=== adder_rr_scheduler ===
--- src/rtl/adder_rr_scheduler.sv ---
// Round-robin scheduler sharing one registered 64-bit Brent-Kung adder among NREQ requesters.
// One operation in flight: IDLE (arbitrate/accept) -> EXEC (add) -> RESP (hold until accepted).
module adder_rr_scheduler #(
  parameter int NREQ = 4,
  parameter int ID_W = $clog2(NREQ)
) (
  input  logic                 clk,
  input  logic                 rst,
  input  logic [NREQ-1:0]      req_valid,
  output logic [NREQ-1:0]      req_ready,
  input  logic [64*NREQ-1:0]   req_a,
  input  logic [64*NREQ-1:0]   req_b,
  input  logic [NREQ-1:0]      req_cin,
  input  logic [NREQ-1:0]      req_sub,
  output logic                 rsp_valid,
  input  logic                 rsp_ready,
  output logic [ID_W-1:0]      rsp_id,
  output logic [63:0]          rsp_sum,
  output logic                 rsp_cout,
  output logic                 rsp_ovf,
  output logic                 busy
);

  typedef enum logic [1:0] {StIdle, StExec, StResp} state_e;

  state_e          state_q, state_d;
  logic [ID_W-1:0] ptr_q, id_q;
  logic [63:0]     opa_q, opb_q, rsp_sum_q;
  logic            opcin_q, sub_q, rsp_cout_q, rsp_ovf_q;

  logic [NREQ-1:0] gnt;
  logic [ID_W-1:0] win;
  logic            found, accept;
  logic [63:0]     sel_a, sel_b;
  logic            sel_cin, sel_sub;

  // Winner is the first valid requester at or above ptr, wrapping modulo NREQ.
  always_comb begin : p_arb
    int k;
    k     = 0;
    gnt   = '0;
    win   = '0;
    found = 1'b0;
    for (int i = 0; i < NREQ; i++) begin
      k = int'(ptr_q) + i;
      if (k >= NREQ) k = k - NREQ;
      if (!found && req_valid[k]) begin
        found  = 1'b1;
        win    = ID_W'(k);
        gnt[k] = 1'b1;
      end
    end
  end

  always_comb begin : p_mux
    sel_a   = '0;
    sel_b   = '0;
    sel_cin = 1'b0;
    sel_sub = 1'b0;
    for (int i = 0; i < NREQ; i++) begin
      if (gnt[i]) begin
        sel_a   = req_a[64*i +: 64];
        sel_b   = req_b[64*i +: 64];
        sel_cin = req_cin[i];
        sel_sub = req_sub[i];
      end
    end
  end

  assign accept    = (state_q == StIdle) && found;
  assign req_ready = (state_q == StIdle && !rst) ? gnt : '0;

  always_comb begin : p_fsm
    state_d = state_q;
    case (state_q)
      StIdle:  if (accept) state_d = StExec;
      StExec:  state_d = StResp;
      StResp:  if (rsp_ready) state_d = StIdle;
      default: state_d = StIdle;
    endcase
  end

  // Brent-Kung prefix network over the registered operands.
  logic [63:0]        beff, bit_g, bit_p, sum;
  logic               cin_eff, cout, ovf;
  logic [11:0][63:0]  gs;
  logic [10:0][63:0]  ps;

  assign beff    = sub_q ? ~opb_q : opb_q;
  assign cin_eff = sub_q ? 1'b1 : opcin_q;
  assign bit_g   = opa_q & beff;
  assign bit_p   = opa_q ^ beff;
  // Carry-in folded into bit 0 so every prefix G[i] is the carry out of bit i.
  assign gs[0]   = bit_g | {63'd0, bit_p[0] & cin_eff};
  assign ps[0]   = bit_p;

  for (genvar s = 1; s <= 11; s++) begin : g_stage
    for (genvar i = 0; i < 64; i++) begin : g_bit
      localparam int  L    = (s <= 6) ? s - 1 : 11 - s;
      localparam int  D    = 2 ** L;
      localparam bit  Comb = (s <= 6) ? (((i + 1) % (2 * D)) == 0)
                                      : ((i >= 2 * D) && (((i + 1) % (2 * D)) == D));
      if (Comb) begin : g_op
        assign gs[s][i] = gs[s-1][i] | (ps[s-1][i] & gs[s-1][i-D]);
        if (s <= 6) begin : g_pu
          assign ps[s][i] = ps[s-1][i] & ps[s-1][i-D];
        end else if (s <= 10) begin : g_pd
          assign ps[s][i] = ps[s-1][i];
        end
      end else begin : g_pass
        assign gs[s][i] = gs[s-1][i];
        if (s <= 10) begin : g_pp
          assign ps[s][i] = ps[s-1][i];
        end
      end
    end
  end

  assign sum  = bit_p ^ {gs[11][62:0], cin_eff};
  assign cout = gs[11][63];
  assign ovf  = (opa_q[63] == beff[63]) && (sum[63] != opa_q[63]);

  always_ff @(posedge clk or posedge rst) begin
    if (rst) begin
      state_q    <= StIdle;
      ptr_q      <= '0;
      id_q       <= '0;
      opa_q      <= '0;
      opb_q      <= '0;
      opcin_q    <= 1'b0;
      sub_q      <= 1'b0;
      rsp_sum_q  <= '0;
      rsp_cout_q <= 1'b0;
      rsp_ovf_q  <= 1'b0;
    end else begin
      state_q <= state_d;
      if (accept) begin
        opa_q   <= sel_a;
        opb_q   <= sel_b;
        opcin_q <= sel_cin;
        sub_q   <= sel_sub;
        id_q    <= win;
        ptr_q   <= (win == ID_W'(NREQ - 1)) ? '0 : win + 1'b1;
      end
      if (state_q == StExec) begin
        rsp_sum_q  <= sum;
        rsp_cout_q <= cout;
        rsp_ovf_q  <= ovf;
      end
    end
  end

  assign rsp_valid = (state_q == StResp);
  assign rsp_id    = id_q;
  assign rsp_sum   = rsp_sum_q;
  assign rsp_cout  = rsp_cout_q;
  assign rsp_ovf   = rsp_ovf_q;
  assign busy      = (state_q != StIdle);

endmodule
--- config.mk ---
export PLATFORM = sky130hd
export DESIGN_NAME = adder_rr_scheduler
export DESIGN_NICKNAME = d
export VERILOG_FILES = /design/src/rtl/adder_rr_scheduler.sv
export SDC_FILE = /design/constraint.sdc
export NUM_CORES = 1
export LEC_CHECK = 0
export CAP_MARGIN = 20
export CORE_AREA = 4 4 230 232
export DETAILED_ROUTE_END_ITERATION = 16
export DIE_AREA = 0 0 234 236
export SYNTH_ARGS = -nofsm -noshare
export SYNTH_HDL_FRONTEND = slang
export SYNTH_SLANG_ARGS = --single-unit
--- constraint.sdc ---
create_clock -name clk -period 12.3 [get_ports clk]
set_input_delay 3.69 -clock clk [delete_from_list [all_inputs] [get_ports clk]]
set_output_delay 3.69 -clock clk [all_outputs]
set_load 0.01 [all_outputs]
adder_rr_scheduler/clock_map.png
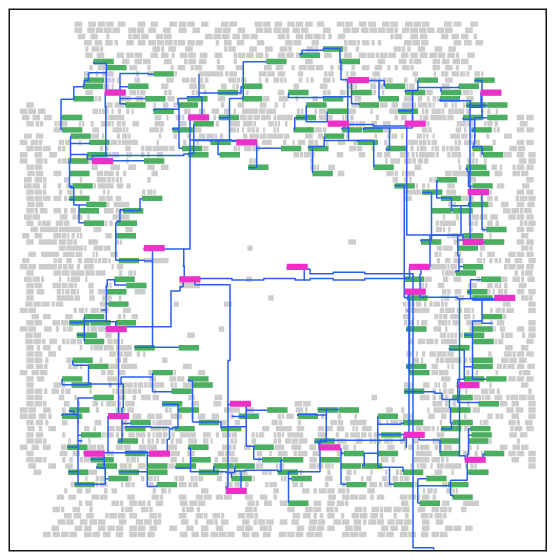
flip-flops -> green  # count 202
clock wires -> blue  # length 3450 um
cells driving clock nets -> magenta  # count 26
routed clock nets = 27

==> job_summary.md <==
### Flow metrics

| Metric | Value |
|---|---|
| Clk Tree Root Cell | clkbuf_16 |
| RSZ-0062 raised after global routing | no |
| Clock slew at reported path FFs | 0.06 ns |
| CP max FO | 14 |
| XOR/XNOR Area Share | 0.0602 |
| Outcome | finished clean |
| Diodes inserted | 7 |
| Fraction of area in multi-input gates | 0.389 |
| CTS H-Tree Depth | 1 |
| Type of the worst min-delay path | reg -> reg |
| Die y size | 236 um |
| Core area | 51000 um2 |
| DIE AREA | 55200 um2 |
| Boundary pin count | 601 |
| Vias in the first global route | 14800 |
| CTS tree | built |
| Share of cells above drive strength 1 | 0.0409 |
| Peak clock frequency supported by timing | 97.6 MHz |
| FF-to-FF End | rsp_ovf |
| Taps Inserted | 680 |
| Critical path data arrival time | 6.55 ns |
| Critical path depth in cells | 7 |
| Hold_buf cts | 0 |
| Flop count | 202 |
adder_rr_scheduler/registers.png
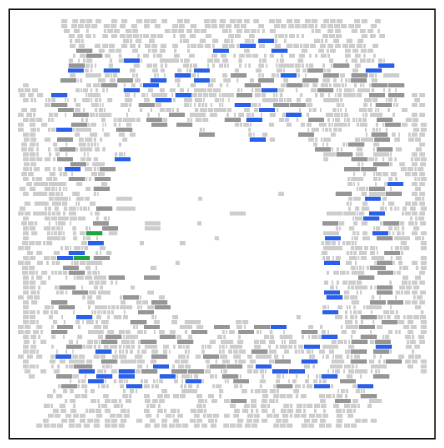
`rsp_id` -> green  # flops 2
`opb_q` -> blue  # flops 64, where widely spread
Sequential Area: 5060 um2
flop share of the area: 0.235
sequential power: 1.29 mW
fin util: 0.423

==> per-stage QoR <==
step | instances | util
after floorplan | 1577 | -
after global placement | 2738 | 0.406
after detailed placement | 2738 | 0.406
after CTS | 2784 | 0.423
after global routing | 2790 | 0.423
final | 2791 | 0.423
==> power breakdown <==
| group | switching, mW | internal, mW |
|---|---|---|
| logic | 3.00 | 2.05 |
| registers | 0.263 | 1.02 |
| clock network | 0.301 | 0.481 |
==> routing by layer <==
layer / wire length, um / GRT usage
met4: 1330 / 0.0517
met1: 24500 / 0.257
met3: 4240 / 0.0489
met5: 21 / 0
met2: 28800 / 0.345

=== doorlock_fsm ===
## src/rtl/doorlock_fsm.sv

```systemverilog
// Door lock password controller: detects debounced key presses, collects a
// PW_LEN-digit code, checks it on ENTER and times the unlock, error and
// lockout indications.
module doorlock_fsm #(
  parameter int unsigned              PW_LEN   = 4,
  parameter logic [2*PW_LEN-1:0]      PASSWORD = 8'b00_01_10_00,
  parameter int unsigned              MAX_FAIL = 3,
  parameter int unsigned              CNT_W    = 28,
  parameter logic [CNT_W-1:0]         T_OPEN   = 28'd150_000_000,
  parameter logic [CNT_W-1:0]         T_ERR    = 28'd25_000_000,
  parameter logic [CNT_W-1:0]         T_LOCK   = 28'd250_000_000
) (
  input  logic       clk,
  input  logic       rst,
  input  logic [3:0] key_n,
  output logic       door_open,
  output logic       err,
  output logic       locked,
  output logic [2:0] digit_cnt,
  output logic [1:0] fail_cnt
);

  localparam int unsigned ENTRY_W = 2 * PW_LEN;

  typedef enum logic [2:0] {
    S_IDLE  = 3'd0,
    S_ENTRY = 3'd1,
    S_OPEN  = 3'd2,
    S_ERR   = 3'd3,
    S_LOCK  = 3'd4
  } state_t;

  state_t             state;
  logic [3:0]         key_d1;
  logic [CNT_W-1:0]   timer;
  logic [ENTRY_W-1:0] entry;
  logic               ovf;
  logic               multi;

  logic [3:0]         press;
  logic               enter_press;
  logic               dig_any;
  logic               dig_multi;
  logic [1:0]         dig_val;
  logic               code_ok;
  logic [2:0]         fail_next;

  // Falling edge of a debounced active-low key level is a press.
  assign press       = key_d1 & ~key_n;
  assign enter_press = press[3];
  assign dig_any     = |press[2:0];
  assign dig_multi   = (press[0] & press[1]) | (press[0] & press[2]) | (press[1] & press[2]);
  // With several digits pressed at once the code is spoiled by multi, so the value is arbitrary.
  assign dig_val     = press[0] ? 2'd0 : (press[1] ? 2'd1 : 2'd2);
  assign code_ok     = (digit_cnt == 3'(PW_LEN)) && (entry == PASSWORD) && !ovf && !multi;
  assign fail_next   = 3'(fail_cnt) + 3'd1;

  // Key level history for press detection; resets low so a held key is not a press.
  always_ff @(posedge clk or posedge rst) begin
    if (rst) key_d1 <= 4'b0000;
    else     key_d1 <= key_n;
  end

  // Main controller: state, entry collection, timers and registered indications.
  always_ff @(posedge clk or posedge rst) begin
    if (rst) begin
      state     <= S_IDLE;
      timer     <= '0;
      entry     <= '0;
      ovf       <= 1'b0;
      multi     <= 1'b0;
      door_open <= 1'b0;
      err       <= 1'b0;
      locked    <= 1'b0;
      digit_cnt <= 3'd0;
      fail_cnt  <= 2'd0;
    end else begin
      case (state)
        S_IDLE, S_ENTRY: begin
          if (enter_press) begin
            // ENTER wins over any digit in the same cycle; in IDLE it does nothing.
            if (state == S_ENTRY) begin
              entry     <= '0;
              digit_cnt <= 3'd0;
              ovf       <= 1'b0;
              multi     <= 1'b0;
              if (code_ok) begin
                state     <= S_OPEN;
                timer     <= T_OPEN - CNT_W'(1);
                fail_cnt  <= 2'd0;
                door_open <= 1'b1;
              end else if (fail_next < 3'(MAX_FAIL)) begin
                state    <= S_ERR;
                timer    <= T_ERR - CNT_W'(1);
                fail_cnt <= 2'(fail_next);
                err      <= 1'b1;
              end else begin
                state    <= S_LOCK;
                timer    <= T_LOCK - CNT_W'(1);
                fail_cnt <= 2'd0;
                locked   <= 1'b1;
              end
            end
          end else if (dig_any) begin
            state <= S_ENTRY;
            if (dig_multi) multi <= 1'b1;
            if (digit_cnt == 3'(PW_LEN)) begin
              ovf <= 1'b1;
            end else begin
              entry     <= ENTRY_W'({entry, dig_val});
              digit_cnt <= digit_cnt + 3'd1;
            end
          end
        end

        S_OPEN: begin
          if (enter_press || timer == '0) begin
            state     <= S_IDLE;
            timer     <= '0;
            door_open <= 1'b0;
          end else begin
            timer <= timer - CNT_W'(1);
          end
        end

        S_ERR: begin
          if (timer == '0) begin
            state <= S_IDLE;
            err   <= 1'b0;
          end else begin
            timer <= timer - CNT_W'(1);
          end
        end

        S_LOCK: begin
          if (timer == '0) begin
            state  <= S_IDLE;
            locked <= 1'b0;
          end else begin
            timer <= timer - CNT_W'(1);
          end
        end

        default: begin
          state     <= S_IDLE;
          timer     <= '0;
          door_open <= 1'b0;
          err       <= 1'b0;
          locked    <= 1'b0;
        end
      endcase
    end
  end

endmodule
```

## config.mk

```make
export PLATFORM = sky130hd
export DESIGN_NAME = doorlock_fsm
export DESIGN_NICKNAME = d
export VERILOG_FILES = /design/src/rtl/doorlock_fsm.sv
export SDC_FILE = /design/constraint.sdc
export NUM_CORES = 1
export LEC_CHECK = 0
export CAP_MARGIN = 20
export CORE_AREA = 2 2 85 87
export CTS_CLUSTER_SIZE = 16
export DETAILED_ROUTE_END_ITERATION = 12
export DIE_AREA = 0 0 87 89
export HOLD_SLACK_MARGIN = 0.1
export PLACE_DENSITY = 0.68
export SETUP_SLACK_MARGIN = 0.02
export SYNTH_ARGS = -nofsm -noshare
export SYNTH_HDL_FRONTEND = slang
export SYNTH_SLANG_ARGS = --single-unit
```

## constraint.sdc

```tcl
create_clock -name clk -period 2.9 [get_ports clk]
set_input_delay 0.58 -clock clk [delete_from_list [all_inputs] [get_ports clk]]
set_output_delay 0.58 -clock clk [all_outputs]
set_load 0.02 [all_outputs]
```

doorlock_fsm/registers.png
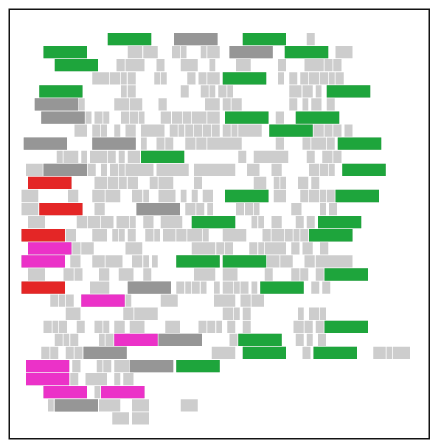
`timer` -> green  # flops 28
`entry` -> magenta  # flops 8, where lower left
`key_d1` -> red  # flops 4, where middle left
fin util: 0.495
Sequential Area: 1330 um2

doorlock_fsm/final_placement.png
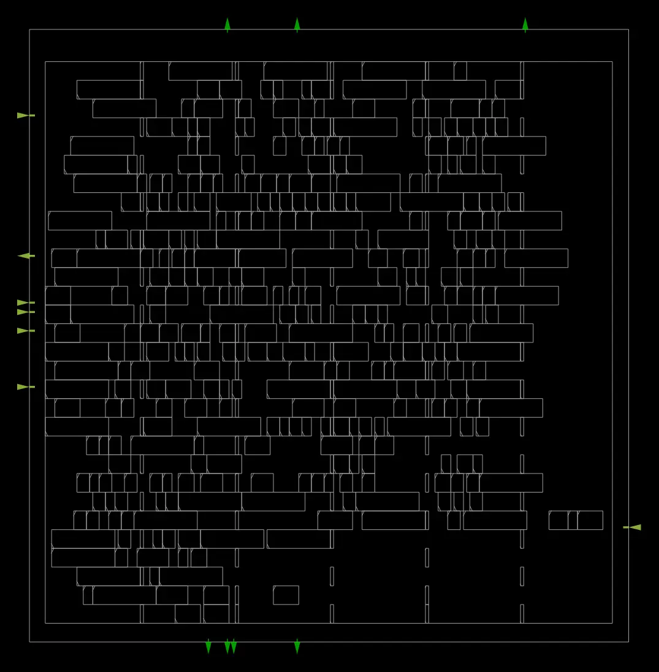
Cell Rows: 30
Post-Layout Cell Count: 435

==> sequential cells by signal (all words and copies together), names as in the netlist <==
register,count
err,1
digit_cnt,3
state,3
multi,1
key_d1,4
ovf,1
door_open,1
timer,28
entry,8
fail_cnt,2
locked,1
==> path summary, 6_finish.rpt <==
path / cells after the start / slack, ns / endpoint
setup / recovery: 8 / 0.29 / timer[26]
hold / removal: 1 / 0.51 / door_open
setup reg to reg: 8 / 0.29 / timer[26]
hold reg to reg: 1 / 0.51 / door_open
max in group asynchronous: 3 / 1.69 / key_d1[3]
min in group asynchronous: 3 / 0.76 / timer[4]
==> job_summary.md <==
### Flow metrics

| Metric | Value |
|---|---|
| Internal power | 1.92 mW |
| Largest net degree at the start of global routing | 54 |
| Max-area cell share | 0.439 |
| Synth Register Bits | 53 |
| XOR/XNOR Area Share | 0.00290 |
| Synth top cells by count | o21ai_0 (57), dfrtp_1 (53), a21oi_1 (30) |
| Post-route ant nets | 0 |
| Area post-placement | 3240 um2 |
| Critical Path RT | 3.09 ns |
| Number of fill cells in the layout | 622 |
| Signal inverters | 20 |
| Simple-Gate Fraction of Synth Area | 0.236 |
| Latency at later pin | 0.31 ns |
| Final Cell Area | 3330 um2 |
| Multi-Input Combinational | 251 |
| RSZ-0062 raised after global routing | no |
| Synth top cell by count | o21ai_0 |
| Met1 WL | 3.35 mm |
| Taps Inserted | 80 |
| Vias in the first global route | 2439 |
| Ao+oa area frac | 0.235 |
| Vias | 2534 |
| # DRC | 0 |
| Final Max Tran Viols | 0 |
| Min-delay src | door_open |
| Crit. End Element | flip-flop |
| Outcome | finished clean |
| Global Route met3 Usage | 0.0351 |
| CP max stage cell | nor4b_1 |
| Die span in x | 87 um |
| DP Wirelength | 4.92 mm |
| Initial DRC Count | 186 |
| Top cells by area | dfrtp_1 (44%), o21ai_0 (9.5%), a21oi_1 (5.0%) |
| Syn_nets | 351 |
| Post-Syn Area per Cell | 8.85 um2 |
| DR top layer | met4 |
| Hold Slack | 0.508 ns |
| Diodes inserted | 0 |
| Crit path time final | 2.61 ns |
| Setup Total Neg Slack | 0 ns |
| Cell count in the Yosys report | 341 |

=== u109_xfer_sequencer ===
u109_xfer_sequencer/wire_density.png
Scale bar: 10 um. The die is cut into 9 by 12 equal tiles; dark purple is low, yellow is high, scaled to the fullest tile. Values are wire area over tile area, all layers added.
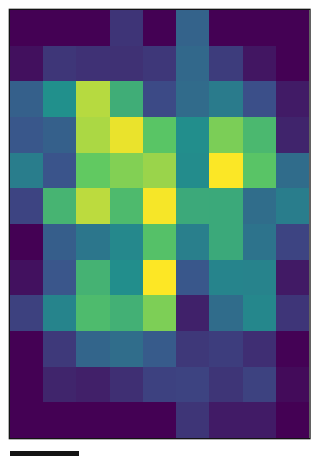
u109_xfer_sequencer/final_placement.png
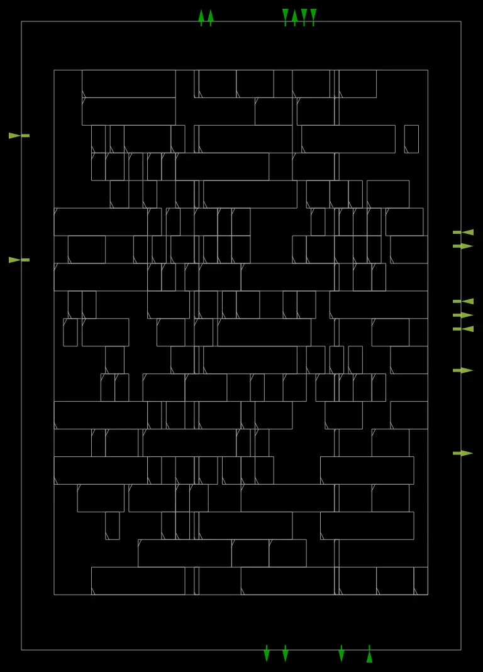
`src/rtl/u109_pkg.sv`:
```
// Shared definitions for the u109 Amiga/PCI transfer sequencer.
// State encoding, buffer direction codes and the default abort timeout.
package u109_pkg;

  typedef enum logic [2:0] {
    S_IDLE,
    S_ADDR,
    S_DATA,
    S_TERM,
    S_TURN
  } state_t;

  localparam logic DIR_A2P = 1'b1;
  localparam logic DIR_P2A = 1'b0;

  localparam int TIMEOUT_DEFAULT = 16;

endpackage

```
`src/rtl/u109_wait_timer.sv`:
```
// Counts DATA-phase cycles without a beat; expire fires on the cycle that
// would bring the count to CYCLES, so a ready beat in that cycle wins.
module u109_wait_timer #(
  parameter int CYCLES = 16
) (
  input  logic i_clk,
  input  logic i_rst,
  input  logic i_clr,
  input  logic i_en,
  output logic o_expire
);

  localparam int W = $clog2(CYCLES + 1);

  logic [W-1:0] r_cnt;

  always_ff @(posedge i_clk or posedge i_rst) begin
    if (i_rst)
      r_cnt <= '0;
    else if (i_clr)
      r_cnt <= '0;
    else if (i_en)
      r_cnt <= r_cnt + W'(1);
  end

  assign o_expire = i_en && (r_cnt == W'(CYCLES - 1));

endmodule

```
`src/rtl/u109_xfer_sequencer.sv`:
```
// Arbitrates CPU/DMA access to the D<->AD buffers and sequences one
// address phase plus one or four data beats; all outputs registered.
module u109_xfer_sequencer
  import u109_pkg::*;
#(
  parameter int TIMEOUT_CYCLES = TIMEOUT_DEFAULT
) (
  input  logic       CLKP,
  input  logic       RESET,
  input  logic       CPU_REQ,
  input  logic       CPU_RnW,
  input  logic       CPU_LINE,
  input  logic       DMA_REQ,
  input  logic       DMA_RnW,
  input  logic       DMA_LINE,
  input  logic       FIFO_RDY,
  output logic       CPU_GNT,
  output logic       DMA_GNT,
  output logic       ALATCH,
  output logic       DATA_EN,
  output logic       DIRECTION,
  output logic       BEAT_STB,
  output logic [1:0] BEAT_CNT,
  output logic       DONE,
  output logic       TIMEOUT
);

  state_t     r_state, w_state;
  logic       r_cpu_gnt, w_cpu_gnt;
  logic       r_dma_gnt, w_dma_gnt;
  logic       r_dir, w_dir;
  logic       r_alatch, w_alatch;
  logic       r_data_en, w_data_en;
  logic       r_beat, w_beat;
  logic [1:0] r_beat_cnt, w_beat_cnt;
  logic       r_done, w_done;
  logic       r_tmo, w_tmo;
  logic [1:0] r_idx, w_idx;
  logic       r_line, w_line;
  logic       r_last_dma, w_last_dma;
  logic       w_clr, w_en, w_expire;

  u109_wait_timer #(
    .CYCLES(TIMEOUT_CYCLES)
  ) u_timer (
    .i_clk   (CLKP),
    .i_rst   (RESET),
    .i_clr   (w_clr),
    .i_en    (w_en),
    .o_expire(w_expire)
  );

  always_comb begin
    w_state    = r_state;
    w_cpu_gnt  = r_cpu_gnt;
    w_dma_gnt  = r_dma_gnt;
    w_dir      = r_dir;
    w_alatch   = 1'b0;
    w_data_en  = 1'b0;
    w_beat     = 1'b0;
    w_beat_cnt = r_beat_cnt;
    w_done     = 1'b0;
    w_tmo      = 1'b0;
    w_idx      = r_idx;
    w_line     = r_line;
    w_last_dma = r_last_dma;
    w_clr      = 1'b1;
    w_en       = 1'b0;
    unique case (r_state)
      S_IDLE: begin
        w_idx = 2'd0;
        // CPU wins a tie only when DMA was served last
        if (CPU_REQ && (!DMA_REQ || r_last_dma)) begin
          w_cpu_gnt  = 1'b1;
          w_dma_gnt  = 1'b0;
          w_dir      = CPU_RnW ? DIR_P2A : DIR_A2P;
          w_line     = CPU_LINE;
          w_last_dma = 1'b0;
          w_beat_cnt = 2'd0;
          w_state    = S_ADDR;
        end else if (DMA_REQ) begin
          w_cpu_gnt  = 1'b0;
          w_dma_gnt  = 1'b1;
          w_dir      = DMA_RnW ? DIR_A2P : DIR_P2A;
          w_line     = DMA_LINE;
          w_last_dma = 1'b1;
          w_beat_cnt = 2'd0;
          w_state    = S_ADDR;
        end
      end
      S_ADDR: begin
        w_alatch = 1'b1;
        w_state  = S_DATA;
      end
      S_DATA: begin
        w_data_en = 1'b1;
        w_clr     = FIFO_RDY;
        w_en      = !FIFO_RDY;
        if (FIFO_RDY) begin
          w_beat     = 1'b1;
          w_beat_cnt = r_idx;
          if (r_idx == (r_line ? 2'd3 : 2'd0))
            w_state = S_TERM;
          else
            w_idx = r_idx + 2'd1;
        end else if (w_expire) begin
          w_tmo   = 1'b1;
          w_state = S_TERM;
        end
      end
      S_TERM: begin
        w_done  = 1'b1;
        w_state = S_TURN;
      end
      S_TURN: begin
        w_cpu_gnt = 1'b0;
        w_dma_gnt = 1'b0;
        w_dir     = 1'b0;
        w_state   = S_IDLE;
      end
      default: w_state = S_IDLE;
    endcase
  end

  always_ff @(posedge CLKP or posedge RESET) begin
    if (RESET) begin
      r_state    <= S_IDLE;
      r_cpu_gnt  <= 1'b0;
      r_dma_gnt  <= 1'b0;
      r_dir      <= 1'b0;
      r_alatch   <= 1'b0;
      r_data_en  <= 1'b0;
      r_beat     <= 1'b0;
      r_beat_cnt <= 2'd0;
      r_done     <= 1'b0;
      r_tmo      <= 1'b0;
      r_idx      <= 2'd0;
      r_line     <= 1'b0;
      r_last_dma <= 1'b1;
    end else begin
      r_state    <= w_state;
      r_cpu_gnt  <= w_cpu_gnt;
      r_dma_gnt  <= w_dma_gnt;
      r_dir      <= w_dir;
      r_alatch   <= w_alatch;
      r_data_en  <= w_data_en;
      r_beat     <= w_beat;
      r_beat_cnt <= w_beat_cnt;
      r_done     <= w_done;
      r_tmo      <= w_tmo;
      r_idx      <= w_idx;
      r_line     <= w_line;
      r_last_dma <= w_last_dma;
    end
  end

  assign CPU_GNT   = r_cpu_gnt;
  assign DMA_GNT   = r_dma_gnt;
  assign DIRECTION = r_dir;
  assign ALATCH    = r_alatch;
  assign DATA_EN   = r_data_en;
  assign BEAT_STB  = r_beat;
  assign BEAT_CNT  = r_beat_cnt;
  assign DONE      = r_done;
  assign TIMEOUT   = r_tmo;

endmodule

```
`config.mk`:
```
export PLATFORM = sky130hd
export DESIGN_NAME = u109_xfer_sequencer
export DESIGN_NICKNAME = d
export VERILOG_FILES = /design/src/rtl/u109_pkg.sv /design/src/rtl/u109_wait_timer.sv /design/src/rtl/u109_xfer_sequencer.sv
export SDC_FILE = /design/constraint.sdc
export NUM_CORES = 1
export LEC_CHECK = 0
export ABC_AREA = 1
export ABC_CLOCK_PERIOD_IN_PS = 3600
export CAP_MARGIN = 20
export CORE_ASPECT_RATIO = 1.5
export CORE_MARGIN = 3
export CORE_UTILIZATION = 50
export CTS_BUF_LIST = sky130_fd_sc_hd__clkbuf_2
export DETAILED_ROUTE_END_ITERATION = 8
export PLACE_DENSITY = 0.74
export SYNTH_ARGS = -nofsm -noshare
export SYNTH_HDL_FRONTEND = slang
export SYNTH_SLANG_ARGS = --single-unit
```
`constraint.sdc`:
```
create_clock -name CLKP -period 3.6 [get_ports CLKP]
set_input_delay 0.54 -clock CLKP [delete_from_list [all_inputs] [get_ports CLKP]]
set_output_delay 0.54 -clock CLKP [all_outputs]
set_load 0.01 [all_outputs]
```
==> job_summary.md <==
### Flow metrics

| Metric | Value |
|---|---|
| Outcome | finished clean |
| Most frequent logic cell in the layout | nand2_1 |
| Cell count in the Yosys report | 113 |
| Ys Warns | 0 |
| Synth Area in Adders | 0.0240 |
| Post-place setup slack | 1.85 ns |
| Final Hold Fails | 0 |
| Post_cts resized | 0 |
| Clock Path Buffers | 2 |
| Post CTS Setup Buffer Count | 0 |
| R2r worst-path depth | 8 |
| Simple-Gate Fraction of Synth Area | 0.343 |
| Diodes inserted | 0 |
| Initial Util | 0.548 |
| Non-Clock Buffer Count | 18 |
| Yosys cell types | 23 |
| Largest net degree at the start of global routing | 23 |
| Internal power | 0.526 mW |
| Synth Register Bits | 22 |
| Critical path type | reg -> out |
| Type of the worst min-delay path | reg -> reg |
| Non-clock buffer area fraction after layout | 0.142 |
| Clock slew at reported path FFs | 0.19 ns |
| Synthesized area | 1040 um2 |
| Hold Path Stages | 1 |
| Critical path depth in cells | 1 |
## Picture notes: u109_xfer_sequencer/wire_density.png
fullest tile = 0.35
nearly empty tiles = 17%
densest ninth of the die = center
tiles over half the peak = 23%
mean over tiles = 0.11
GR Util All Layers: 0.176
Avg WL per Cell: 12.4 um
vias: 827
Detailed Route WL: 1.93 mm

## Picture notes: u109_xfer_sequencer/final_placement.png
fin util: 0.667
number of fill cells in the layout: 167
Taps Inserted: 21

## state kept, by name, summed over array words and instances (netlist names), 2 cells and up
signal / count
BEAT_CNT: 2
r_idx: 2
u_timer.r_cnt: 5
r_state: 3
## metrics by stage
stage	utilization	cell area, um2	cells	total power [mW]	hold slack (ns)
after floorplan	-	1040	113	0.659	0.430
after global placement	0.657	1250	152	0.793	0.454
after detailed placement	0.657	1250	152	0.803	0.456
after CTS	0.667	1270	156	0.905	0.479
after global routing	0.667	1270	156	0.968	0.501
final	0.667	1270	156	0.895	0.475

=== mem_dump_reader ===
File: config.mk
export PLATFORM = sky130hd
export DESIGN_NAME = mem_dump_reader
export DESIGN_NICKNAME = d
export VERILOG_FILES = /design/src/rtl/mem_dump_reader.sv
export SDC_FILE = /design/constraint.sdc
export NUM_CORES = 1
export LEC_CHECK = 0
export ABC_AREA = 0
export CAP_MARGIN = 20
export CELL_PAD_IN_SITES_DETAIL_PLACEMENT = 0
export CELL_PAD_IN_SITES_GLOBAL_PLACEMENT = 1
export CORE_UTILIZATION = 37
export DETAILED_ROUTE_END_ITERATION = 10
export PLACE_DENSITY = 0.89
export REMOVE_ABC_BUFFERS = 1
export SETUP_SLACK_MARGIN = 0.4
export SYNTH_ARGS = -nofsm -noshare
export SYNTH_HDL_FRONTEND = slang
export SYNTH_SLANG_ARGS = --single-unit
File: constraint.sdc
create_clock -name clk -period 5 [get_ports clk]
set_input_delay 0.75 -clock clk [delete_from_list [all_inputs] [get_ports clk]]
set_output_delay 0.75 -clock clk [all_outputs]
set_load 0.005 [all_outputs]
File: src/rtl/mem_dump_reader.sv
`default_nettype none
// ============================================================================
//  Module      : mem_dump_reader
//  Description : Reads a word range from a byte-wide synchronous memory and
//                streams it out as (address, little-endian word) records.
//  Revision    : 1.0 - initial release
// ============================================================================
module mem_dump_reader #(
  parameter int ADDR_W = 32,
  parameter int CNT_W  = 16
) (
  input  logic              clk,
  input  logic              rst,
  input  logic              start,
  input  logic [ADDR_W-1:0] base_addr,
  input  logic [CNT_W-1:0]  word_count,
  output logic              busy,
  output logic              done,
  output logic              mem_rd_en,
  output logic [ADDR_W-1:0] mem_addr,
  input  logic [7:0]        mem_rdata,
  output logic              out_valid,
  input  logic              out_ready,
  output logic [ADDR_W-1:0] out_addr,
  output logic [31:0]       out_word,
  output logic              out_last
);

  typedef enum logic [1:0] {
    S_IDLE = 2'd0,
    S_READ = 2'd1,
    S_EMIT = 2'd2,
    S_DONE = 2'd3
  } state_t;

  state_t            r_state;
  state_t            w_state_nxt;
  logic [ADDR_W-1:0] r_word_addr;
  logic [CNT_W-1:0]  r_remaining;
  logic [2:0]        r_byte_idx;
  logic [31:0]       r_word;
  logic              w_last;
  logic              w_rd_phase;

  assign w_last     = (r_remaining == CNT_W'(1));
  assign w_rd_phase = (r_byte_idx != 3'd4);
  assign mem_addr   = r_word_addr + ADDR_W'(r_byte_idx);
  assign out_addr   = r_word_addr;
  assign out_word   = r_word;

  always_ff @(posedge clk) begin
    if (!rst) begin
      r_state <= S_IDLE;
    end else begin
      r_state <= w_state_nxt;
    end
  end

  always_comb begin
    w_state_nxt = r_state;
    busy        = 1'b0;
    done        = 1'b0;
    mem_rd_en   = 1'b0;
    out_valid   = 1'b0;
    out_last    = 1'b0;
    case (r_state)
      S_IDLE: begin
        if (start) begin
          w_state_nxt = (word_count == '0) ? S_DONE : S_READ;
        end
      end
      S_READ: begin
        busy      = 1'b1;
        mem_rd_en = w_rd_phase;
        if (!w_rd_phase) begin
          w_state_nxt = S_EMIT;
        end
      end
      S_EMIT: begin
        busy      = 1'b1;
        out_valid = 1'b1;
        out_last  = w_last;
        if (out_ready) begin
          w_state_nxt = w_last ? S_DONE : S_READ;
        end
      end
      S_DONE: begin
        done        = 1'b1;
        w_state_nxt = S_IDLE;
      end
      default: w_state_nxt = S_IDLE;
    endcase
  end

  // Read data lags the strobe by one cycle, so index k fills lane k-1.
  always_ff @(posedge clk) begin
    if (!rst) begin
      r_word_addr <= '0;
      r_remaining <= '0;
      r_byte_idx  <= '0;
      r_word      <= '0;
    end else begin
      case (r_state)
        S_IDLE: begin
          if (start) begin
            r_word_addr <= base_addr;
            r_remaining <= word_count;
            r_byte_idx  <= '0;
          end
        end
        S_READ: begin
          case (r_byte_idx)
            3'd1:    r_word[7:0]   <= mem_rdata;
            3'd2:    r_word[15:8]  <= mem_rdata;
            3'd3:    r_word[23:16] <= mem_rdata;
            3'd4:    r_word[31:24] <= mem_rdata;
            default: ;
          endcase
          r_byte_idx <= w_rd_phase ? (r_byte_idx + 3'd1) : 3'd0;
        end
        S_EMIT: begin
          if (out_ready && !w_last) begin
            r_word_addr <= r_word_addr + ADDR_W'(4);
            r_remaining <= r_remaining - CNT_W'(1);
          end
        end
        default: ;
      endcase
    end
  end

endmodule
`default_nettype wire

==> job_summary.md <==
### Flow metrics

| Metric | Value |
|---|---|
| Min-delay src | out_word[7] |
| Reg power frac | 0.302 |
| Vias per cell | 5.86 |
| Placed cells | 991 |
| Sequential power | 1.20 mW |
| Flip-flops with a built-in enable | 0 |
| Sink Count | 85 |
| Diodes inserted | 0 |
| Met2 Usage GRT | 0.389 |
| Critical path type | reg -> out |
| Logic pwr share | 0.497 |
| Peak VDD IR | 282 uV |
| Die span in x | 122 um |
| Flop share of the area | 0.233 |
| Non-Clock Buffer Count | 169 |
| Final Cell Area | 7310 um2 |
| DR top layer | met4 |
| Initial DRC Count | 496 |
| Post_cts resized | 0 |
| Sw power | 1.70 mW |
| Outcome | finished clean |
| # DRC | 0 |
| Yosys cell types | 68 |
| Total design power | 3.98 mW |
| Internal power | 2.28 mW |
| Asr flop ratio synth | 0 |
| Placer Congestion | 0.894 |
| Synth top cells by count | nand2_1 (92), dfxtp_1 (85), a21oi_1 (74) |
| Number of fill cells in the layout | 1314 |
| Type of the worst min-delay path | reg -> reg |
| Final worst path period share | 0.804 |
| CTS H-Tree Depth | 3 |
| Area growth syn-to-layout | 37.2% |
| Signal inverters | 18 |
| Flop count | 85 |
| Critical path origin | out_addr[2] |
| Post CTS Setup Buffer Count | 0 |
| TritonCTS Buffers | 9 |
layout by cell type (no fill, tap or decap), types with 14 or more instances in the layout:
cell type,netlist,routed
nor4_1,15,15
nor2_1,58,58
a21oi_1,74,74
nor3_1,16,16
nand3_1,48,48
nand2_1,92,92
xnor2_1,17,17
dfxtp_1,85,85
nand4_1,22,22
clkdlybuf4s50_1,0,160
ha_1,15,14
inv_1,17,16
o21ai_0,27,27
worst register-to-register path: cells and delay by family (launching register included):
kind	cells	cell delay [ns]
adder cells (fa/ha/maj)	1	0.19
flip-flops	1	0.34
buffers and inverters	2	0.70
AND-OR/OR-AND	4	1.75
mem_dump_reader/wire_density.png
Scale bar: 20 um. The die is cut into 24 by 24 equal tiles; dark purple is low, yellow is high, scaled to the fullest tile. Values are wire area over tile area, all layers added.
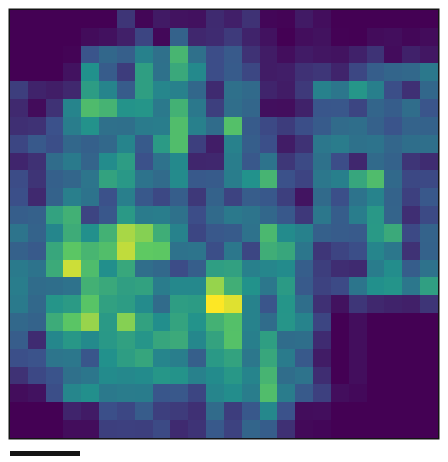
fullest tile = 0.67
nearly empty tiles = 13%
mean over tiles = 0.20

mem_dump_reader/clock_map.png
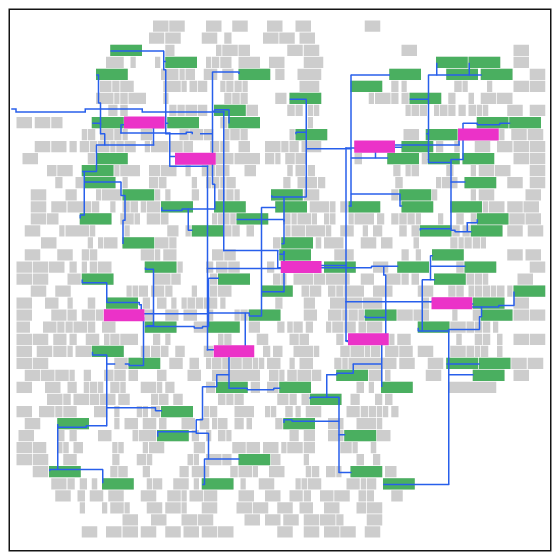
clock wires -> blue  # length 1300 um
cells driving clock nets -> magenta  # count 9
flip-flops -> green  # count 85
routed clock nets = 10
clock-net power: 0.798 mW
clock group share of total power: 0.201
Latency at later pin: 0.35 ns
Final Skew: 0.0106 ns


=== sdram_rd_arbiter ===
sdram_rd_arbiter/final_placement.png
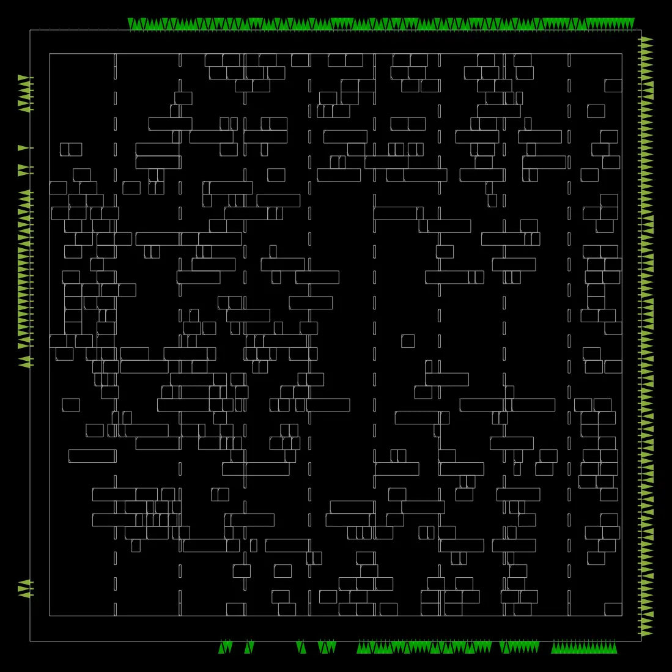
sdram_rd_arbiter/met4.png
Scale bar: 50 um. Supply wires on this layer in gray.
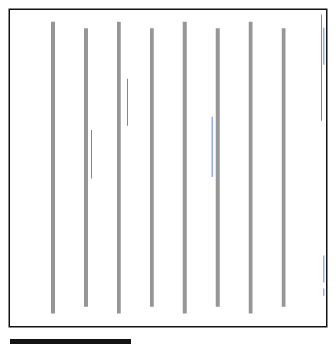
--- config.mk ---
export PLATFORM = sky130hd
export DESIGN_NAME = sdram_rd_arbiter
export DESIGN_NICKNAME = d
export VERILOG_FILES = /design/src/rtl/sdram_rd_arbiter.sv
export SDC_FILE = /design/constraint.sdc
export NUM_CORES = 1
export LEC_CHECK = 0
export ABC_AREA = 0
export CAP_MARGIN = 40
export CORE_MARGIN = 4
export CORE_UTILIZATION = 24
export CTS_CLUSTER_SIZE = 16
export DETAILED_ROUTE_END_ITERATION = 16
export PLACE_DENSITY_LB_ADDON = 0.1
export SETUP_SLACK_MARGIN = 0.1
export SYNTH_ARGS = -nofsm -noshare
export SYNTH_HDL_FRONTEND = slang
export SYNTH_SLANG_ARGS = --single-unit
--- constraint.sdc ---
create_clock -name clk -period 4.6 [get_ports clk]
set_input_delay 0.46 -clock clk [delete_from_list [all_inputs] [get_ports clk]]
set_output_delay 0.46 -clock clk [all_outputs]
set_load 0.005 [all_outputs]
--- src/rtl/sdram_rd_arbiter.sv ---
`default_nettype none
// ============================================================================
// Module   : sdram_rd_arbiter
// Purpose  : Round-robin arbiter sharing one Avalon-MM burst read port
//            between two requesters, one burst outstanding at a time.
// Revision : 1.0 - initial release
// ============================================================================
module sdram_rd_arbiter #(
   parameter int ADDR_W  = 29,
   parameter int DATA_W  = 64,
   parameter int BURST_W = 8
) (
   input  logic               clk,
   input  logic               rst_n,
   input  logic               r0_read,
   input  logic [ADDR_W-1:0]  r0_address,
   input  logic [BURST_W-1:0] r0_burstcount,
   output logic               r0_waitrequest,
   output logic [DATA_W-1:0]  r0_readdata,
   output logic               r0_readdatavalid,
   input  logic               r1_read,
   input  logic [ADDR_W-1:0]  r1_address,
   input  logic [BURST_W-1:0] r1_burstcount,
   output logic               r1_waitrequest,
   output logic [DATA_W-1:0]  r1_readdata,
   output logic               r1_readdatavalid,
   output logic [ADDR_W-1:0]  sdram_address,
   output logic [BURST_W-1:0] sdram_burstcount,
   output logic               sdram_read,
   input  logic               sdram_waitrequest,
   input  logic [DATA_W-1:0]  sdram_readdata,
   input  logic               sdram_readdatavalid,
   output logic               busy,
   output logic               err_stray
);

   localparam logic [1:0] c_IDLE  = 2'd0;
   localparam logic [1:0] c_ISSUE = 2'd1;
   localparam logic [1:0] c_DATA  = 2'd2;

   logic [1:0]         r_state;
   logic               r_read;
   logic [ADDR_W-1:0]  r_address;
   logic [BURST_W-1:0] r_burstcount;
   logic [BURST_W-1:0] r_remaining;
   logic               r_owner;
   logic               r_last_grant;
   logic               r_err_stray;

   logic               w_idle;
   logic               w_active;
   logic               w_grant0;
   logic               w_grant1;
   logic               w_accept;
   logic [ADDR_W-1:0]  w_addr;
   logic [BURST_W-1:0] w_bc;
   logic               w_beat;

   // On a tie the requester that was not granted last wins.
   assign w_idle   = (r_state == c_IDLE);
   assign w_active = (r_state == c_ISSUE) | (r_state == c_DATA);
   assign w_grant0 = w_idle & r0_read & (~r1_read | r_last_grant);
   assign w_grant1 = w_idle & r1_read & (~r0_read | ~r_last_grant);
   assign w_accept = w_grant0 | w_grant1;
   assign w_addr   = w_grant1 ? r1_address    : r0_address;
   assign w_bc     = w_grant1 ? r1_burstcount : r0_burstcount;
   assign w_beat   = w_active & sdram_readdatavalid & (r_remaining != '0);

   always_ff @(posedge clk or negedge rst_n) begin
      if (!rst_n) begin
         r_state      <= c_IDLE;
         r_read       <= 1'b0;
         r_address    <= '0;
         r_burstcount <= '0;
         r_remaining  <= '0;
         r_owner      <= 1'b0;
         r_last_grant <= 1'b1;
         r_err_stray  <= 1'b0;
      end else begin
         case (r_state)
            c_IDLE: begin
               if (sdram_readdatavalid) begin
                  r_err_stray <= 1'b1;
               end
               if (w_accept) begin
                  r_last_grant <= w_grant1;
                  // Zero-length bursts are acknowledged but never forwarded.
                  if (w_bc != '0) begin
                     r_address    <= w_addr;
                     r_burstcount <= w_bc;
                     r_remaining  <= w_bc;
                     r_owner      <= w_grant1;
                     r_read       <= 1'b1;
                     r_state      <= c_ISSUE;
                  end
               end
            end
            c_ISSUE: begin
               if (!sdram_waitrequest) begin
                  r_read  <= 1'b0;
                  r_state <= c_DATA;
               end
            end
            c_DATA: begin
               r_state <= c_DATA;
            end
            default: begin
               r_state <= c_IDLE;
            end
         endcase

         if (w_beat) begin
            r_remaining <= r_remaining - BURST_W'(1);
            if (r_remaining == BURST_W'(1)) begin
               r_state <= c_IDLE;
               r_read  <= 1'b0;
            end
         end
      end
   end

   assign r0_waitrequest   = ~w_grant0;
   assign r1_waitrequest   = ~w_grant1;
   assign r0_readdata      = sdram_readdata;
   assign r1_readdata      = sdram_readdata;
   assign r0_readdatavalid = w_active & sdram_readdatavalid & ~r_owner;
   assign r1_readdatavalid = w_active & sdram_readdatavalid &  r_owner;
   assign sdram_address    = r_address;
   assign sdram_burstcount = r_burstcount;
   assign sdram_read       = r_read;
   assign busy             = ~w_idle;
   assign err_stray        = r_err_stray;

endmodule
`default_nettype wire

==> job_summary.md <==
### Flow metrics

| Metric | Value |
|---|---|
| Latency at later pin | 0.29 ns |
| Post CTS Setup Buffer Count | 0 |
| GR Util All Layers | 0.117 |
| Peak clock frequency supported by timing | 355 MHz |
| Lkg Pwr | 1.83 nW |
| DIE AREA | 16900 um2 |
| Busiest grt layer | met2 |
| Clock group share of total power | 0.166 |
| Placer Congestion | 0.758 |
| Worst Setup Start Kind | flip-flop |
| Final Cell Area | 4220 um2 |
| Sequential Area | 1280 um2 |
| Outcome | finished clean |
| Post-synth top flop | dfrtp_1 |
| XOR/XNOR Area Share | 0 |
| Vias in the first global route | 2563 |
| Post_cts resized | 0 |
| Flop2flop setup slack | 2.12 ns |
Notes on sdram_rd_arbiter/final_placement.png above:
Post-Layout Cell Count: 570
Cell Rows: 44
flop count: 51
flop share of the area: 0.303
core area: 14600 um2

Notes on sdram_rd_arbiter/met4.png above:
nets with wire on the layer = 6
share of all routed wire = 1.3%
main direction = vertical

[layout make-up]
type                            instances  area share
Inverter                                9     0.00801
Clock buffer                            6      0.0306
Timing Repair Buffer                  128       0.304
Sequential cell                        51       0.303
Multi-Input combinational cell        191       0.292
Tap cell                              184      0.0546
Clock inverter                          1     0.00712
[logic make-up after synthesis]
group                    count (synthesis)
buffers and inverters                  154
multiplexers                            38
flip-flops                              51
AND-OR/OR-AND                           69
adder cells (fa/ha/maj)                  6
AND/OR/NAND/NOR                         78

=== adc_avg_filter ===
adc_avg_filter/final_placement.png
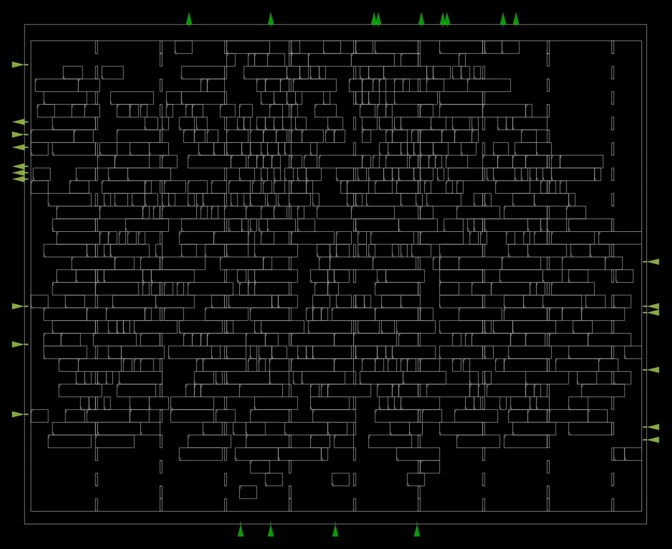
adc_avg_filter/met4.png
Scale bar: 50 um. Supply wires on this layer in gray.
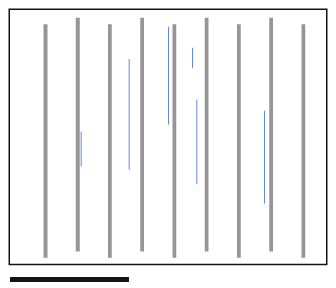
File: config.mk
export PLATFORM = sky130hd
export DESIGN_NAME = adc_avg_filter
export DESIGN_NICKNAME = d
export VERILOG_FILES = /design/src/rtl/adc_avg_filter.sv
export SDC_FILE = /design/constraint.sdc
export NUM_CORES = 1
export LEC_CHECK = 0
export CORE_ASPECT_RATIO = 0.8
export CORE_MARGIN = 1
export CORE_UTILIZATION = 50
export CTS_BUF_LIST = sky130_fd_sc_hd__clkbuf_4
export DETAILED_ROUTE_END_ITERATION = 10
export PLACE_DENSITY = 0.76
export SETUP_SLACK_MARGIN = 0.2
export SYNTH_ARGS = -nofsm -noshare
export SYNTH_HDL_FRONTEND = slang
export SYNTH_SLANG_ARGS = --single-unit
File: constraint.sdc
create_clock -name clk -period 5.31 [get_ports clk]
set_input_delay 1.062 -clock clk [delete_from_list [all_inputs] [get_ports clk]]
set_output_delay 1.062 -clock clk [all_outputs]
set_load 0.02 [all_outputs]
File: src/rtl/adc_avg_filter.sv
// adc_avg_filter: boxcar moving average over the last 2^LOG2_DEPTH ADC samples.
// Define ADC_AVG_ROUND_EN for round-half-up output; default build truncates.
module adc_avg_filter #(
  parameter int WIDTH      = 12,
  parameter int LOG2_DEPTH = 3
) (
  input  logic             clk,
  input  logic             rst,
  input  logic [WIDTH-1:0] sample_in,
  input  logic             sample_valid,
  output logic [WIDTH-1:0] avg_out,
  output logic             avg_valid,
  output logic             buf_full
);
  localparam int DEPTH = 1 << LOG2_DEPTH;
  localparam int SW    = WIDTH + LOG2_DEPTH;

  typedef enum logic {ST_FILL = 1'b0, ST_RUN = 1'b1} state_t;

  state_t                r_state;
  state_t                w_state_next;
  logic [WIDTH-1:0]      r_entry [DEPTH];
  logic [LOG2_DEPTH-1:0] r_wr_ptr;
  logic [LOG2_DEPTH-1:0] r_fill_cnt;
  logic [SW-1:0]         r_sum;
  logic [SW-1:0]         w_sum_next;
  logic [WIDTH-1:0]      r_avg;
  logic                  r_avg_valid;
  logic                  r_buf_full;
  logic                  w_fill_done;
  logic                  w_avg_load;
  logic [WIDTH-1:0]      w_avg_new;

  // Oldest entry is zero while filling, so one update rule covers both states.
  assign w_sum_next = r_sum + SW'(sample_in) - SW'(r_entry[r_wr_ptr]);

`ifdef ADC_AVG_ROUND_EN
  // Adding half an LSB before the shift equals adding the bit just below the cut.
  logic [WIDTH:0] w_avg_rnd;
  assign w_avg_rnd = {1'b0, w_sum_next[SW-1:LOG2_DEPTH]} + (WIDTH+1)'(w_sum_next[LOG2_DEPTH-1]);
  assign w_avg_new = w_avg_rnd[WIDTH] ? '1 : w_avg_rnd[WIDTH-1:0];
`else
  assign w_avg_new = w_sum_next[SW-1:LOG2_DEPTH];
`endif

  always_ff @(posedge clk or posedge rst) begin
    if (rst) r_state <= ST_FILL;
    else     r_state <= w_state_next;
  end

  always_comb begin
    w_state_next = r_state;
    if (r_state == ST_FILL && sample_valid && r_fill_cnt == LOG2_DEPTH'(DEPTH-1))
      w_state_next = ST_RUN;
  end

  always_comb begin
    w_fill_done = 1'b0;
    w_avg_load  = 1'b0;
    if (r_state == ST_FILL && w_state_next == ST_RUN) w_fill_done = 1'b1;
    if (sample_valid && w_state_next == ST_RUN)       w_avg_load  = 1'b1;
  end

  always_ff @(posedge clk or posedge rst) begin
    if (rst) begin
      for (int i = 0; i < DEPTH; i++) r_entry[i] <= '0;
      r_wr_ptr    <= '0;
      r_fill_cnt  <= '0;
      r_sum       <= '0;
      r_avg       <= '0;
      r_avg_valid <= 1'b0;
      r_buf_full  <= 1'b0;
    end else begin
      r_avg_valid <= w_avg_load;
      if (sample_valid) begin
        r_entry[r_wr_ptr] <= sample_in;
        r_wr_ptr          <= r_wr_ptr + LOG2_DEPTH'(1);
        r_sum             <= w_sum_next;
        if (r_state == ST_FILL) r_fill_cnt <= r_fill_cnt + LOG2_DEPTH'(1);
      end
      if (w_avg_load)  r_avg      <= w_avg_new;
      if (w_fill_done) r_buf_full <= 1'b1;
    end
  end

  assign avg_out   = r_avg;
  assign avg_valid = r_avg_valid;
  assign buf_full  = r_buf_full;
endmodule

==> job_summary.md <==
### Flow metrics

| Metric | Value |
|---|---|
| Area post-placement | 7310 um2 |
| Avg WL per Cell | 17.4 um |
| DR top layer | met4 |
| Worst-case hold path end point | buf_full |
| Initial antenna violation count | 0 |
| Final worst path period share | 0.807 |
| Hold_buf cts | 0 |
| Max-cap viol count | 0 |
| CP endpoint | avg_out[9] |
| Share of cells above drive strength 1 | 0.226 |
| Multi-Input Combinational | 368 |
| Clock slew at reported path FFs | 0.13 ns |
| Latency at later pin | 0.54 ns |
| Outcome | finished clean |
| Die y size | 107 um |
| Non-Clock Buffer Count | 37 |
| Most frequent logic cell in the layout | dfrtp_1 |
| Met1 WL | 6.45 mm |
| Largest register by flop count | r_entry |
| Synthesized area | 6870 um2 |
| R2R Path Start | r_wr_ptr[0] |
## Picture notes: adc_avg_filter/final_placement.png
core area: 13100 um2
Cell Rows: 37

## Picture notes: adc_avg_filter/met4.png
main direction = vertical
nets with wire on the layer = 5
longest straight run = 46.2 um
wire length on this layer = 184 um
Detailed Route WL: 14.0 mm
vias: 4548

-- kinds of logic after synthesis --
family / after synthesis / synth area share
AND-OR/OR-AND: 105 / 0.0934
XOR/XNOR: 15 / 0.0191
adder cells (fa/ha/maj): 30 / 0.0677
buffers and inverters: 88 / 0.0535
flip-flops: 132 / 0.481
multiplexers: 103 / 0.207
AND/OR/NAND/NOR: 115 / 0.0785
-- layer usage --
layer  track usage  vias up
met5             0        -
met4        0.0706        0
met3        0.0530       17
met2         0.355       94
met1         0.300     2327
li1              -     2110

=== vl_rec_echo_fifo ===
vl_rec_echo_fifo/registers.png
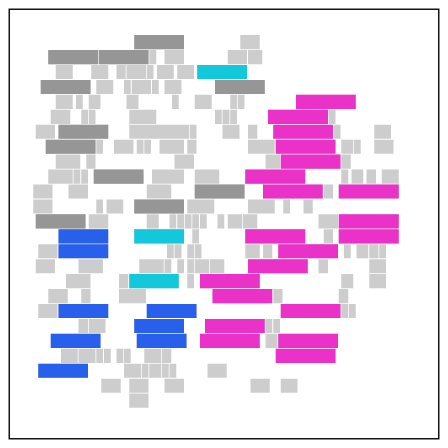
==> config.mk <==
export PLATFORM = sky130hd
export DESIGN_NAME = vl_rec_echo_fifo
export DESIGN_NICKNAME = d
export VERILOG_FILES = /design/src/rtl/vl_rec_echo_fifo.sv
export SDC_FILE = /design/constraint.sdc
export NUM_CORES = 1
export LEC_CHECK = 0
export ABC_AREA = 1
export CORE_MARGIN = 4
export CORE_UTILIZATION = 35
export CTS_BUF_LIST = sky130_fd_sc_hd__clkbuf_4 sky130_fd_sc_hd__clkbuf_8
export CTS_CLUSTER_SIZE = 30
export DETAILED_ROUTE_END_ITERATION = 16
export PLACE_DENSITY_LB_ADDON = 0.15
export SLEW_MARGIN = 40
export SYNTH_ARGS = -nofsm -noshare
export SYNTH_HDL_FRONTEND = slang
export SYNTH_SLANG_ARGS = --single-unit
==> constraint.sdc <==
create_clock -name clk -period 2.1 [get_ports clk]
set_input_delay 0.42 -clock clk [delete_from_list [all_inputs] [get_ports clk]]
set_output_delay 0.42 -clock clk [all_outputs]
set_load 0.02 [all_outputs]
==> src/rtl/vl_rec_echo_fifo.sv <==
// vl_rec_echo_fifo: FWFT echo FIFO for vl_rec records {vl_bit, vl_arr[3:0]}; `VL_REC_PARITY_EN adds even-parity filtering
module vl_rec_echo_fifo #(
  parameter int DEPTH = 4,
  parameter int CNT_W = 8
) (
  input  logic             clk,
  input  logic             rst_n,
  input  logic             in_valid,
  output logic             in_ready,
  input  logic [4:0]       in_data,
`ifdef VL_REC_PARITY_EN
  input  logic             in_par,
  output logic             out_par,
  output logic [CNT_W-1:0] err_count,
`endif
  output logic             out_valid,
  input  logic             out_ready,
  output logic [4:0]       out_data,
  output logic [CNT_W-1:0] rx_count,
  output logic [CNT_W-1:0] tx_count,
  output logic             full,
  output logic             empty
);
  localparam int AW = $clog2(DEPTH);
  logic [AW:0] wp_q, wp_d, rp_q, rp_d;
  logic [CNT_W-1:0] rx_q, rx_d, tx_q, tx_d;
  logic [4:0] mem [DEPTH];
  logic push, pop, store;
`ifdef VL_REC_PARITY_EN
  logic [CNT_W-1:0] err_q, err_d;
  logic bad;
`endif
  // pointer compare, handshakes, and next-state of pointers and counters
  always_comb begin
    full = (wp_q[AW] != rp_q[AW]) && (wp_q[AW-1:0] == rp_q[AW-1:0]);
    empty = wp_q == rp_q;
    in_ready = !full;
    out_valid = !empty;
    out_data = mem[rp_q[AW-1:0]];
    push = in_valid && in_ready;
    pop = out_valid && out_ready;
`ifdef VL_REC_PARITY_EN
    bad = ^{in_data, in_par};
    store = push && !bad;
    err_d = (push && bad && !(&err_q)) ? err_q + CNT_W'(1) : err_q;
    out_par = ^out_data;
    err_count = err_q;
`else
    store = push;
`endif
    wp_d = wp_q + (AW+1)'(store);
    rp_d = rp_q + (AW+1)'(pop);
    rx_d = rx_q + CNT_W'(push);
    tx_d = tx_q + CNT_W'(pop);
    rx_count = rx_q;
    tx_count = tx_q;
  end
  // record storage; contents need no reset since the pointers gate visibility
  always_ff @(posedge clk) begin
    if (store) mem[wp_q[AW-1:0]] <= in_data;
  end
  // pointer and counter registers
  always_ff @(posedge clk or negedge rst_n) begin
    if (!rst_n) begin
      wp_q <= '0;
      rp_q <= '0;
      rx_q <= '0;
      tx_q <= '0;
`ifdef VL_REC_PARITY_EN
      err_q <= '0;
`endif
    end else begin
      wp_q <= wp_d;
      rp_q <= rp_d;
      rx_q <= rx_d;
      tx_q <= tx_d;
`ifdef VL_REC_PARITY_EN
      err_q <= err_d;
`endif
    end
  end
endmodule

==> job_summary.md <==
### Flow metrics

| Metric | Value |
|---|---|
| Hold Slack | 0.472 ns |
| Lkg Pwr | 1.00 nW |
| First-pass GRT wire length | 5.69 mm |
| Worst Setup Start Kind | flip-flop |
| XOR/XNOR Area Share | 0.0614 |
| Cell Rows | 25 |
| Type of the worst min-delay path | in -> async |
| Crit. End Element | output port |
| Detailed Route WL | 3.23 mm |
| Boundary pin count | 34 |
| OpenROAD warning count | 26 |
| Core area | 4720 um2 |
| Fin util | 0.481 |
| CP max stage cell | dfrtp_1 |
| Global Route met3 Usage | 0.0406 |
| Clock buffer count | 5 |
| Outcome | finished clean |
| Post-place setup slack | 0.112 ns |
| Worst slew margin | 0.726 |
| DP Wirelength | 2.44 mm |
| Setup-failing EPs final | 0 |
## Picture notes: vl_rec_echo_fifo/registers.png
`rx_count` -> blue  # flops 8, where lower left
`wp_q` -> cyan  # flops 3
`mem` -> magenta  # flops 20

## synth_stat cells
cell type  instances  area (um2)
nand4_1            3        18.8
xnor2_1            6        52.6
ha_1               8         100
nand3_1            6        30.0
dfrtp_1           22         551
buf_2              2        10.0
nand2_1           20        75.1
nor2_1            19        71.3
inv_1             14        52.6
edfxtp_1          20         601
xor2_1             6        52.6
nand2_2            1        6.26
o21ai_0           10        50.1
nand3_2            1        10.0
o22ai_1            5        31.3
## registers in the layout, summed over array words and instances (netlist names)
register / count
mem: 20
rx_count: 8
tx_count: 8
rp_q: 3
wp_q: 3

=== mod_counter_ud ===
==> config.mk <==
export PLATFORM = sky130hd
export DESIGN_NAME = mod_counter_ud
export DESIGN_NICKNAME = d
export VERILOG_FILES = /design/src/rtl/mod_counter_pkg.sv /design/src/rtl/mod_counter_ud.sv
export SDC_FILE = /design/constraint.sdc
export NUM_CORES = 1
export LEC_CHECK = 0
export ABC_AREA = 1
export CORE_AREA = 8 8 45 47
export CTS_CLUSTER_SIZE = 30
export DETAILED_ROUTE_END_ITERATION = 7
export DIE_AREA = 0 0 53 55
export GPL_TIMING_DRIVEN = 0
export HOLD_SLACK_MARGIN = 0.12
export PLACE_DENSITY = 0.63
export SYNTH_ARGS = -nofsm -noshare
export SYNTH_HDL_FRONTEND = slang
export SYNTH_SLANG_ARGS = --single-unit
==> constraint.sdc <==
create_clock -name clk -period 1.55 [get_ports clk]
set_input_delay 0.31 -clock clk [delete_from_list [all_inputs] [get_ports clk]]
set_output_delay 0.31 -clock clk [all_outputs]
set_load 0.05 [all_outputs]
==> src/rtl/mod_counter_pkg.sv <==
// Shared definitions for the modulo-N up/down counter family: direction
// encodings, default geometry and the wrapped next-value function.
package mod_counter_pkg;

  localparam logic DIR_UP = 1'b1;
  localparam logic DIR_DN = 1'b0;

  localparam int DEF_WIDTH   = 4;
  localparam int DEF_MODULUS = 12;

  // Widest supported counter; next_count works on this width and callers
  // truncate back to their own WIDTH.
  localparam int MAX_WIDTH = 16;

  typedef logic [MAX_WIDTH-1:0] cnt_t;
  // One extra bit so a modulus of 2**MAX_WIDTH is representable.
  typedef logic [MAX_WIDTH:0]   mod_t;

  // Next count value in the given direction, wrapping inside 0..modulus-1.
  // The compare against modulus-1 (rather than relying on natural rollover)
  // keeps the result correct for any modulus, including a full power of two.
  function automatic cnt_t next_count(input cnt_t cq, input logic up_dn, input mod_t modulus);
    mod_t cq_ext;
    mod_t last;
    mod_t nxt;
    cq_ext = {1'b0, cq};
    last   = modulus - 17'd1;
    if (up_dn == DIR_UP) begin
      if (cq_ext == last) begin
        nxt = 17'd0;
      end else begin
        nxt = cq_ext + 17'd1;
      end
    end else begin
      if (cq_ext == 17'd0) begin
        nxt = last;
      end else begin
        nxt = cq_ext - 17'd1;
      end
    end
    return nxt[MAX_WIDTH-1:0];
  endfunction

endpackage

==> src/rtl/mod_counter_ud.sv <==
// Parametrised modulo-N up/down counter with synchronous clear/load,
// enable, combinational terminal count (tc) for cascading and a registered
// wrap pulse. Optional one-shot mode (stop at the terminal value instead of
// wrapping, flagged on done) is built when MOD_COUNTER_ONESHOT_EN is defined.
module mod_counter_ud
  import mod_counter_pkg::*;
#(
  parameter int WIDTH   = DEF_WIDTH,
  parameter int MODULUS = DEF_MODULUS
) (
  input  logic             clk,
  input  logic             rst,
  input  logic             en,
  input  logic             up_dn,
  input  logic             clr,
  input  logic             load,
  input  logic [WIDTH-1:0] load_val,
`ifdef MOD_COUNTER_ONESHOT_EN
  input  logic             oneshot,
  output logic             done,
`endif
  output logic [WIDTH-1:0] cq,
  output logic             tc,
  output logic             wrap
);

  localparam logic [WIDTH-1:0] LAST_CNT = WIDTH'(MODULUS - 1);
  localparam logic [WIDTH-1:0] ZERO_CNT = {WIDTH{1'b0}};
  localparam mod_t             MOD_EXT  = mod_t'(MODULUS);

  // Reject illegal geometry at elaboration time.
  if (WIDTH < 2 || WIDTH > MAX_WIDTH) begin : g_bad_width
    $fatal(1, "mod_counter_ud: WIDTH %0d outside 2..%0d", WIDTH, MAX_WIDTH);
  end
  if (MODULUS < 2 || MODULUS > (1 << WIDTH)) begin : g_bad_modulus
    $fatal(1, "mod_counter_ud: MODULUS %0d outside 2..2**WIDTH", MODULUS);
  end

  logic             term_s;      // cq sits at the terminal value for the current direction
  logic             stopped_s;   // one-shot run complete: counting frozen
  logic             oneshot_s;   // one-shot mode requested
  logic [WIDTH-1:0] step_s;      // wrapped next value in the current direction
  logic [WIDTH-1:0] load_sat_s;  // load value clamped to MODULUS-1
  logic [WIDTH-1:0] cq_nxt_s;
  logic             wrap_nxt_s;

`ifdef MOD_COUNTER_ONESHOT_EN
  logic done_r;
  logic done_nxt_s;

  assign stopped_s = done_r;
  assign oneshot_s = oneshot;
  assign done      = done_r;
`else
  assign stopped_s = 1'b0;
  assign oneshot_s = 1'b0;
`endif

  // Terminal detection, stepped value and saturated load value.
  always_comb begin
    term_s     = 1'b0;
    step_s     = WIDTH'(next_count(cnt_t'(cq), up_dn, MOD_EXT));
    load_sat_s = load_val;
    if (up_dn == DIR_UP) begin
      term_s = (cq == LAST_CNT);
    end else begin
      term_s = (cq == ZERO_CNT);
    end
    if (load_val > LAST_CNT) begin
      load_sat_s = LAST_CNT;
    end else begin
      load_sat_s = load_val;
    end
  end

  // tc is deliberately ungated by clr/load so a cascade sees it immediately.
  assign tc = en & term_s & ~stopped_s;

  // Next count and wrap pulse with priority clr > load > en > hold.
  always_comb begin
    cq_nxt_s   = cq;
    wrap_nxt_s = 1'b0;
    if (clr) begin
      cq_nxt_s = ZERO_CNT;
    end else if (load) begin
      cq_nxt_s = load_sat_s;
    end else if (en && !stopped_s) begin
      if (term_s && oneshot_s) begin
        cq_nxt_s = cq;
      end else begin
        cq_nxt_s   = step_s;
        wrap_nxt_s = term_s;
      end
    end else begin
      cq_nxt_s = cq;
    end
  end

`ifdef MOD_COUNTER_ONESHOT_EN
  // One-shot completion flag: set on the step that would wrap, cleared by clr/load.
  always_comb begin
    done_nxt_s = done_r;
    if (clr || load) begin
      done_nxt_s = 1'b0;
    end else if (en && !done_r && term_s && oneshot_s) begin
      done_nxt_s = 1'b1;
    end else begin
      done_nxt_s = done_r;
    end
  end

  // Done flag register.
  always_ff @(posedge clk or posedge rst) begin
    if (rst) begin
      done_r <= 1'b0;
    end else begin
      done_r <= done_nxt_s;
    end
  end
`endif

  // Count and wrap registers.
  always_ff @(posedge clk or posedge rst) begin
    if (rst) begin
      cq   <= ZERO_CNT;
      wrap <= 1'b0;
    end else begin
      cq   <= cq_nxt_s;
      wrap <= wrap_nxt_s;
    end
  end

endmodule

mod_counter_ud/drive_strength.png
Scale bar: 20 um.
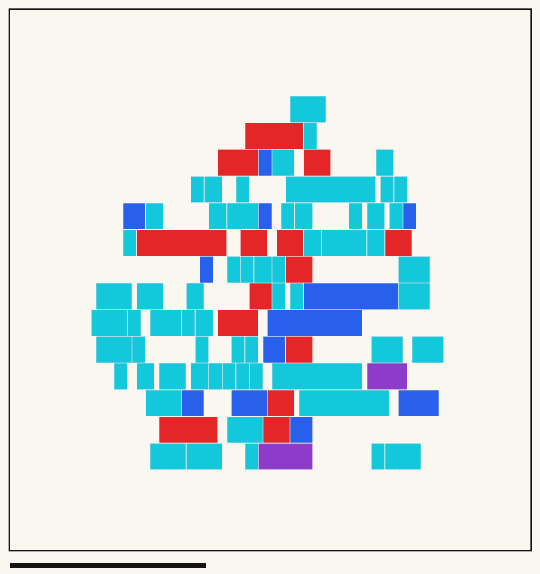
drive 1 or less -> cyan  # cells 62, share 69%, most used nand2_1
drive 6 and up -> purple  # cells 2, share 2.2%
drive 2 -> blue  # cells 12, share 13%, most used inv_2
drive 3 to 4 -> red  # cells 14, share 16%, most used buf_4

==> job_summary.md <==
### Flow metrics

| Metric | Value |
|---|---|
| Number of fill cells in the layout | 138 |
| Seq share, synth | 0.272 |
| Multiplexer share | 0 |
| Setup-failing EPs final | 1 |
| Clock Path Buffers | 2 |
| DR top layer | met4 |
| Gate Area | 303 um2 |
| Synth top cells by count | nand2_1 (20), inv_1 (11), nand3_1 (10) |
| Setup Total Neg Slack | -0.243 ns |
| Outcome | complete, but fails checks |
| Reg power frac | 0.282 |
| Initial DRC Count | 5 |
| P per Cell Area | 781 nW/um2 |
| Violations in the final reports | setup timing |
| Final WS setup | -0.243 ns |
| DP Wirelength | 947 um |
| Most frequent logic cell in the layout | nand2_1 |
| Flip-flops with a built-in enable | 0 |
| Final Cell Area | 724 um2 |
[worst paths after layout]
check | start | endpoint | slack [ns] | depth (start not counted)
worst max-delay path | cq[1] | tc | -0.24 | 9
worst min-delay path | rst | wrap | 0.27 | 2
worst max register to register | cq[1] | wrap | 0.16 | 9
worst min register to register | cq[3] | cq[3] | 0.63 | 2
max in group asynchronous | rst | cq[0] | 1.10 | 2
min in group clk | cq[3] | cq[3] | 0.63 | 2
[cell type report]
class	instances	area share
multi-input cells	48	0.418
inverters	13	0.0760
flip-flops and latches	5	0.176
plain buffers	1	0.0155
well taps	16	0.0276
clock buffers	4	0.0363
repair buffers	19	0.250

=== disp_msg_sched_flat ===
<file path="config.mk">
export PLATFORM = sky130hd
export DESIGN_NAME = disp_msg_sched_flat
export DESIGN_NICKNAME = d
export VERILOG_FILES = /design/src/rtl/disp_msg_sched_if.sv /design/src/rtl/disp_msg_sched.sv /design/src/flat_wrapper.sv
export SDC_FILE = /design/constraint.sdc
export NUM_CORES = 1
export LEC_CHECK = 0
export ABC_CLOCK_PERIOD_IN_PS = 2300
export CELL_PAD_IN_SITES_DETAIL_PLACEMENT = 1
export CELL_PAD_IN_SITES_GLOBAL_PLACEMENT = 2
export CORE_UTILIZATION = 25
export CTS_CLUSTER_SIZE = 12
export DETAILED_ROUTE_END_ITERATION = 16
export PLACE_DENSITY = 0.62
export SETUP_SLACK_MARGIN = 0.3
export SYNTH_ARGS = -nofsm -noshare
export SYNTH_HDL_FRONTEND = slang
export SYNTH_SLANG_ARGS = --single-unit
</file>
<file path="constraint.sdc">
create_clock -name clk -period 2.3 [get_ports clk]
set_input_delay 0.46 -clock clk [delete_from_list [all_inputs] [get_ports clk]]
set_output_delay 0.46 -clock clk [all_outputs]
set_load 0.01 [all_outputs]
</file>
<file path="src/rtl/disp_msg_sched_if.sv">
// Handshake and display bus between the message source/value producer and disp_msg_sched.
// master drives value and requests; slave returns ready, busy and decoder codes.
interface disp_msg_sched_if;
    logic [15:0] value;
    logic        value_en;
    logic        msg_valid;
    logic [2:0]  msg_id;
    logic        msg_blink;
    logic        msg_ready;
    logic        msg_clear;
    logic        busy;
    logic [19:0] codes;

    modport master (
        output value, value_en, msg_valid, msg_id, msg_blink, msg_clear,
        input  msg_ready, busy, codes
    );

    modport slave (
        input  value, value_en, msg_valid, msg_id, msg_blink, msg_clear,
        output msg_ready, busy, codes
    );
endinterface

</file>
<file path="src/rtl/disp_msg_sched.sv">
// Shares a 4-digit 7-seg bank between a live hex value and timed text messages; codes are registered (1 cycle).
// msg_ready is combinational and only high in IDLE; requests while a message is showing wait for it to end.
module disp_msg_sched #(
    parameter int TICK_DIV    = 50000,
    parameter int HOLD_TICKS  = 1000,
    parameter int BLINK_TICKS = 250,
    parameter int LZB         = 0
) (
    input  logic             clk,
    input  logic             reset,
    disp_msg_sched_if.slave  io
);
    localparam int PW = (TICK_DIV > 1) ? $clog2(TICK_DIV) : 1;

    typedef enum logic [1:0] {IDLE, MSG_ON, MSG_OFF} state_t;

    state_t        state_q, state_d;
    logic [PW-1:0] presc_q, presc_d;
    logic [15:0]   hold_q, hold_d;
    logic [15:0]   blink_q, blink_d;
    logic [2:0]    id_q, id_d;
    logic          blk_q, blk_d;
    logic [19:0]   codes_q, codes_d;

    logic tick, accept, hold_done, blink_done;

    function automatic logic [19:0] msg_codes(input logic [2:0] id);
        case (id)
            3'd0:    return {5'h13, 5'h14, 5'h10, 5'h11};
            3'd1:    return {5'h12, 5'h16, 5'h16, 5'h1F};
            3'd2:    return {5'h13, 5'h14, 5'h17, 5'h18};
            3'd3:    return {5'h16, 5'h12, 5'h10, 5'h11};
            3'd4:    return {5'h17, 5'h18, 5'h14, 5'h16};
            3'd5:    return {5'h14, 5'h11, 5'h11, 5'h1F};
            3'd6:    return {5'h10, 5'h13, 5'h13, 5'h1F};
            default: return 20'hFFFFF;
        endcase
    endfunction

    assign tick       = (presc_q == PW'(TICK_DIV - 1));
    assign accept     = io.msg_valid && io.msg_ready;
    assign hold_done  = tick && (hold_q == 16'(HOLD_TICKS - 1));
    assign blink_done = tick && blk_q && (blink_q == 16'(BLINK_TICKS - 1));

    always_ff @(posedge clk) begin
        if (reset) begin
            state_q <= IDLE;
            presc_q <= '0;
            hold_q  <= '0;
            blink_q <= '0;
            id_q    <= '0;
            blk_q   <= 1'b0;
            codes_q <= 20'hFFFFF;
        end else begin
            state_q <= state_d;
            presc_q <= presc_d;
            hold_q  <= hold_d;
            blink_q <= blink_d;
            id_q    <= id_d;
            blk_q   <= blk_d;
            codes_q <= codes_d;
        end
    end

    // Abort beats hold expiry, which beats blink toggling.
    always_comb begin
        state_d = state_q;
        case (state_q)
            IDLE: begin
                if (accept) state_d = MSG_ON;
            end
            MSG_ON, MSG_OFF: begin
                if (io.msg_clear || hold_done) state_d = IDLE;
                else if (blink_done)           state_d = (state_q == MSG_ON) ? MSG_OFF : MSG_ON;
            end
            default: state_d = IDLE;
        endcase
    end

    always_comb begin
        presc_d = tick ? '0 : presc_q + 1'b1;
        hold_d  = hold_q;
        blink_d = blink_q;
        id_d    = id_q;
        blk_d   = blk_q;
        if (accept) begin
            presc_d = '0;
            hold_d  = '0;
            blink_d = '0;
            id_d    = io.msg_id;
            blk_d   = io.msg_blink;
        end else if (state_q != IDLE && tick) begin
            hold_d = hold_q + 16'd1;
            if (blk_q) blink_d = blink_done ? 16'd0 : blink_q + 16'd1;
        end
    end

    always_comb begin
        io.msg_ready = (state_q == IDLE) && !io.msg_clear && !reset;
        io.busy      = (state_q != IDLE);
        io.codes     = codes_q;
        codes_d      = 20'hFFFFF;
        case (state_q)
            IDLE: begin
                if (io.value_en) begin
                    codes_d = {1'b0, io.value[15:12], 1'b0, io.value[11:8],
                               1'b0, io.value[7:4],   1'b0, io.value[3:0]};
                    if (LZB != 0) begin
                        if (io.value[15:12] == 4'd0) codes_d[19:15] = 5'h1F;
                        if (io.value[15:8]  == 8'd0) codes_d[14:10] = 5'h1F;
                        if (io.value[15:4]  == 12'd0) codes_d[9:5]  = 5'h1F;
                    end
                end
            end
            MSG_ON:  codes_d = msg_codes(id_q);
            default: codes_d = 20'hFFFFF;
        endcase
    end
endmodule

</file>
<file path="src/flat_wrapper.sv">
// flat-port wrapper written by rule: the top's interface ports become plain ports
module disp_msg_sched_flat 
#(
    parameter int TICK_DIV    = 50000,
    parameter int HOLD_TICKS  = 1000,
    parameter int BLINK_TICKS = 250,
    parameter int LZB         = 0
)
  (clk, reset, io_value, io_value_en, io_msg_valid, io_msg_id, io_msg_blink, io_msg_clear, io_msg_ready, io_busy, io_codes);
  disp_msg_sched_if io_i ();
  input  logic clk;
  input  logic reset;
  input wire logic [$bits(io_i.value)-1:0] io_value;
  input wire logic [$bits(io_i.value_en)-1:0] io_value_en;
  input wire logic [$bits(io_i.msg_valid)-1:0] io_msg_valid;
  input wire logic [$bits(io_i.msg_id)-1:0] io_msg_id;
  input wire logic [$bits(io_i.msg_blink)-1:0] io_msg_blink;
  input wire logic [$bits(io_i.msg_clear)-1:0] io_msg_clear;
  output wire logic [$bits(io_i.msg_ready)-1:0] io_msg_ready;
  output wire logic [$bits(io_i.busy)-1:0] io_busy;
  output wire logic [$bits(io_i.codes)-1:0] io_codes;
  assign io_i.value = io_value;
  assign io_i.value_en = io_value_en;
  assign io_i.msg_valid = io_msg_valid;
  assign io_i.msg_id = io_msg_id;
  assign io_i.msg_blink = io_msg_blink;
  assign io_i.msg_clear = io_msg_clear;
  assign io_msg_ready = io_i.msg_ready;
  assign io_busy = io_i.busy;
  assign io_codes = io_i.codes;
  disp_msg_sched #(.TICK_DIV(TICK_DIV), .HOLD_TICKS(HOLD_TICKS), .BLINK_TICKS(BLINK_TICKS), .LZB(LZB)) u_core (.clk(clk), .reset(reset), .io(io_i));
endmodule
</file>
disp_msg_sched_flat/wire_density.png
Scale bar: 20 um. The die is cut into 23 by 23 equal tiles; dark purple is low, yellow is high, scaled to the fullest tile. Values are wire area over tile area, all layers added.
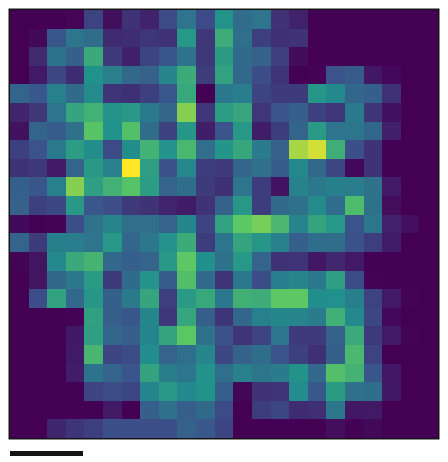
fullest tile = 0.36
tiles over half the peak = 17%
mean over tiles = 0.096
emptiest ninth of the die = upper right

disp_msg_sched_flat/final_placement.png
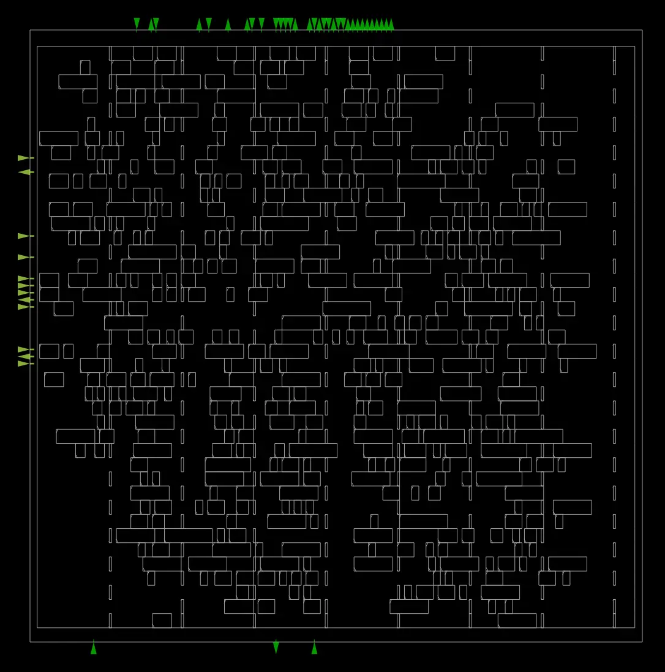
fin util: 0.342
flop share of the area: 0.326
number of fill cells in the layout: 1475
core area: 12800 um2

==> job_summary.md <==
### Flow metrics

| Metric | Value |
|---|---|
| Outcome | finished clean |
| Worst-Margin Slew | 0.421 ns |
| Clk Tree Root Cell | clkbuf_16 |
| Initial antenna violation count | 0 |
| Flip-flops with a built-in enable | 0 |
| Synth Register Bits | 71 |
| Vias in the first global route | 2818 |
| Boundary pin count | 47 |
| Total design power | 3.45 mW |
| Non-clock buffer area fraction after layout | 0.127 |
| Fraction of area in multi-input gates | 0.422 |
| Cells after synthesis | 390 |
| Worst Setup Start Kind | flip-flop |
| Non-Clock Buffer Count | 59 |
| Met1 WL | 4.12 mm |
| Flop2flop setup slack | 0.34 ns |
| Clock group share of total power | 0.388 |
| Gate Area | 1840 um2 |
| Cell Rows | 41 |
| M1 GR Usage | 0.160 |
| Cell type with the largest total area | dfxtp_1 |
| RSZ-0062 raised after global routing | yes |
| Vias | 2741 |
| Post-place setup slack | 0.153 ns |
| Hold Slack | 0.448 ns |
| Worst path cell trace | nor4b_1 -> nand4_1 -> a21oi_4 -> o22ai_2 -> or3_1 -> a21oi_2 |
| Hold Path Stages | 1 |
| Post-synth top flop | dfxtp_1 |
| Ys Warns | 0 |
| CTS H-Tree Depth | 3 |
| Vias per cell | 4.45 |
| GR Util All Layers | 0.134 |
| Initial Util | 0.260 |
| CP max stage cell | dfxtp_1 |
| Placed cells | 600 |
| Area growth syn-to-layout | 31.3% |
| Global Route met3 Usage | 0.0467 |
| Detailed Route WL | 8.66 mm |
| Share of cells above drive strength 1 | 0.117 |
| Critical path depth in cells | 6 |
| Crit-path max cell delay | 0.44 ns |
| Critical path origin | u_core.hold_q[2] |
| Met2 Usage GRT | 0.220 |
disp_msg_sched_flat/registers.png
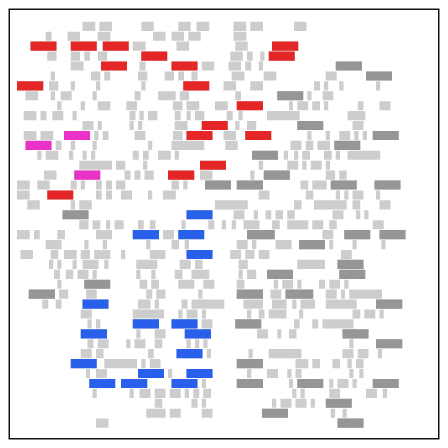
`u_core.id_q` -> magenta  # flops 3
`u_core.io.codes` -> red  # flops 17
`u_core.hold_q` -> blue  # flops 16
not colored = 35

[kinds of logic (layout without fill, tap and decap cells)]
| group | after synthesis | after routing | synth area share |
|---|---|---|---|
| fa+ha+maj | 7 | 7 | 0.0263 |
| flops | 71 | 71 | 0.427 |
| xor+xnor | 47 | 47 | 0.124 |
| buf+inv | 32 | 86 | 0.0436 |
| compound gates | 39 | 39 | 0.0662 |
| simple gates | 191 | 191 | 0.304 |
| mux | 3 | 3 | 0.00903 |
[timing repair]
item,CTS,global route
cloned,0,0
resized,7,18
pin swaps,1,5
buffers inserted,2,0
setup endpoints to repair,9,37

=== pipe_hazard_ctrl ===
<file path="src/rtl/pipe_ctrl_pkg.sv">
// Shared types and constants for the pipeline hazard/sequencing controller:
// FSM state encoding, IF/ID write codes, opcodes and the rt-usage decoder.
package pipe_ctrl_pkg;

  typedef enum logic [1:0] {
    ST_RUN        = 2'd0,
    ST_LOAD_STALL = 2'd1,
    ST_FLUSH      = 2'd2,
    ST_EXT_STALL  = 2'd3
  } ctrl_state_e;

  localparam logic [2:0] IFID_LOAD  = 3'b111;
  localparam logic [2:0] IFID_HOLD  = 3'b010;
  localparam logic [2:0] IFID_FLUSH = 3'b000;

  localparam logic [5:0] OP_RTYPE = 6'b000000;
  localparam logic [5:0] OP_BEQ   = 6'b000100;
  localparam logic [5:0] OP_BNE   = 6'b000101;
  localparam logic [5:0] OP_LW    = 6'b100011;
  localparam logic [5:0] OP_SW    = 6'b101011;

  // True when the instruction reads rt as a source operand.
  function automatic logic uses_rt(input logic [5:0] opcode);
    case (opcode)
      OP_RTYPE, OP_BEQ, OP_BNE, OP_SW: uses_rt = 1'b1;
      default:                         uses_rt = 1'b0;
    endcase
  endfunction

endpackage

</file>
<file path="src/rtl/pipe_hazard_ctrl_hazard_detect.sv">
// Combinational load-use comparator: a load in EX whose destination is read
// by the instruction currently in ID.
module hazard_detect
  import pipe_ctrl_pkg::*;
(
  input  logic [5:0] id_opcode,
  input  logic [4:0] id_rs,
  input  logic [4:0] id_rt,
  input  logic       ex_mem_read,
  input  logic [4:0] ex_rt,
  output logic       load_use
);

  // $zero never carries a real dependency.
  assign load_use = ex_mem_read && (ex_rt != 5'd0) &&
                    ((ex_rt == id_rs) || ((ex_rt == id_rt) && uses_rt(id_opcode)));

endmodule

</file>
<file path="src/rtl/pipe_hazard_ctrl.sv">
// Pipeline hazard/sequencing controller (Mealy FSM) resolving branch flushes,
// external stalls and load-use stalls. Optional counters: HAZARD_PERF_CNT_EN.
module pipe_hazard_ctrl
  import pipe_ctrl_pkg::*;
#(
  parameter int BRANCH_FLUSH_CYCLES = 1,
  parameter int CNT_W               = 32
) (
  input  logic             clock,
  input  logic             reset,
  input  logic [5:0]       id_opcode,
  input  logic [4:0]       id_rs,
  input  logic [4:0]       id_rt,
  input  logic             ex_mem_read,
  input  logic [4:0]       ex_rt,
  input  logic             ex_branch_taken,
  input  logic             ext_stall_req,
  output logic [2:0]       if_id_write,
  output logic             pc_write,
  output logic             id_ex_bubble,
  output logic [1:0]       ctrl_state
`ifdef HAZARD_PERF_CNT_EN
  ,
  output logic [CNT_W-1:0] stall_cnt,
  output logic [CNT_W-1:0] flush_cnt
`endif
);

  localparam logic [2:0] FLUSH_RELOAD = 3'(BRANCH_FLUSH_CYCLES - 1);

  ctrl_state_e state_q, state_d;
  logic [2:0]  remaining_q, remaining_d;
  logic        load_use;

  hazard_detect u_hazard_detect (
    .id_opcode   (id_opcode),
    .id_rs       (id_rs),
    .id_rt       (id_rt),
    .ex_mem_read (ex_mem_read),
    .ex_rt       (ex_rt),
    .load_use    (load_use)
  );

  always_comb begin
    state_d      = state_q;
    remaining_d  = remaining_q;
    if_id_write  = IFID_LOAD;
    pc_write     = 1'b1;
    id_ex_bubble = 1'b0;
    if (ex_branch_taken) begin
      if_id_write  = IFID_FLUSH;
      id_ex_bubble = 1'b1;
      if (BRANCH_FLUSH_CYCLES > 1) begin
        state_d     = ST_FLUSH;
        remaining_d = FLUSH_RELOAD;
      end else begin
        state_d     = ST_RUN;
        remaining_d = 3'd0;
      end
    end else if (state_q == ST_FLUSH) begin
      // Wrong-path instructions are still arriving; load-use is irrelevant here.
      if_id_write  = IFID_FLUSH;
      id_ex_bubble = 1'b1;
      remaining_d  = remaining_q - 3'd1;
      if (remaining_q <= 3'd1) begin
        state_d     = ext_stall_req ? ST_EXT_STALL : ST_RUN;
        remaining_d = 3'd0;
      end
    end else if (ext_stall_req) begin
      if_id_write  = IFID_HOLD;
      pc_write     = 1'b0;
      id_ex_bubble = 1'b1;
      state_d      = ST_EXT_STALL;
    end else if (state_q == ST_LOAD_STALL) begin
      state_d = ST_RUN;
    end else if (load_use) begin
      if_id_write  = IFID_HOLD;
      pc_write     = 1'b0;
      id_ex_bubble = 1'b1;
      state_d      = ST_LOAD_STALL;
    end else begin
      state_d = ST_RUN;
    end
    if (reset) begin
      if_id_write  = IFID_FLUSH;
      pc_write     = 1'b0;
      id_ex_bubble = 1'b1;
    end
  end

  assign ctrl_state = reset ? ST_RUN : state_q;

  always_ff @(posedge clock or posedge reset) begin
    if (reset) begin
      state_q     <= ST_RUN;
      remaining_q <= 3'd0;
    end else begin
      state_q     <= state_d;
      remaining_q <= remaining_d;
    end
  end

`ifdef HAZARD_PERF_CNT_EN
  localparam logic [CNT_W-1:0] CNT_ONE = {{(CNT_W-1){1'b0}}, 1'b1};

  logic [CNT_W-1:0] stall_cnt_q, stall_cnt_d;
  logic [CNT_W-1:0] flush_cnt_q, flush_cnt_d;

  // Saturating counters; the reset branch keeps reset cycles out of the tally.
  always_comb begin
    stall_cnt_d = stall_cnt_q;
    flush_cnt_d = flush_cnt_q;
    if ((if_id_write == IFID_HOLD) && (stall_cnt_q != '1))
      stall_cnt_d = stall_cnt_q + CNT_ONE;
    if ((if_id_write == IFID_FLUSH) && (flush_cnt_q != '1))
      flush_cnt_d = flush_cnt_q + CNT_ONE;
  end

  always_ff @(posedge clock or posedge reset) begin
    if (reset) begin
      stall_cnt_q <= '0;
      flush_cnt_q <= '0;
    end else begin
      stall_cnt_q <= stall_cnt_d;
      flush_cnt_q <= flush_cnt_d;
    end
  end

  assign stall_cnt = stall_cnt_q;
  assign flush_cnt = flush_cnt_q;
`endif

endmodule

</file>
<file path="config.mk">
export PLATFORM = sky130hd
export DESIGN_NAME = pipe_hazard_ctrl
export DESIGN_NICKNAME = d
export VERILOG_FILES = /design/src/rtl/pipe_ctrl_pkg.sv /design/src/rtl/pipe_hazard_ctrl_hazard_detect.sv /design/src/rtl/pipe_hazard_ctrl.sv
export SDC_FILE = /design/constraint.sdc
export NUM_CORES = 1
export LEC_CHECK = 0
export ABC_AREA = 1
export CORE_UTILIZATION = 38
export CTS_CLUSTER_SIZE = 28
export DETAILED_ROUTE_END_ITERATION = 10
export GPL_ROUTABILITY_DRIVEN = 0
export GPL_TIMING_DRIVEN = 0
export PLACE_DENSITY = 0.86
export SLEW_MARGIN = 20
export SYNTH_ARGS = -nofsm -noshare
export SYNTH_HDL_FRONTEND = slang
export SYNTH_HIERARCHICAL = 1
export SYNTH_SLANG_ARGS = --single-unit
export TNS_END_PERCENT = 20
</file>
<file path="constraint.sdc">
create_clock -name clock -period 2.6 [get_ports clock]
set_input_delay 0.78 -clock clock [delete_from_list [all_inputs] [get_ports clock]]
set_output_delay 0.78 -clock clock [all_outputs]
set_load 0.03 [all_outputs]
</file>
==> job_summary.md <==
### Flow metrics

| Metric | Value |
|---|---|
| Vias per cell | 4.55 |
| CTS H-Tree Depth | 1 |
| Flop count | 5 |
| Ys Warns | 6 |
| Crit. End Element | output port |
| Crit path time final | 2.68 ns |
| Post CTS Setup Buffer Count | 6 |
| Final Hold Fails | 0 |
| Share of cells above drive strength 1 | 0.410 |
| GRT Residual Overflow | 0 |
| Clock group share of total power | 0.307 |
| Simple-Gate Fraction of Synth Area | 0.467 |
| Syn_nets | 141 |
| Non-clock buffer area fraction after layout | 0.324 |
| Core area | 1510 um2 |
| Setup Total Neg Slack | -0.211 ns |
| Critical path type | in -> out |
| Area post-placement | 967 um2 |
| Most frequent CP cell | nor2_1 |
| WL met3 | 80 um |
| DP Wirelength | 1.27 mm |
| Most frequent logic cell in the layout | nand2_1 |
| Setup-failing EPs final | 4 |
| Final Skew | 0.00609 ns |
| Final WS setup | -0.0817 ns |
| Yosys Chip Area | 617 um2 |
| Outcome | complete, but fails checks |
| Total design power | 0.289 mW |
| Flip-flops with a built-in enable | 0 |
| CP max stage cell | buf_4 |
| Number of fill cells in the layout | 130 |
| Placed cells | 161 |
| Violations in the final reports | setup timing |
| Vias in the first global route | 757 |
| Met2 Usage GRT | 0.335 |
worst max path at each step:
| stage | end | slack, ns | startpoint |
|---|---|---|---|
| 6_report | if_id_write[2] | -0.08 | ex_rt[0] |
| 5_1_grt | if_id_write[2] | -0.17 | ex_rt[0] |
| 4_1_cts | if_id_write[2] | -0.09 | ex_rt[2] |
| 3_5_place_dp | if_id_write[2] | -0.99 | ex_rt[1] |
| 3_3_place_gp | if_id_write[2] | -0.98 | ex_rt[1] |
| 2_1_floorplan | pc_write | -0.05 | ex_rt[1] |
flip-flops by register name, summed over array words and instances, names as in the netlist:
signal	count
remaining_q	3
state_q	2
pipe_hazard_ctrl/wire_density.png
Scale bar: 10 um. The die is cut into 8 by 8 equal tiles; dark purple is low, yellow is high, scaled to the fullest tile. Values are wire area over tile area, all layers added.
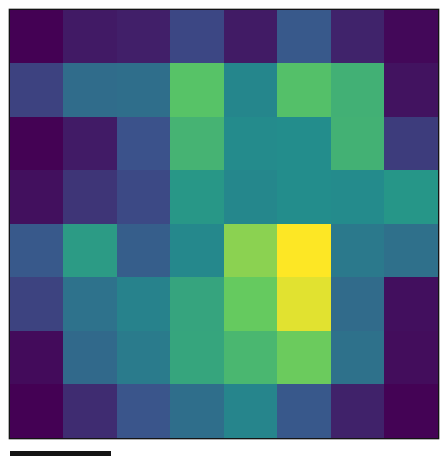
fullest tile = 0.41
emptiest ninth of the die = upper left
mean over tiles = 0.15
nearly empty tiles = 6.2%
tiles over half the peak = 25%

pipe_hazard_ctrl/registers.png
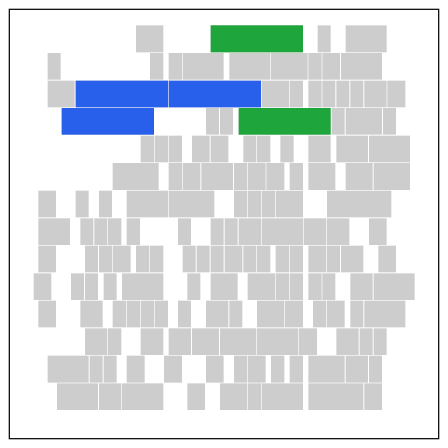
`remaining_q` -> blue  # flops 3
`state_q` -> green  # flops 2

pipe_hazard_ctrl/drive_strength.png
Scale bar: 10 um.
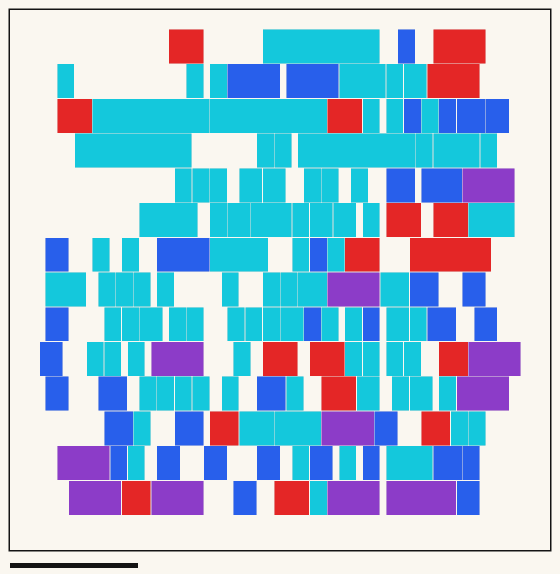
drive 1 or less -> cyan  # cells 92, share 59%, most used nand2_1
drive 6 and up -> purple  # cells 11, share 7.1%, most used buf_6
drive 3 to 4 -> red  # cells 17, share 11%, most used buf_4
drive 2 -> blue  # cells 36, share 23%, most used buf_2


=== stack_arbiter ===
stack_arbiter/clock_map.png
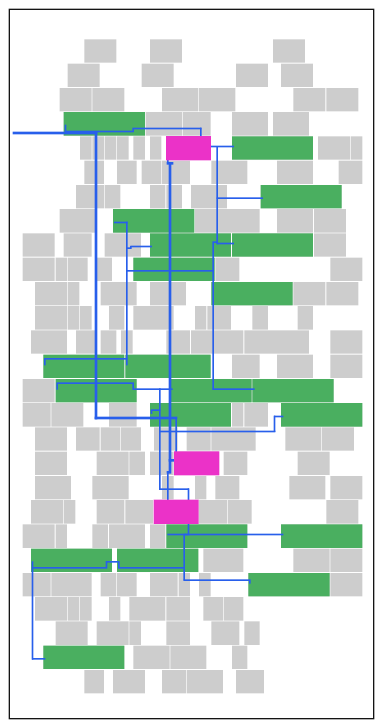
### config.mk
export PLATFORM = sky130hd
export DESIGN_NAME = stack_arbiter
export DESIGN_NICKNAME = d
export VERILOG_FILES = /design/src/rtl/stack_arb_pkg.sv /design/src/rtl/stack_arbiter_rr_arbiter.sv /design/src/rtl/stack_arbiter.sv
export SDC_FILE = /design/constraint.sdc
export NUM_CORES = 1
export LEC_CHECK = 0
export CORE_ASPECT_RATIO = 2
export CORE_UTILIZATION = 35
export CTS_CLUSTER_DIAMETER = 100
export DETAILED_ROUTE_END_ITERATION = 12
export PLACE_DENSITY_LB_ADDON = 0.2
export SLEW_MARGIN = 5
export SYNTH_ARGS = -nofsm -noshare
export SYNTH_HDL_FRONTEND = slang
export SYNTH_SLANG_ARGS = --single-unit
### constraint.sdc
create_clock -name clk -period 1.6 [get_ports clk]
set_input_delay 0.16 -clock clk [delete_from_list [all_inputs] [get_ports clk]]
set_output_delay 0.16 -clock clk [all_outputs]
set_load 0.01 [all_outputs]
### src/rtl/stack_arb_pkg.sv
// -----------------------------------------------------------------------------
// stack_arb_pkg
// Shared definitions for the stack arbiter slice:
//   - state_t     : arbiter FSM encoding (IDLE / ISSUE / RESP)
//   - OP_PUSH/POP : encoding of the per-requester op bit and stk_push_pop
//   - DEFAULT_DATA_W, STACK_DEPTH : geometry of the shared LIFO
// -----------------------------------------------------------------------------
package stack_arb_pkg;

   typedef enum logic [1:0] {
      IDLE  = 2'd0,
      ISSUE = 2'd1,
      RESP  = 2'd2
   } state_t;

   localparam logic OP_PUSH = 1'b1;
   localparam logic OP_POP  = 1'b0;

   localparam int DEFAULT_DATA_W = 8;
   localparam int STACK_DEPTH    = 8;

endpackage

### src/rtl/stack_arbiter_rr_arbiter.sv
// -----------------------------------------------------------------------------
// rr_arbiter
// Purely combinational round-robin picker. Searches i_req starting one above
// i_last and wrapping around; the first set bit wins.
// Ports:
//   i_req  [N-1:0]  request vector
//   i_last [IW-1:0] index of the previous winner (search starts at i_last+1)
//   o_gnt  [N-1:0]  one-hot grant (all zero when no request)
//   o_idx  [IW-1:0] binary index of the winner (0 when no request)
// -----------------------------------------------------------------------------
module rr_arbiter
   import stack_arb_pkg::*;
#(
   parameter  int N  = 2,
   localparam int IW = (N > 1) ? $clog2(N) : 1
) (
   input  logic [N-1:0]  i_req,
   input  logic [IW-1:0] i_last,
   output logic [N-1:0]  o_gnt,
   output logic [IW-1:0] o_idx
);

   logic [IW-1:0] w_cand;
   logic          w_found;

   // NOTE: every combinational output gets a default before any branch, so no
   // path through the block leaves a value held and no latch is inferred.
   always_comb begin
      o_gnt   = '0;
      o_idx   = '0;
      w_found = 1'b0;
      w_cand  = '0;
      // Offsets 1..N visit every requester once, the previous winner last.
      for (int k = 1; k <= N; k++) begin
         w_cand = IW'((int'(i_last) + k) % N);
         if (!w_found && i_req[w_cand]) begin
            w_found       = 1'b1;
            o_gnt[w_cand] = 1'b1;
            o_idx         = w_cand;
         end
      end
   end

endmodule

### src/rtl/stack_arbiter.sv
// -----------------------------------------------------------------------------
// stack_arbiter
// Shares one LIFO stack between NUM_REQ requesters. Each request is a
// req/ack handshake; one winner per IDLE visit is picked round-robin, its op
// is issued to the stack for exactly one cycle (or rejected on full/empty),
// and the result is returned as a one-cycle ack (+err) pulse.
// Sequence: IDLE (sample req) -> ISSUE (stack edge) -> RESP (ack).
//
// Ports:
//   clk, reset            clock; asynchronous active-high reset
//   req/op   [NUM_REQ]    per-requester request and op (1 = push, 0 = pop)
//   wdata [NUM_REQ*DATA_W] push data, slice i at [i*DATA_W +: DATA_W]
//   ack/err  [NUM_REQ]    completion pulse; err marks a rejected op
//   rdata    [DATA_W]     value returned by the last successful pop
//   stk_enable/stk_push_pop/stk_data_in   stack control (this block only)
//   stk_data_out/stk_empty/stk_full       stack status
//   err_count [8]         saturating count of rejected ops
//                         (only when STACK_ARB_ERR_CNT_EN is defined)
//
// Build option: STACK_ARB_ERR_CNT_EN adds the err_count output.
// -----------------------------------------------------------------------------
module stack_arbiter
   import stack_arb_pkg::*;
#(
   parameter int NUM_REQ = 2,
   parameter int DATA_W  = DEFAULT_DATA_W
) (
   input  logic                      clk,
   input  logic                      reset,
   input  logic [NUM_REQ-1:0]        req,
   input  logic [NUM_REQ-1:0]        op,
   input  logic [NUM_REQ*DATA_W-1:0] wdata,
   output logic [NUM_REQ-1:0]        ack,
   output logic [NUM_REQ-1:0]        err,
   output logic [DATA_W-1:0]         rdata,
   output logic                      stk_enable,
   output logic                      stk_push_pop,
   output logic [DATA_W-1:0]         stk_data_in,
   input  logic [DATA_W-1:0]         stk_data_out,
   input  logic                      stk_empty,
   input  logic                      stk_full
`ifdef STACK_ARB_ERR_CNT_EN
   ,
   output logic [7:0]                err_count
`endif
);

   localparam int IW = $clog2(NUM_REQ);

   state_t              r_state;
   state_t              w_next_state;
   // Last winner: doubles as the grant index of the op in flight, since the
   // winner of an IDLE visit is by definition the new round-robin anchor.
   logic [IW-1:0]       r_rr_last;
   logic                r_op;
   logic [DATA_W-1:0]   r_wdata;
   logic [DATA_W-1:0]   r_rdata;
   logic                r_reject;
   logic                w_reject;
   logic [NUM_REQ-1:0]  w_win_gnt;
   logic [IW-1:0]       w_win_idx;

   rr_arbiter #(
      .N (NUM_REQ)
   ) u_rr (
      .i_req  (req),
      .i_last (r_rr_last),
      .o_gnt  (w_win_gnt),
      .o_idx  (w_win_idx)
   );

   // Flags cannot move between IDLE and ISSUE: this block is the only master.
   assign w_reject = ((r_op == OP_PUSH) && stk_full) ||
                     ((r_op == OP_POP)  && stk_empty);

   // NOTE: sequential state is written with non-blocking assignments so every
   // register samples the pre-edge values, independent of block ordering.
   always_ff @(posedge clk or posedge reset) begin
      if (reset) r_state <= IDLE;
      else       r_state <= w_next_state;
   end

   // Outputs are decoded from registered state and latched op/flags only; req
   // never reaches ack, err or stk_enable combinationally.
   always_comb begin
      w_next_state = r_state;
      ack          = '0;
      err          = '0;
      stk_enable   = 1'b0;
      stk_push_pop = 1'b0;
      stk_data_in  = '0;
      case (r_state)
         IDLE: begin
            if (|req) w_next_state = ISSUE;
         end
         ISSUE: begin
            if (!w_reject) begin
               stk_enable   = 1'b1;
               stk_push_pop = r_op;
               stk_data_in  = r_wdata;
            end
            w_next_state = RESP;
         end
         RESP: begin
            ack[r_rr_last] = 1'b1;
            err[r_rr_last] = r_reject;
            w_next_state   = IDLE;
         end
         default: w_next_state = IDLE;
      endcase
   end

   // NOTE: the latched request fields are reset along with the state so a
   // reset mid-operation leaves nothing stale, and rdata reads 0 afterwards.
   always_ff @(posedge clk or posedge reset) begin
      if (reset) begin
         r_rr_last <= IW'(NUM_REQ - 1);
         r_op      <= OP_POP;
         r_wdata   <= '0;
         r_rdata   <= '0;
         r_reject  <= 1'b0;
      end else begin
         case (r_state)
            IDLE: begin
               if (|req) begin
                  r_rr_last <= w_win_idx;
                  r_op      <= |(op & w_win_gnt);
                  r_wdata   <= wdata[int'(w_win_idx)*DATA_W +: DATA_W];
               end
            end
            ISSUE: begin
               r_reject <= w_reject;
               // Top of stack before the pop is what the requester gets back.
               if (!w_reject && (r_op == OP_POP)) r_rdata <= stk_data_out;
            end
            default: ;
         endcase
      end
   end

   assign rdata = r_rdata;

`ifdef STACK_ARB_ERR_CNT_EN
   logic [7:0] r_err_count;

   always_ff @(posedge clk or posedge reset) begin
      if (reset) begin
         r_err_count <= '0;
      end else if ((r_state == RESP) && r_reject && (r_err_count != 8'hFF)) begin
         r_err_count <= r_err_count + 8'd1;
      end
   end

   assign err_count = r_err_count;
`endif

endmodule

==> job_summary.md <==
### Flow metrics

| Metric | Value |
|---|---|
| Die y size | 79.4 um |
| DIE AREA | 3230 um2 |
| Top pwr grp | combinational logic |
| Most frequent CP cell | buf_6 |
| Peak VDD IR | 1090 uV |
| Diodes inserted | 0 |
| Switching share of power | 0.342 |
| Critical Path RT | 1.44 ns |
| Type of the worst min-delay path | in -> async |
| Final WS setup | -0.175 ns |
| Critical path origin | r_state[1] |
| Sequential power | 0.982 mW |
| Setup-failing EPs final | 9 |
| Simple-Gate Fraction of Synth Area | 0.202 |
| FF-to-FF End | r_reject |
| Outcome | complete, but fails checks |
| Yosys cell types | 28 |
| Violations in the final reports | setup timing |
| Top cells by area | dfrtp_1 (48%), mux2_2 (8.6%), and2_1 (6.0%) |
About stack_arbiter/clock_map.png:
flip-flops -> green  # count 21
cells driving clock nets -> magenta  # count 3
clock wires -> blue  # length 310 um
routed clock nets = 4
Latency at later pin: 0.27 ns
Final Skew: 0.00409 ns
clock-net power: 0.359 mW
clock group share of total power: 0.112

-- per-stage QoR --
step | setup WS (ns) | TNS [ns] | cell area [um2] | utilization
after global routing | -0.218 | -1.69 | 1860 | 0.663
after global placement | -0.312 | -2.62 | 1680 | 0.600
after CTS | -0.159 | -0.724 | 1820 | 0.650
after detailed placement | -0.346 | -2.87 | 1680 | 0.600
final | -0.175 | -1.27 | 1860 | 0.663
after floorplan | 0.307 | 0 | 1050 | -
-- metal layers --
metal | wire, um | vias to the layer above
met3 | 114 | 4
met1 | 956 | 477
met2 | 1780 | 37
met5 | 0 | -
met4 | 65 | 0
li1 | - | 488

=== dmem_port_arbiter ===
dmem_port_arbiter/wire_density.png
Scale bar: 100 um. The die is cut into 19 by 33 equal tiles; dark purple is low, yellow is high, scaled to the fullest tile. Values are wire area over tile area, all layers added.
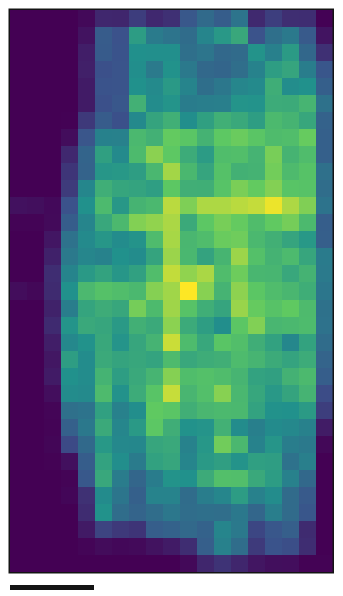
File: src/rtl/dmem_port_arbiter.sv
// dmem_port_arbiter: single-port RAM shared by a host port and round-robin arbitrated gpu channels; define DMEM_STALL_STATS_EN to enable stall_count
module dmem_port_arbiter #(
  parameter int ADDR_BITS    = 8,
  parameter int DATA_BITS    = 8,
  parameter int NUM_CHANNELS = 4,
  parameter int STAT_BITS    = 16
) (
  input  logic                              clk,
  input  logic                              reset,
  input  logic [NUM_CHANNELS-1:0]           read_valid,
  input  logic [NUM_CHANNELS*ADDR_BITS-1:0] read_address,
  output logic [NUM_CHANNELS-1:0]           read_ready,
  output logic [NUM_CHANNELS*DATA_BITS-1:0] read_data,
  input  logic [NUM_CHANNELS-1:0]           write_valid,
  input  logic [NUM_CHANNELS*ADDR_BITS-1:0] write_address,
  input  logic [NUM_CHANNELS*DATA_BITS-1:0] write_data,
  output logic [NUM_CHANNELS-1:0]           write_ready,
  input  logic                              host_en,
  input  logic                              host_we,
  input  logic [ADDR_BITS-1:0]              host_addr,
  input  logic [DATA_BITS-1:0]              host_wdata,
  output logic [DATA_BITS-1:0]              host_rdata,
  output logic [STAT_BITS-1:0]              stall_count
);
  localparam int PW    = NUM_CHANNELS > 1 ? $clog2(NUM_CHANNELS) : 1;
  localparam int DEPTH = 2 ** ADDR_BITS;
  logic [DATA_BITS-1:0]              mem_q [DEPTH];
  logic [NUM_CHANNELS-1:0]           rd_rdy_q, rd_rdy_d, wr_rdy_q, wr_rdy_d;
  logic [NUM_CHANNELS-1:0]           rd_elig, wr_elig, elig;
  logic [NUM_CHANNELS*DATA_BITS-1:0] rd_data_q, rd_data_d;
  logic [DATA_BITS-1:0]              host_rdata_q, host_rdata_d;
  logic [PW-1:0]                     ptr_q, ptr_d, gnt_idx;
  logic                              gnt_vld, gnt_wr, mem_we;
  logic [ADDR_BITS-1:0]              mem_waddr, gnt_raddr;
  logic [DATA_BITS-1:0]              mem_wdata;

  assign rd_elig = read_valid & ~rd_rdy_q;
  assign wr_elig = write_valid & ~wr_rdy_q;
  assign elig    = rd_elig | wr_elig;
  assign gnt_vld = ~host_en & |elig;
  assign gnt_wr  = wr_elig[gnt_idx];

  // round-robin search: scan downwards so the lowest offset from the pointer is assigned last and wins
  always_comb begin
    gnt_idx = '0;
    for (int i = NUM_CHANNELS - 1; i >= 0; i--)
      if (elig[(int'(ptr_q) + i) % NUM_CHANNELS]) gnt_idx = PW'((int'(ptr_q) + i) % NUM_CHANNELS);
  end

  assign ptr_d     = gnt_vld ? (int'(gnt_idx) == NUM_CHANNELS - 1 ? '0 : gnt_idx + 1'b1) : ptr_q;
  assign mem_we    = host_en ? host_we : gnt_vld & gnt_wr;
  assign mem_waddr = host_en ? host_addr : write_address[gnt_idx*ADDR_BITS +: ADDR_BITS];
  assign mem_wdata = host_en ? host_wdata : write_data[gnt_idx*DATA_BITS +: DATA_BITS];
  assign gnt_raddr = read_address[gnt_idx*ADDR_BITS +: ADDR_BITS];

  // completion pulses and read results for the granted channel, plus host readback
  always_comb begin
    rd_rdy_d     = '0;
    wr_rdy_d     = '0;
    rd_data_d    = rd_data_q;
    host_rdata_d = (host_en & ~host_we) ? mem_q[host_addr] : host_rdata_q;
    if (gnt_vld & gnt_wr) wr_rdy_d[gnt_idx] = 1'b1;
    if (gnt_vld & ~gnt_wr) begin
      rd_rdy_d[gnt_idx] = 1'b1;
      rd_data_d[gnt_idx*DATA_BITS +: DATA_BITS] = mem_q[gnt_raddr];
    end
  end

  // RAM array is never cleared so preloaded contents survive reset
  always_ff @(posedge clk)
    if (mem_we) mem_q[mem_waddr] <= mem_wdata;

  // control and output registers
  always_ff @(posedge clk or negedge reset)
    if (!reset) begin
      rd_rdy_q     <= '0;
      wr_rdy_q     <= '0;
      rd_data_q    <= '0;
      host_rdata_q <= '0;
      ptr_q        <= '0;
    end else begin
      rd_rdy_q     <= rd_rdy_d;
      wr_rdy_q     <= wr_rdy_d;
      rd_data_q    <= rd_data_d;
      host_rdata_q <= host_rdata_d;
      ptr_q        <= ptr_d;
    end

  assign read_ready  = rd_rdy_q;
  assign write_ready = wr_rdy_q;
  assign read_data   = rd_data_q;
  assign host_rdata  = host_rdata_q;

`ifdef DMEM_STALL_STATS_EN
  logic [STAT_BITS-1:0] stall_q;
  logic                 stall;
  assign stall = host_en ? |elig : |(elig & ~(NUM_CHANNELS'(1) << gnt_idx));
  // saturating count of cycles where some eligible channel was left waiting
  always_ff @(posedge clk or negedge reset)
    if (!reset) stall_q <= '0;
    else if (stall & ~&stall_q) stall_q <= stall_q + 1'b1;
  assign stall_count = stall_q;
`else
  assign stall_count = '0;
`endif
endmodule

File: config.mk
export PLATFORM = sky130hd
export DESIGN_NAME = dmem_port_arbiter
export DESIGN_NICKNAME = d
export VERILOG_FILES = /design/src/rtl/dmem_port_arbiter.sv
export SDC_FILE = /design/constraint.sdc
export NUM_CORES = 2
export LEC_CHECK = 0
export CORE_ASPECT_RATIO = 1.75
export CORE_MARGIN = 2
export CORE_UTILIZATION = 40
export CTS_BUF_LIST = sky130_fd_sc_hd__clkbuf_16
export DETAILED_ROUTE_END_ITERATION = 7
export PLACE_DENSITY = 0.56
export SYNTH_ARGS = -nofsm -noshare
export SYNTH_HDL_FRONTEND = slang
export SYNTH_SLANG_ARGS = --single-unit
export TNS_END_PERCENT = 1
File: constraint.sdc
create_clock -name clk -period 27.4 [get_ports clk]
set_input_delay 5.48 -clock clk [delete_from_list [all_inputs] [get_ports clk]]
set_output_delay 5.48 -clock clk [all_outputs]
set_load 0.02 [all_outputs]
==> job_summary.md <==
### Flow metrics

| Metric | Value |
|---|---|
| Outcome | complete, but fails checks |
| Violations in the final reports | DRC, capacitance limit |
| Met2 WL | 202 mm |
| Sink Count | 2098 |
| Sw power | 6.19 mW |
| Peak VDD IR | 200 uV |
| Largest register by flop count | mem_q |
| Clock slew at reported path FFs | 0.06 ns |
| Yosys cell types | 76 |
| # DRC | 3 |
| Busiest grt layer | met2 |
| Diodes inserted | 19 |
| Worst path cell trace | clkdlybuf4s50_1 -> nand2b_1 -> a211oi_2 -> a211o_1 -> and2_2 -> buf_4 -> inv_1 -> buf_4 -> and3_1 -> nor2_4 -> buf_4 -> buf_4 -> buf_4 -> buf_4 -> mux4_2 -> a22oi_1 -> nand2_1 -> o21ai_0 -> o311ai_1 -> a221o_1 |
| M1 GR Usage | 0.332 |
| Post-synth top flop | edfxtp_1 |
| Min-delay src | host_rdata[2] |
| Post-place setup slack | 13.68 ns |
| Worst-Margin Slew | 1.49 ns |
| Clock group share of total power | 0.204 |
| Clk Tree Root Cell | clkbuf_16 |
| Max-cap viol count | 2 |
| Worst slew margin | 0.00678 |
| FF-to-FF End | read_data[0] |
| OpenROAD warning count | 70 |
| Placer Congestion | 0.977 |
| Ys Warns | 0 |
| Logic pwr share | 0.500 |
| Cell Rows | 244 |
| Critical path data arrival time | 13.71 ns |
| Flop share of the area | 0.557 |
| Share of cells above drive strength 1 | 0.237 |
| Non-Clock Buffer Count | 357 |
| Cell count in the Yosys report | 6130 |
| Combinational power | 6.80 mW |
| Critical path origin | write_valid[2] |
| CTS tree | built |
| Critical path type | in -> reg |
About dmem_port_arbiter/wire_density.png:
emptiest ninth of the die = upper left
fullest tile = 0.69
mean over tiles = 0.28
densest ninth of the die = center
nearly empty tiles = 18%
tiles over half the peak = 44%

## metrics by stage
| stage | hold slack [ns] | std cells | area, um2 | power (mW) |
|---|---|---|---|---|
| 2_1_floorplan | 0.520 | 6145 | 101000 | 8.01 |
| 3_3_place_gp | 0.575 | 9276 | 106000 | 10.6 |
| 3_5_place_dp | 0.562 | 9276 | 106000 | 10.7 |
| 4_1_cts | 0.583 | 9624 | 113000 | 13.4 |
| 5_1_grt | 0.605 | 9628 | 113000 | 13.8 |
| 6_report | 0.600 | 9643 | 113000 | 13.6 |

=== verify_sequence_flat ===
verify_sequence_flat/clock_map.png
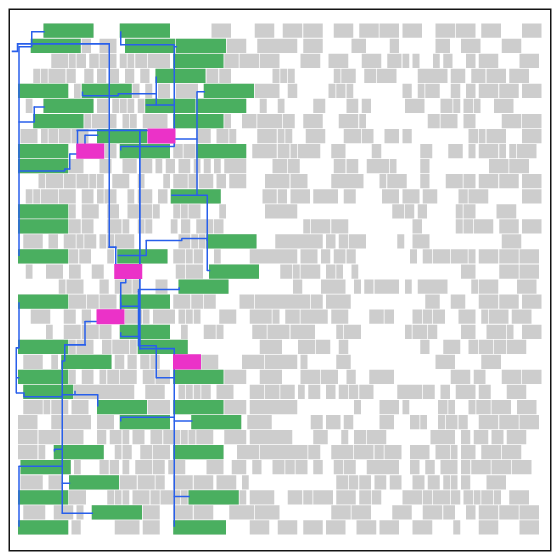
[src/rtl/simon_pkg.sv]
// Shared types and width helpers for the Simon Says input checker.
package simon_pkg;

  typedef enum logic [2:0] {
    IDLE,
    ARM,
    WAIT,
    RELEASE,
    DONE,
    FAIL
  } vs_state_t;

  typedef enum logic [1:0] {
    FC_WRONG,
    FC_MULTI,
    FC_TIMEOUT,
    FC_EMPTY
  } fail_code_t;

  // Symbol width: button index plus an MSB that marks an empty pattern entry.
  function automatic int unsigned sym_width(input int unsigned num_buttons);
    return $clog2(num_buttons) + 1;
  endfunction

  // Round-length width: must hold the value MAX_ROUNDS itself.
  function automatic int unsigned round_width(input int unsigned max_rounds);
    return $clog2(max_rounds + 1);
  endfunction

endpackage

[src/rtl/verify_sequence_if.sv]
// Connection between the game FSM / button synchroniser and the sequence checker.
interface verify_sequence_if #(
  parameter int unsigned NUM_BUTTONS = 4,
  parameter int unsigned MAX_ROUNDS  = 32
);
  import simon_pkg::*;

  localparam int unsigned SYM_W = sym_width(NUM_BUTTONS);
  localparam int unsigned RW    = round_width(MAX_ROUNDS);

  logic                        start;
  logic [RW-1:0]               round_len;
  logic [MAX_ROUNDS*SYM_W-1:0] segment;
  logic [NUM_BUTTONS-1:0]      player_input;
  logic                        busy;
  logic [RW-1:0]               check_idx;
  logic                        step_ok;
  logic                        done;
  logic                        fail;
  logic [1:0]                  fail_code;

  // Game side: issues rounds and supplies the pattern and button levels.
  modport master (
    output start, round_len, segment, player_input,
    input  busy, check_idx, step_ok, done, fail, fail_code
  );

  // Checker side.
  modport slave (
    input  start, round_len, segment, player_input,
    output busy, check_idx, step_ok, done, fail, fail_code
  );

endinterface

[src/rtl/button_encoder.sv]
// Converts button levels to a button index; valid only when exactly one button is down.
module button_encoder #(
  parameter int unsigned NUM_BUTTONS = 4
) (
  input  logic [NUM_BUTTONS-1:0]         buttons_i,
  output logic                           valid_o,
  output logic [$clog2(NUM_BUTTONS)-1:0] index_o
);

  localparam int unsigned IDX_W = $clog2(NUM_BUTTONS);

  // One-hot detect and index of the (highest) set bit.
  always_comb begin
    valid_o = ($countones(buttons_i) == 1);
    index_o = '0;
    for (int unsigned k = 0; k < NUM_BUTTONS; k++) begin
      if (buttons_i[k]) index_o = IDX_W'(k);
    end
  end

endmodule

[src/rtl/verify_sequence.sv]
// Steps through a Simon Says pattern one press at a time, reporting each accepted press,
// round completion, or the reason the round failed.
module verify_sequence
  import simon_pkg::*;
#(
  parameter int unsigned NUM_BUTTONS    = 4,
  parameter int unsigned MAX_ROUNDS     = 32,
  parameter int unsigned TIMEOUT_CYCLES = 50000000
) (
  input logic              clk,
  input logic              reset,
  verify_sequence_if.slave bus
);

  localparam int unsigned SYM_W = sym_width(NUM_BUTTONS);
  localparam int unsigned RW    = round_width(MAX_ROUNDS);
  localparam int unsigned IDX_W = SYM_W - 1;
  localparam int unsigned TW    = $clog2(TIMEOUT_CYCLES + 1);

  localparam logic [TW-1:0] TIMER_LAST = TW'(TIMEOUT_CYCLES - 1);
  localparam logic [RW-1:0] LEN_MAX    = RW'(MAX_ROUNDS);

  vs_state_t              state_q;
  logic [RW-1:0]          len_q;
  logic [RW-1:0]          check_idx_q;
  logic [TW-1:0]          timer_q;
  logic [NUM_BUTTONS-1:0] prev_input_q;
  logic                   step_ok_q;
  logic                   done_q;
  logic                   fail_q;
  fail_code_t             fail_code_q;

  logic [SYM_W-1:0] cur_entry;
  logic [SYM_W-1:0] press_sym;
  logic [IDX_W-1:0] press_idx;
  logic             press_valid;
  logic             press;

  button_encoder #(
    .NUM_BUTTONS(NUM_BUTTONS)
  ) u_encoder (
    .buttons_i(bus.player_input),
    .valid_o  (press_valid),
    .index_o  (press_idx)
  );

  assign press     = (bus.player_input != '0) && (prev_input_q == '0);
  assign press_sym = {1'b0, press_idx};

  // Live pattern lookup at the current index; segment is held stable while busy.
  always_comb begin
    cur_entry = '0;
    for (int unsigned i = 0; i < MAX_ROUNDS; i++) begin
      if (check_idx_q == RW'(i)) cur_entry = bus.segment[i*SYM_W +: SYM_W];
    end
  end

  // Round FSM with index counter, saturating idle timer and registered pulse outputs.
  always_ff @(posedge clk or posedge reset) begin
    if (reset) begin
      state_q      <= IDLE;
      len_q        <= '0;
      check_idx_q  <= '0;
      timer_q      <= '0;
      prev_input_q <= '0;
      step_ok_q    <= 1'b0;
      done_q       <= 1'b0;
      fail_q       <= 1'b0;
      fail_code_q  <= FC_WRONG;
    end else begin
      prev_input_q <= bus.player_input;
      step_ok_q    <= 1'b0;
      done_q       <= 1'b0;
      fail_q       <= 1'b0;
      // start wins in every state: an in-flight round is dropped without a pulse.
      if (bus.start) begin
        len_q       <= bus.round_len;
        check_idx_q <= '0;
        timer_q     <= '0;
        fail_code_q <= FC_WRONG;
        if (bus.round_len == '0 || bus.round_len > LEN_MAX) begin
          state_q     <= FAIL;
          fail_q      <= 1'b1;
          fail_code_q <= FC_EMPTY;
        end else begin
          state_q <= ARM;
        end
      end else begin
        unique case (state_q)
          IDLE: ;
          ARM: begin
            // A button still held from before start must be released first.
            if (bus.player_input == '0) begin
              timer_q <= '0;
              state_q <= WAIT;
            end
          end
          WAIT: begin
            if (timer_q != TIMER_LAST) timer_q <= timer_q + TW'(1);
            if (cur_entry[SYM_W-1]) begin
              state_q     <= FAIL;
              fail_q      <= 1'b1;
              fail_code_q <= FC_EMPTY;
            end else if (press) begin
              if (!press_valid) begin
                state_q     <= FAIL;
                fail_q      <= 1'b1;
                fail_code_q <= FC_MULTI;
              end else if (press_sym != cur_entry) begin
                state_q     <= FAIL;
                fail_q      <= 1'b1;
                fail_code_q <= FC_WRONG;
              end else begin
                step_ok_q <= 1'b1;
                state_q   <= RELEASE;
              end
            end else if (timer_q == TIMER_LAST) begin
              state_q     <= FAIL;
              fail_q      <= 1'b1;
              fail_code_q <= FC_TIMEOUT;
            end
          end
          RELEASE: begin
            if (bus.player_input == '0) begin
              if (check_idx_q == len_q - RW'(1)) begin
                state_q <= DONE;
                done_q  <= 1'b1;
              end else begin
                check_idx_q <= check_idx_q + RW'(1);
                timer_q     <= '0;
                state_q     <= WAIT;
              end
            end
          end
          DONE:    state_q <= IDLE;
          FAIL:    state_q <= IDLE;
          default: state_q <= IDLE;
        endcase
      end
    end
  end

  assign bus.busy      = (state_q != IDLE);
  assign bus.check_idx = check_idx_q;
  assign bus.step_ok   = step_ok_q;
  assign bus.done      = done_q;
  assign bus.fail      = fail_q;
  assign bus.fail_code = fail_code_q;

endmodule
[src/flat_wrapper.sv]
// flat-port wrapper written by rule: the top's interface ports become plain ports
module verify_sequence_flat import simon_pkg::*;
#(
  parameter int unsigned NUM_BUTTONS    = 4,
  parameter int unsigned MAX_ROUNDS     = 32,
  parameter int unsigned TIMEOUT_CYCLES = 50000000
)
  (clk, reset, bus_start, bus_round_len, bus_segment, bus_player_input, bus_busy, bus_check_idx, bus_step_ok, bus_done, bus_fail, bus_fail_code);
  verify_sequence_if #(.NUM_BUTTONS(NUM_BUTTONS), .MAX_ROUNDS(MAX_ROUNDS)) bus_i ();
  input logic clk;
  input logic reset;
  input wire logic [$bits(bus_i.start)-1:0] bus_start;
  input wire logic [$bits(bus_i.round_len)-1:0] bus_round_len;
  input wire logic [$bits(bus_i.segment)-1:0] bus_segment;
  input wire logic [$bits(bus_i.player_input)-1:0] bus_player_input;
  output wire logic [$bits(bus_i.busy)-1:0] bus_busy;
  output wire logic [$bits(bus_i.check_idx)-1:0] bus_check_idx;
  output wire logic [$bits(bus_i.step_ok)-1:0] bus_step_ok;
  output wire logic [$bits(bus_i.done)-1:0] bus_done;
  output wire logic [$bits(bus_i.fail)-1:0] bus_fail;
  output wire logic [$bits(bus_i.fail_code)-1:0] bus_fail_code;
  assign bus_i.start = bus_start;
  assign bus_i.round_len = bus_round_len;
  assign bus_i.segment = bus_segment;
  assign bus_i.player_input = bus_player_input;
  assign bus_busy = bus_i.busy;
  assign bus_check_idx = bus_i.check_idx;
  assign bus_step_ok = bus_i.step_ok;
  assign bus_done = bus_i.done;
  assign bus_fail = bus_i.fail;
  assign bus_fail_code = bus_i.fail_code;
  verify_sequence #(.NUM_BUTTONS(NUM_BUTTONS), .MAX_ROUNDS(MAX_ROUNDS), .TIMEOUT_CYCLES(TIMEOUT_CYCLES)) u_core (.clk(clk), .reset(reset), .bus(bus_i));
endmodule
[config.mk]
export PLATFORM = sky130hd
export DESIGN_NAME = verify_sequence_flat
export DESIGN_NICKNAME = d
export VERILOG_FILES = /design/src/rtl/simon_pkg.sv /design/src/rtl/verify_sequence_if.sv /design/src/rtl/button_encoder.sv /design/src/rtl/verify_sequence.sv /design/src/flat_wrapper.sv
export SDC_FILE = /design/constraint.sdc
export NUM_CORES = 1
export LEC_CHECK = 0
export ABC_AREA = 0
export CAP_MARGIN = 30
export CORE_MARGIN = 1
export CORE_UTILIZATION = 50
export CTS_CLUSTER_DIAMETER = 60
export DETAILED_ROUTE_END_ITERATION = 8
export GPL_TIMING_DRIVEN = 0
export PLACE_DENSITY = 0.82
export SYNTH_ARGS = -nofsm -noshare
export SYNTH_HDL_FRONTEND = slang
export SYNTH_HIERARCHICAL = 1
export SYNTH_SLANG_ARGS = --single-unit
[constraint.sdc]
create_clock -name clk -period 3.6 [get_ports clk]
set_clock_uncertainty 0.1 [all_clocks]
set_input_delay 0.54 -clock clk [delete_from_list [all_inputs] [get_ports clk]]
set_output_delay 0.54 -clock clk [all_outputs]
set_load 0.005 [all_outputs]
==> job_summary.md <==
### Flow metrics

| Metric | Value |
|---|---|
| Post-Layout Cell Count | 789 |
| Top cells by area | dfrtp_1 (27%), nand2_1 (4.5%), xor2_1 (4.2%) |
| Synthesized area | 4570 um2 |
| FF-to-FF End | u_core/state_q[2] |
| GRT Residual Overflow | 0 |
| Largest net degree at the start of global routing | 28 |
| Nets | 798 |
| Area post-placement | 5920 um2 |
| P per Cell Area | 208 nW/um2 |
| Initial DRC Count | 290 |
| CP max stage cell | dfrtp_1 |
| Reg power frac | 0.466 |
| Post-route ant nets | 0 |
| DR top layer | met4 |
| Cell Rows | 34 |
| Diodes inserted | 0 |
| Outcome | finished clean |
| Post-Syn Area per Cell | 8.26 um2 |
| Non-clock buffer area fraction after layout | 0.240 |
| Sink Count | 50 |
| Hold_buf cts | 0 |
| Yosys cell types | 86 |
| M1 GR Usage | 0.428 |
| Post_cts resized | 0 |
| R2r worst-path depth | 13 |
| Top pwr grp | sequential cells |
| Clk Tree Root Cell | clkbuf_8 |
| Final Max Tran Viols | 0 |
| Synth top cells by count | nand2_1 (55), dfrtp_1 (50), nor2_1 (50) |
| Number of fill cells in the layout | 711 |
| Seq share, synth | 0.274 |
| Post-synth top flop | dfrtp_1 |
| Area growth syn-to-layout | 32.8% |
Notes on verify_sequence_flat/clock_map.png above:
flip-flops -> green  # count 50
cells driving clock nets -> magenta  # count 5
clock wires -> blue  # length 544 um
routed clock nets = 6

registers in the layout, summed over array words and instances, names as in the netlist, 2 cells and up:
signal and flops:
u_core/len_q 6, u_core/bus.check_idx 6, u_core/state_q 3, u_core/prev_input_q 4, u_core/timer_q 26, u_core/bus.fail_code 2
critical path, delay by kind of cell (launching register included):
family	cells	cell delay, ns
DFF	1	0.48
and+or+nand+nor	4	0.66
adders and majority gates	1	0.26
AOI/OAI and AO/OA	5	1.05
buffers and inverters	3	0.83


==> notes/layouts.md <==
Pictures saved along the way, in no particular order.

Where the registers sit.
Plate I
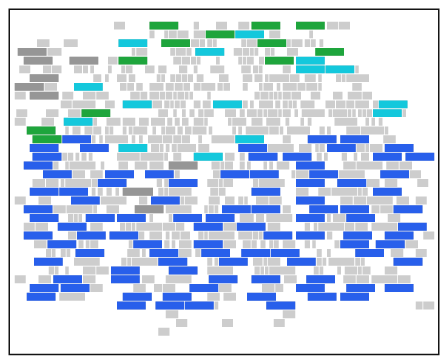
Plate II
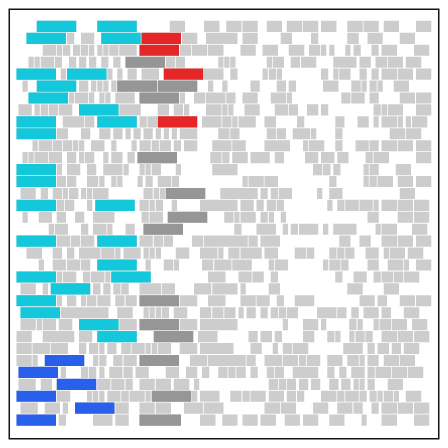
Plate III
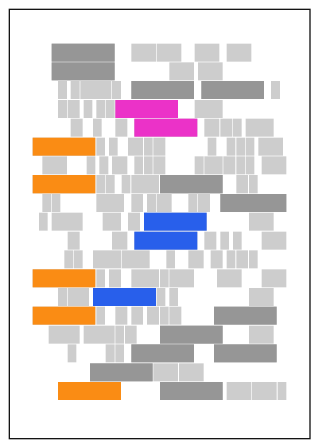
Plate IV
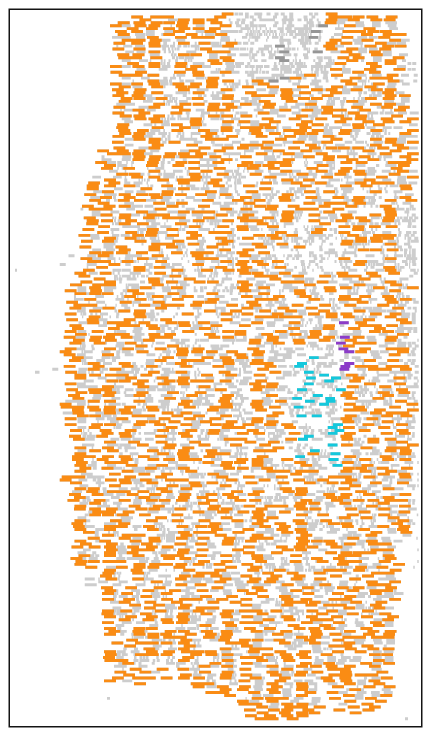
Plate V
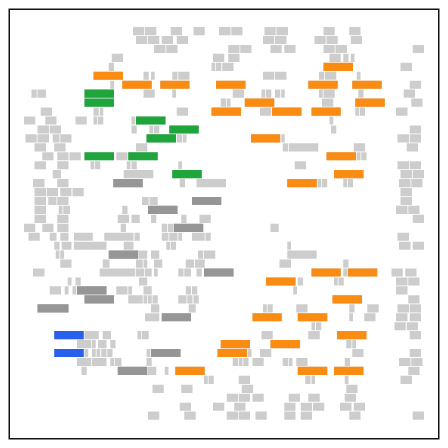
Plate VI
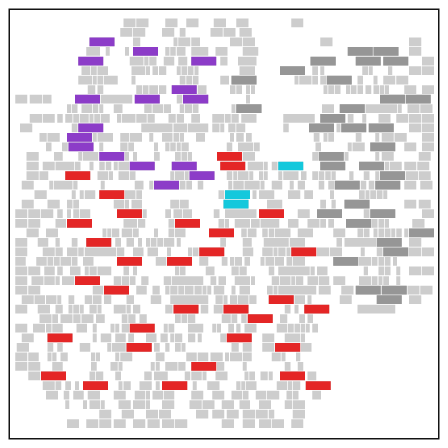
- Plate I = adc_avg_filter
- Plate IV = dmem_port_arbiter
- Plate III = u109_xfer_sequencer
- Plate II = verify_sequence_flat
- Plate VI = mem_dump_reader
- Plate V = sdram_rd_arbiter


==> layout pictures side by side <==
Clock distribution.
picture 1
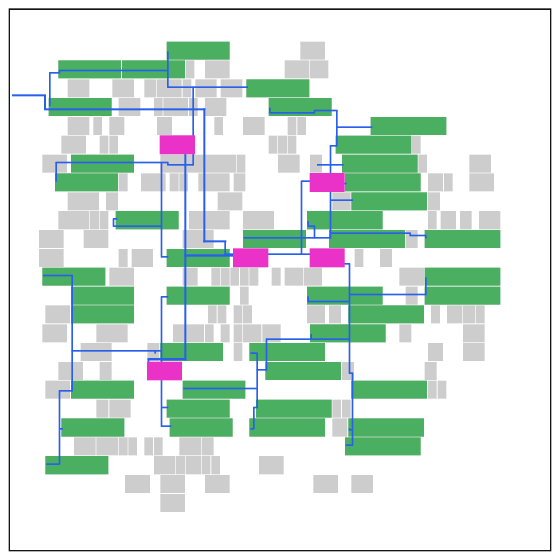
picture 2
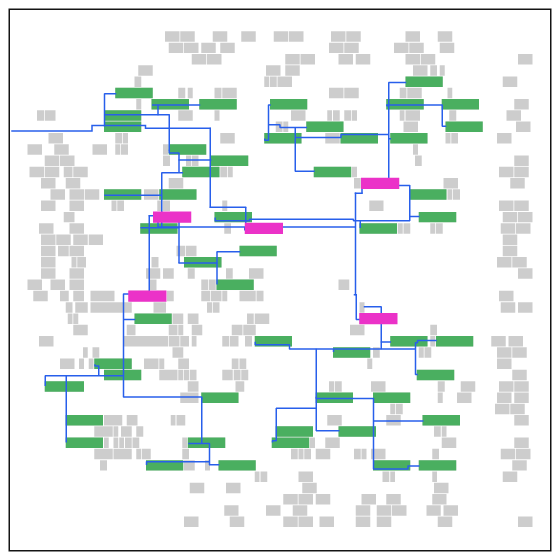
picture 3
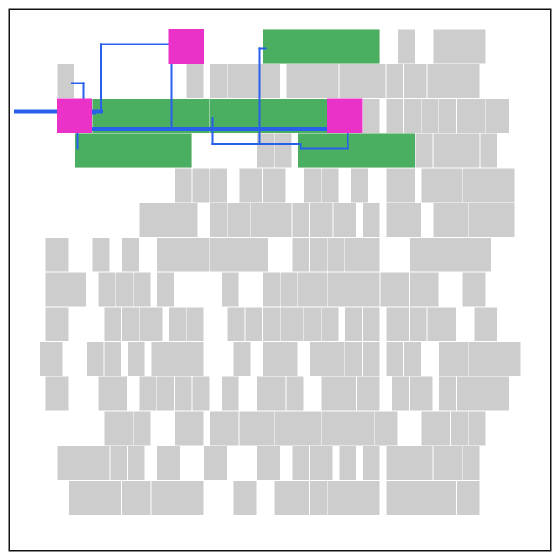
picture 4
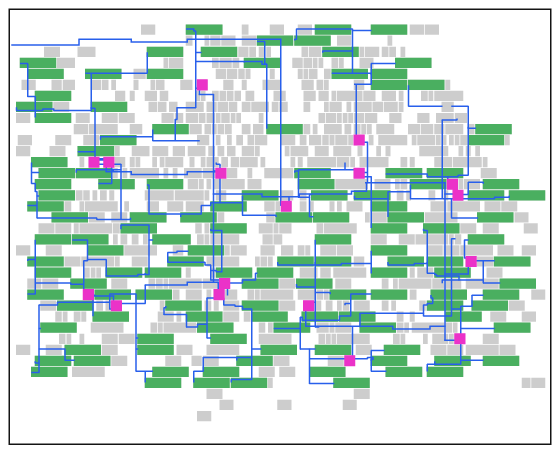
picture 5
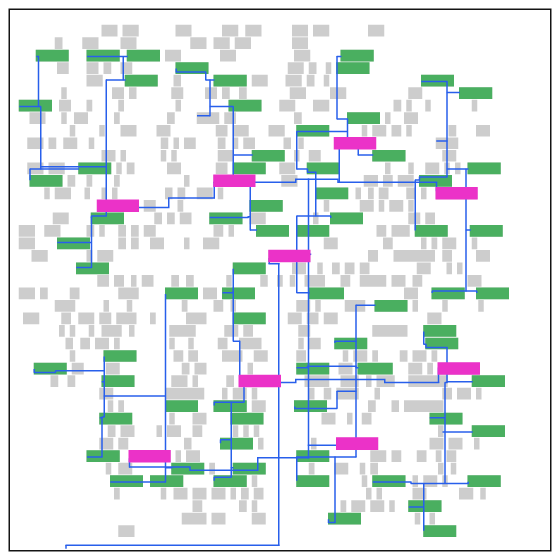
picture 6
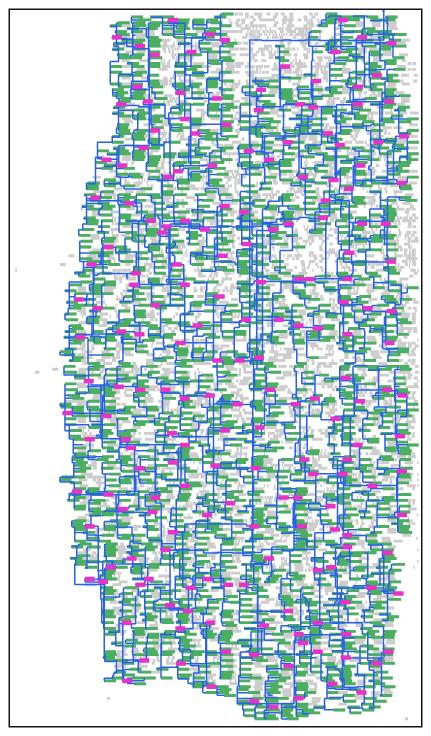
sdram_rd_arbiter: picture 2
dmem_port_arbiter: picture 6
vl_rec_echo_fifo: picture 1
disp_msg_sched_flat: picture 5
pipe_hazard_ctrl: picture 3
adc_avg_filter: picture 4

Key to picture 1:
cells driving clock nets -> magenta  # count 5
flip-flops -> green  # count 42
clock wires -> blue  # length 462 um
routed clock nets = 6

Power and IR drop assume default switching activity.
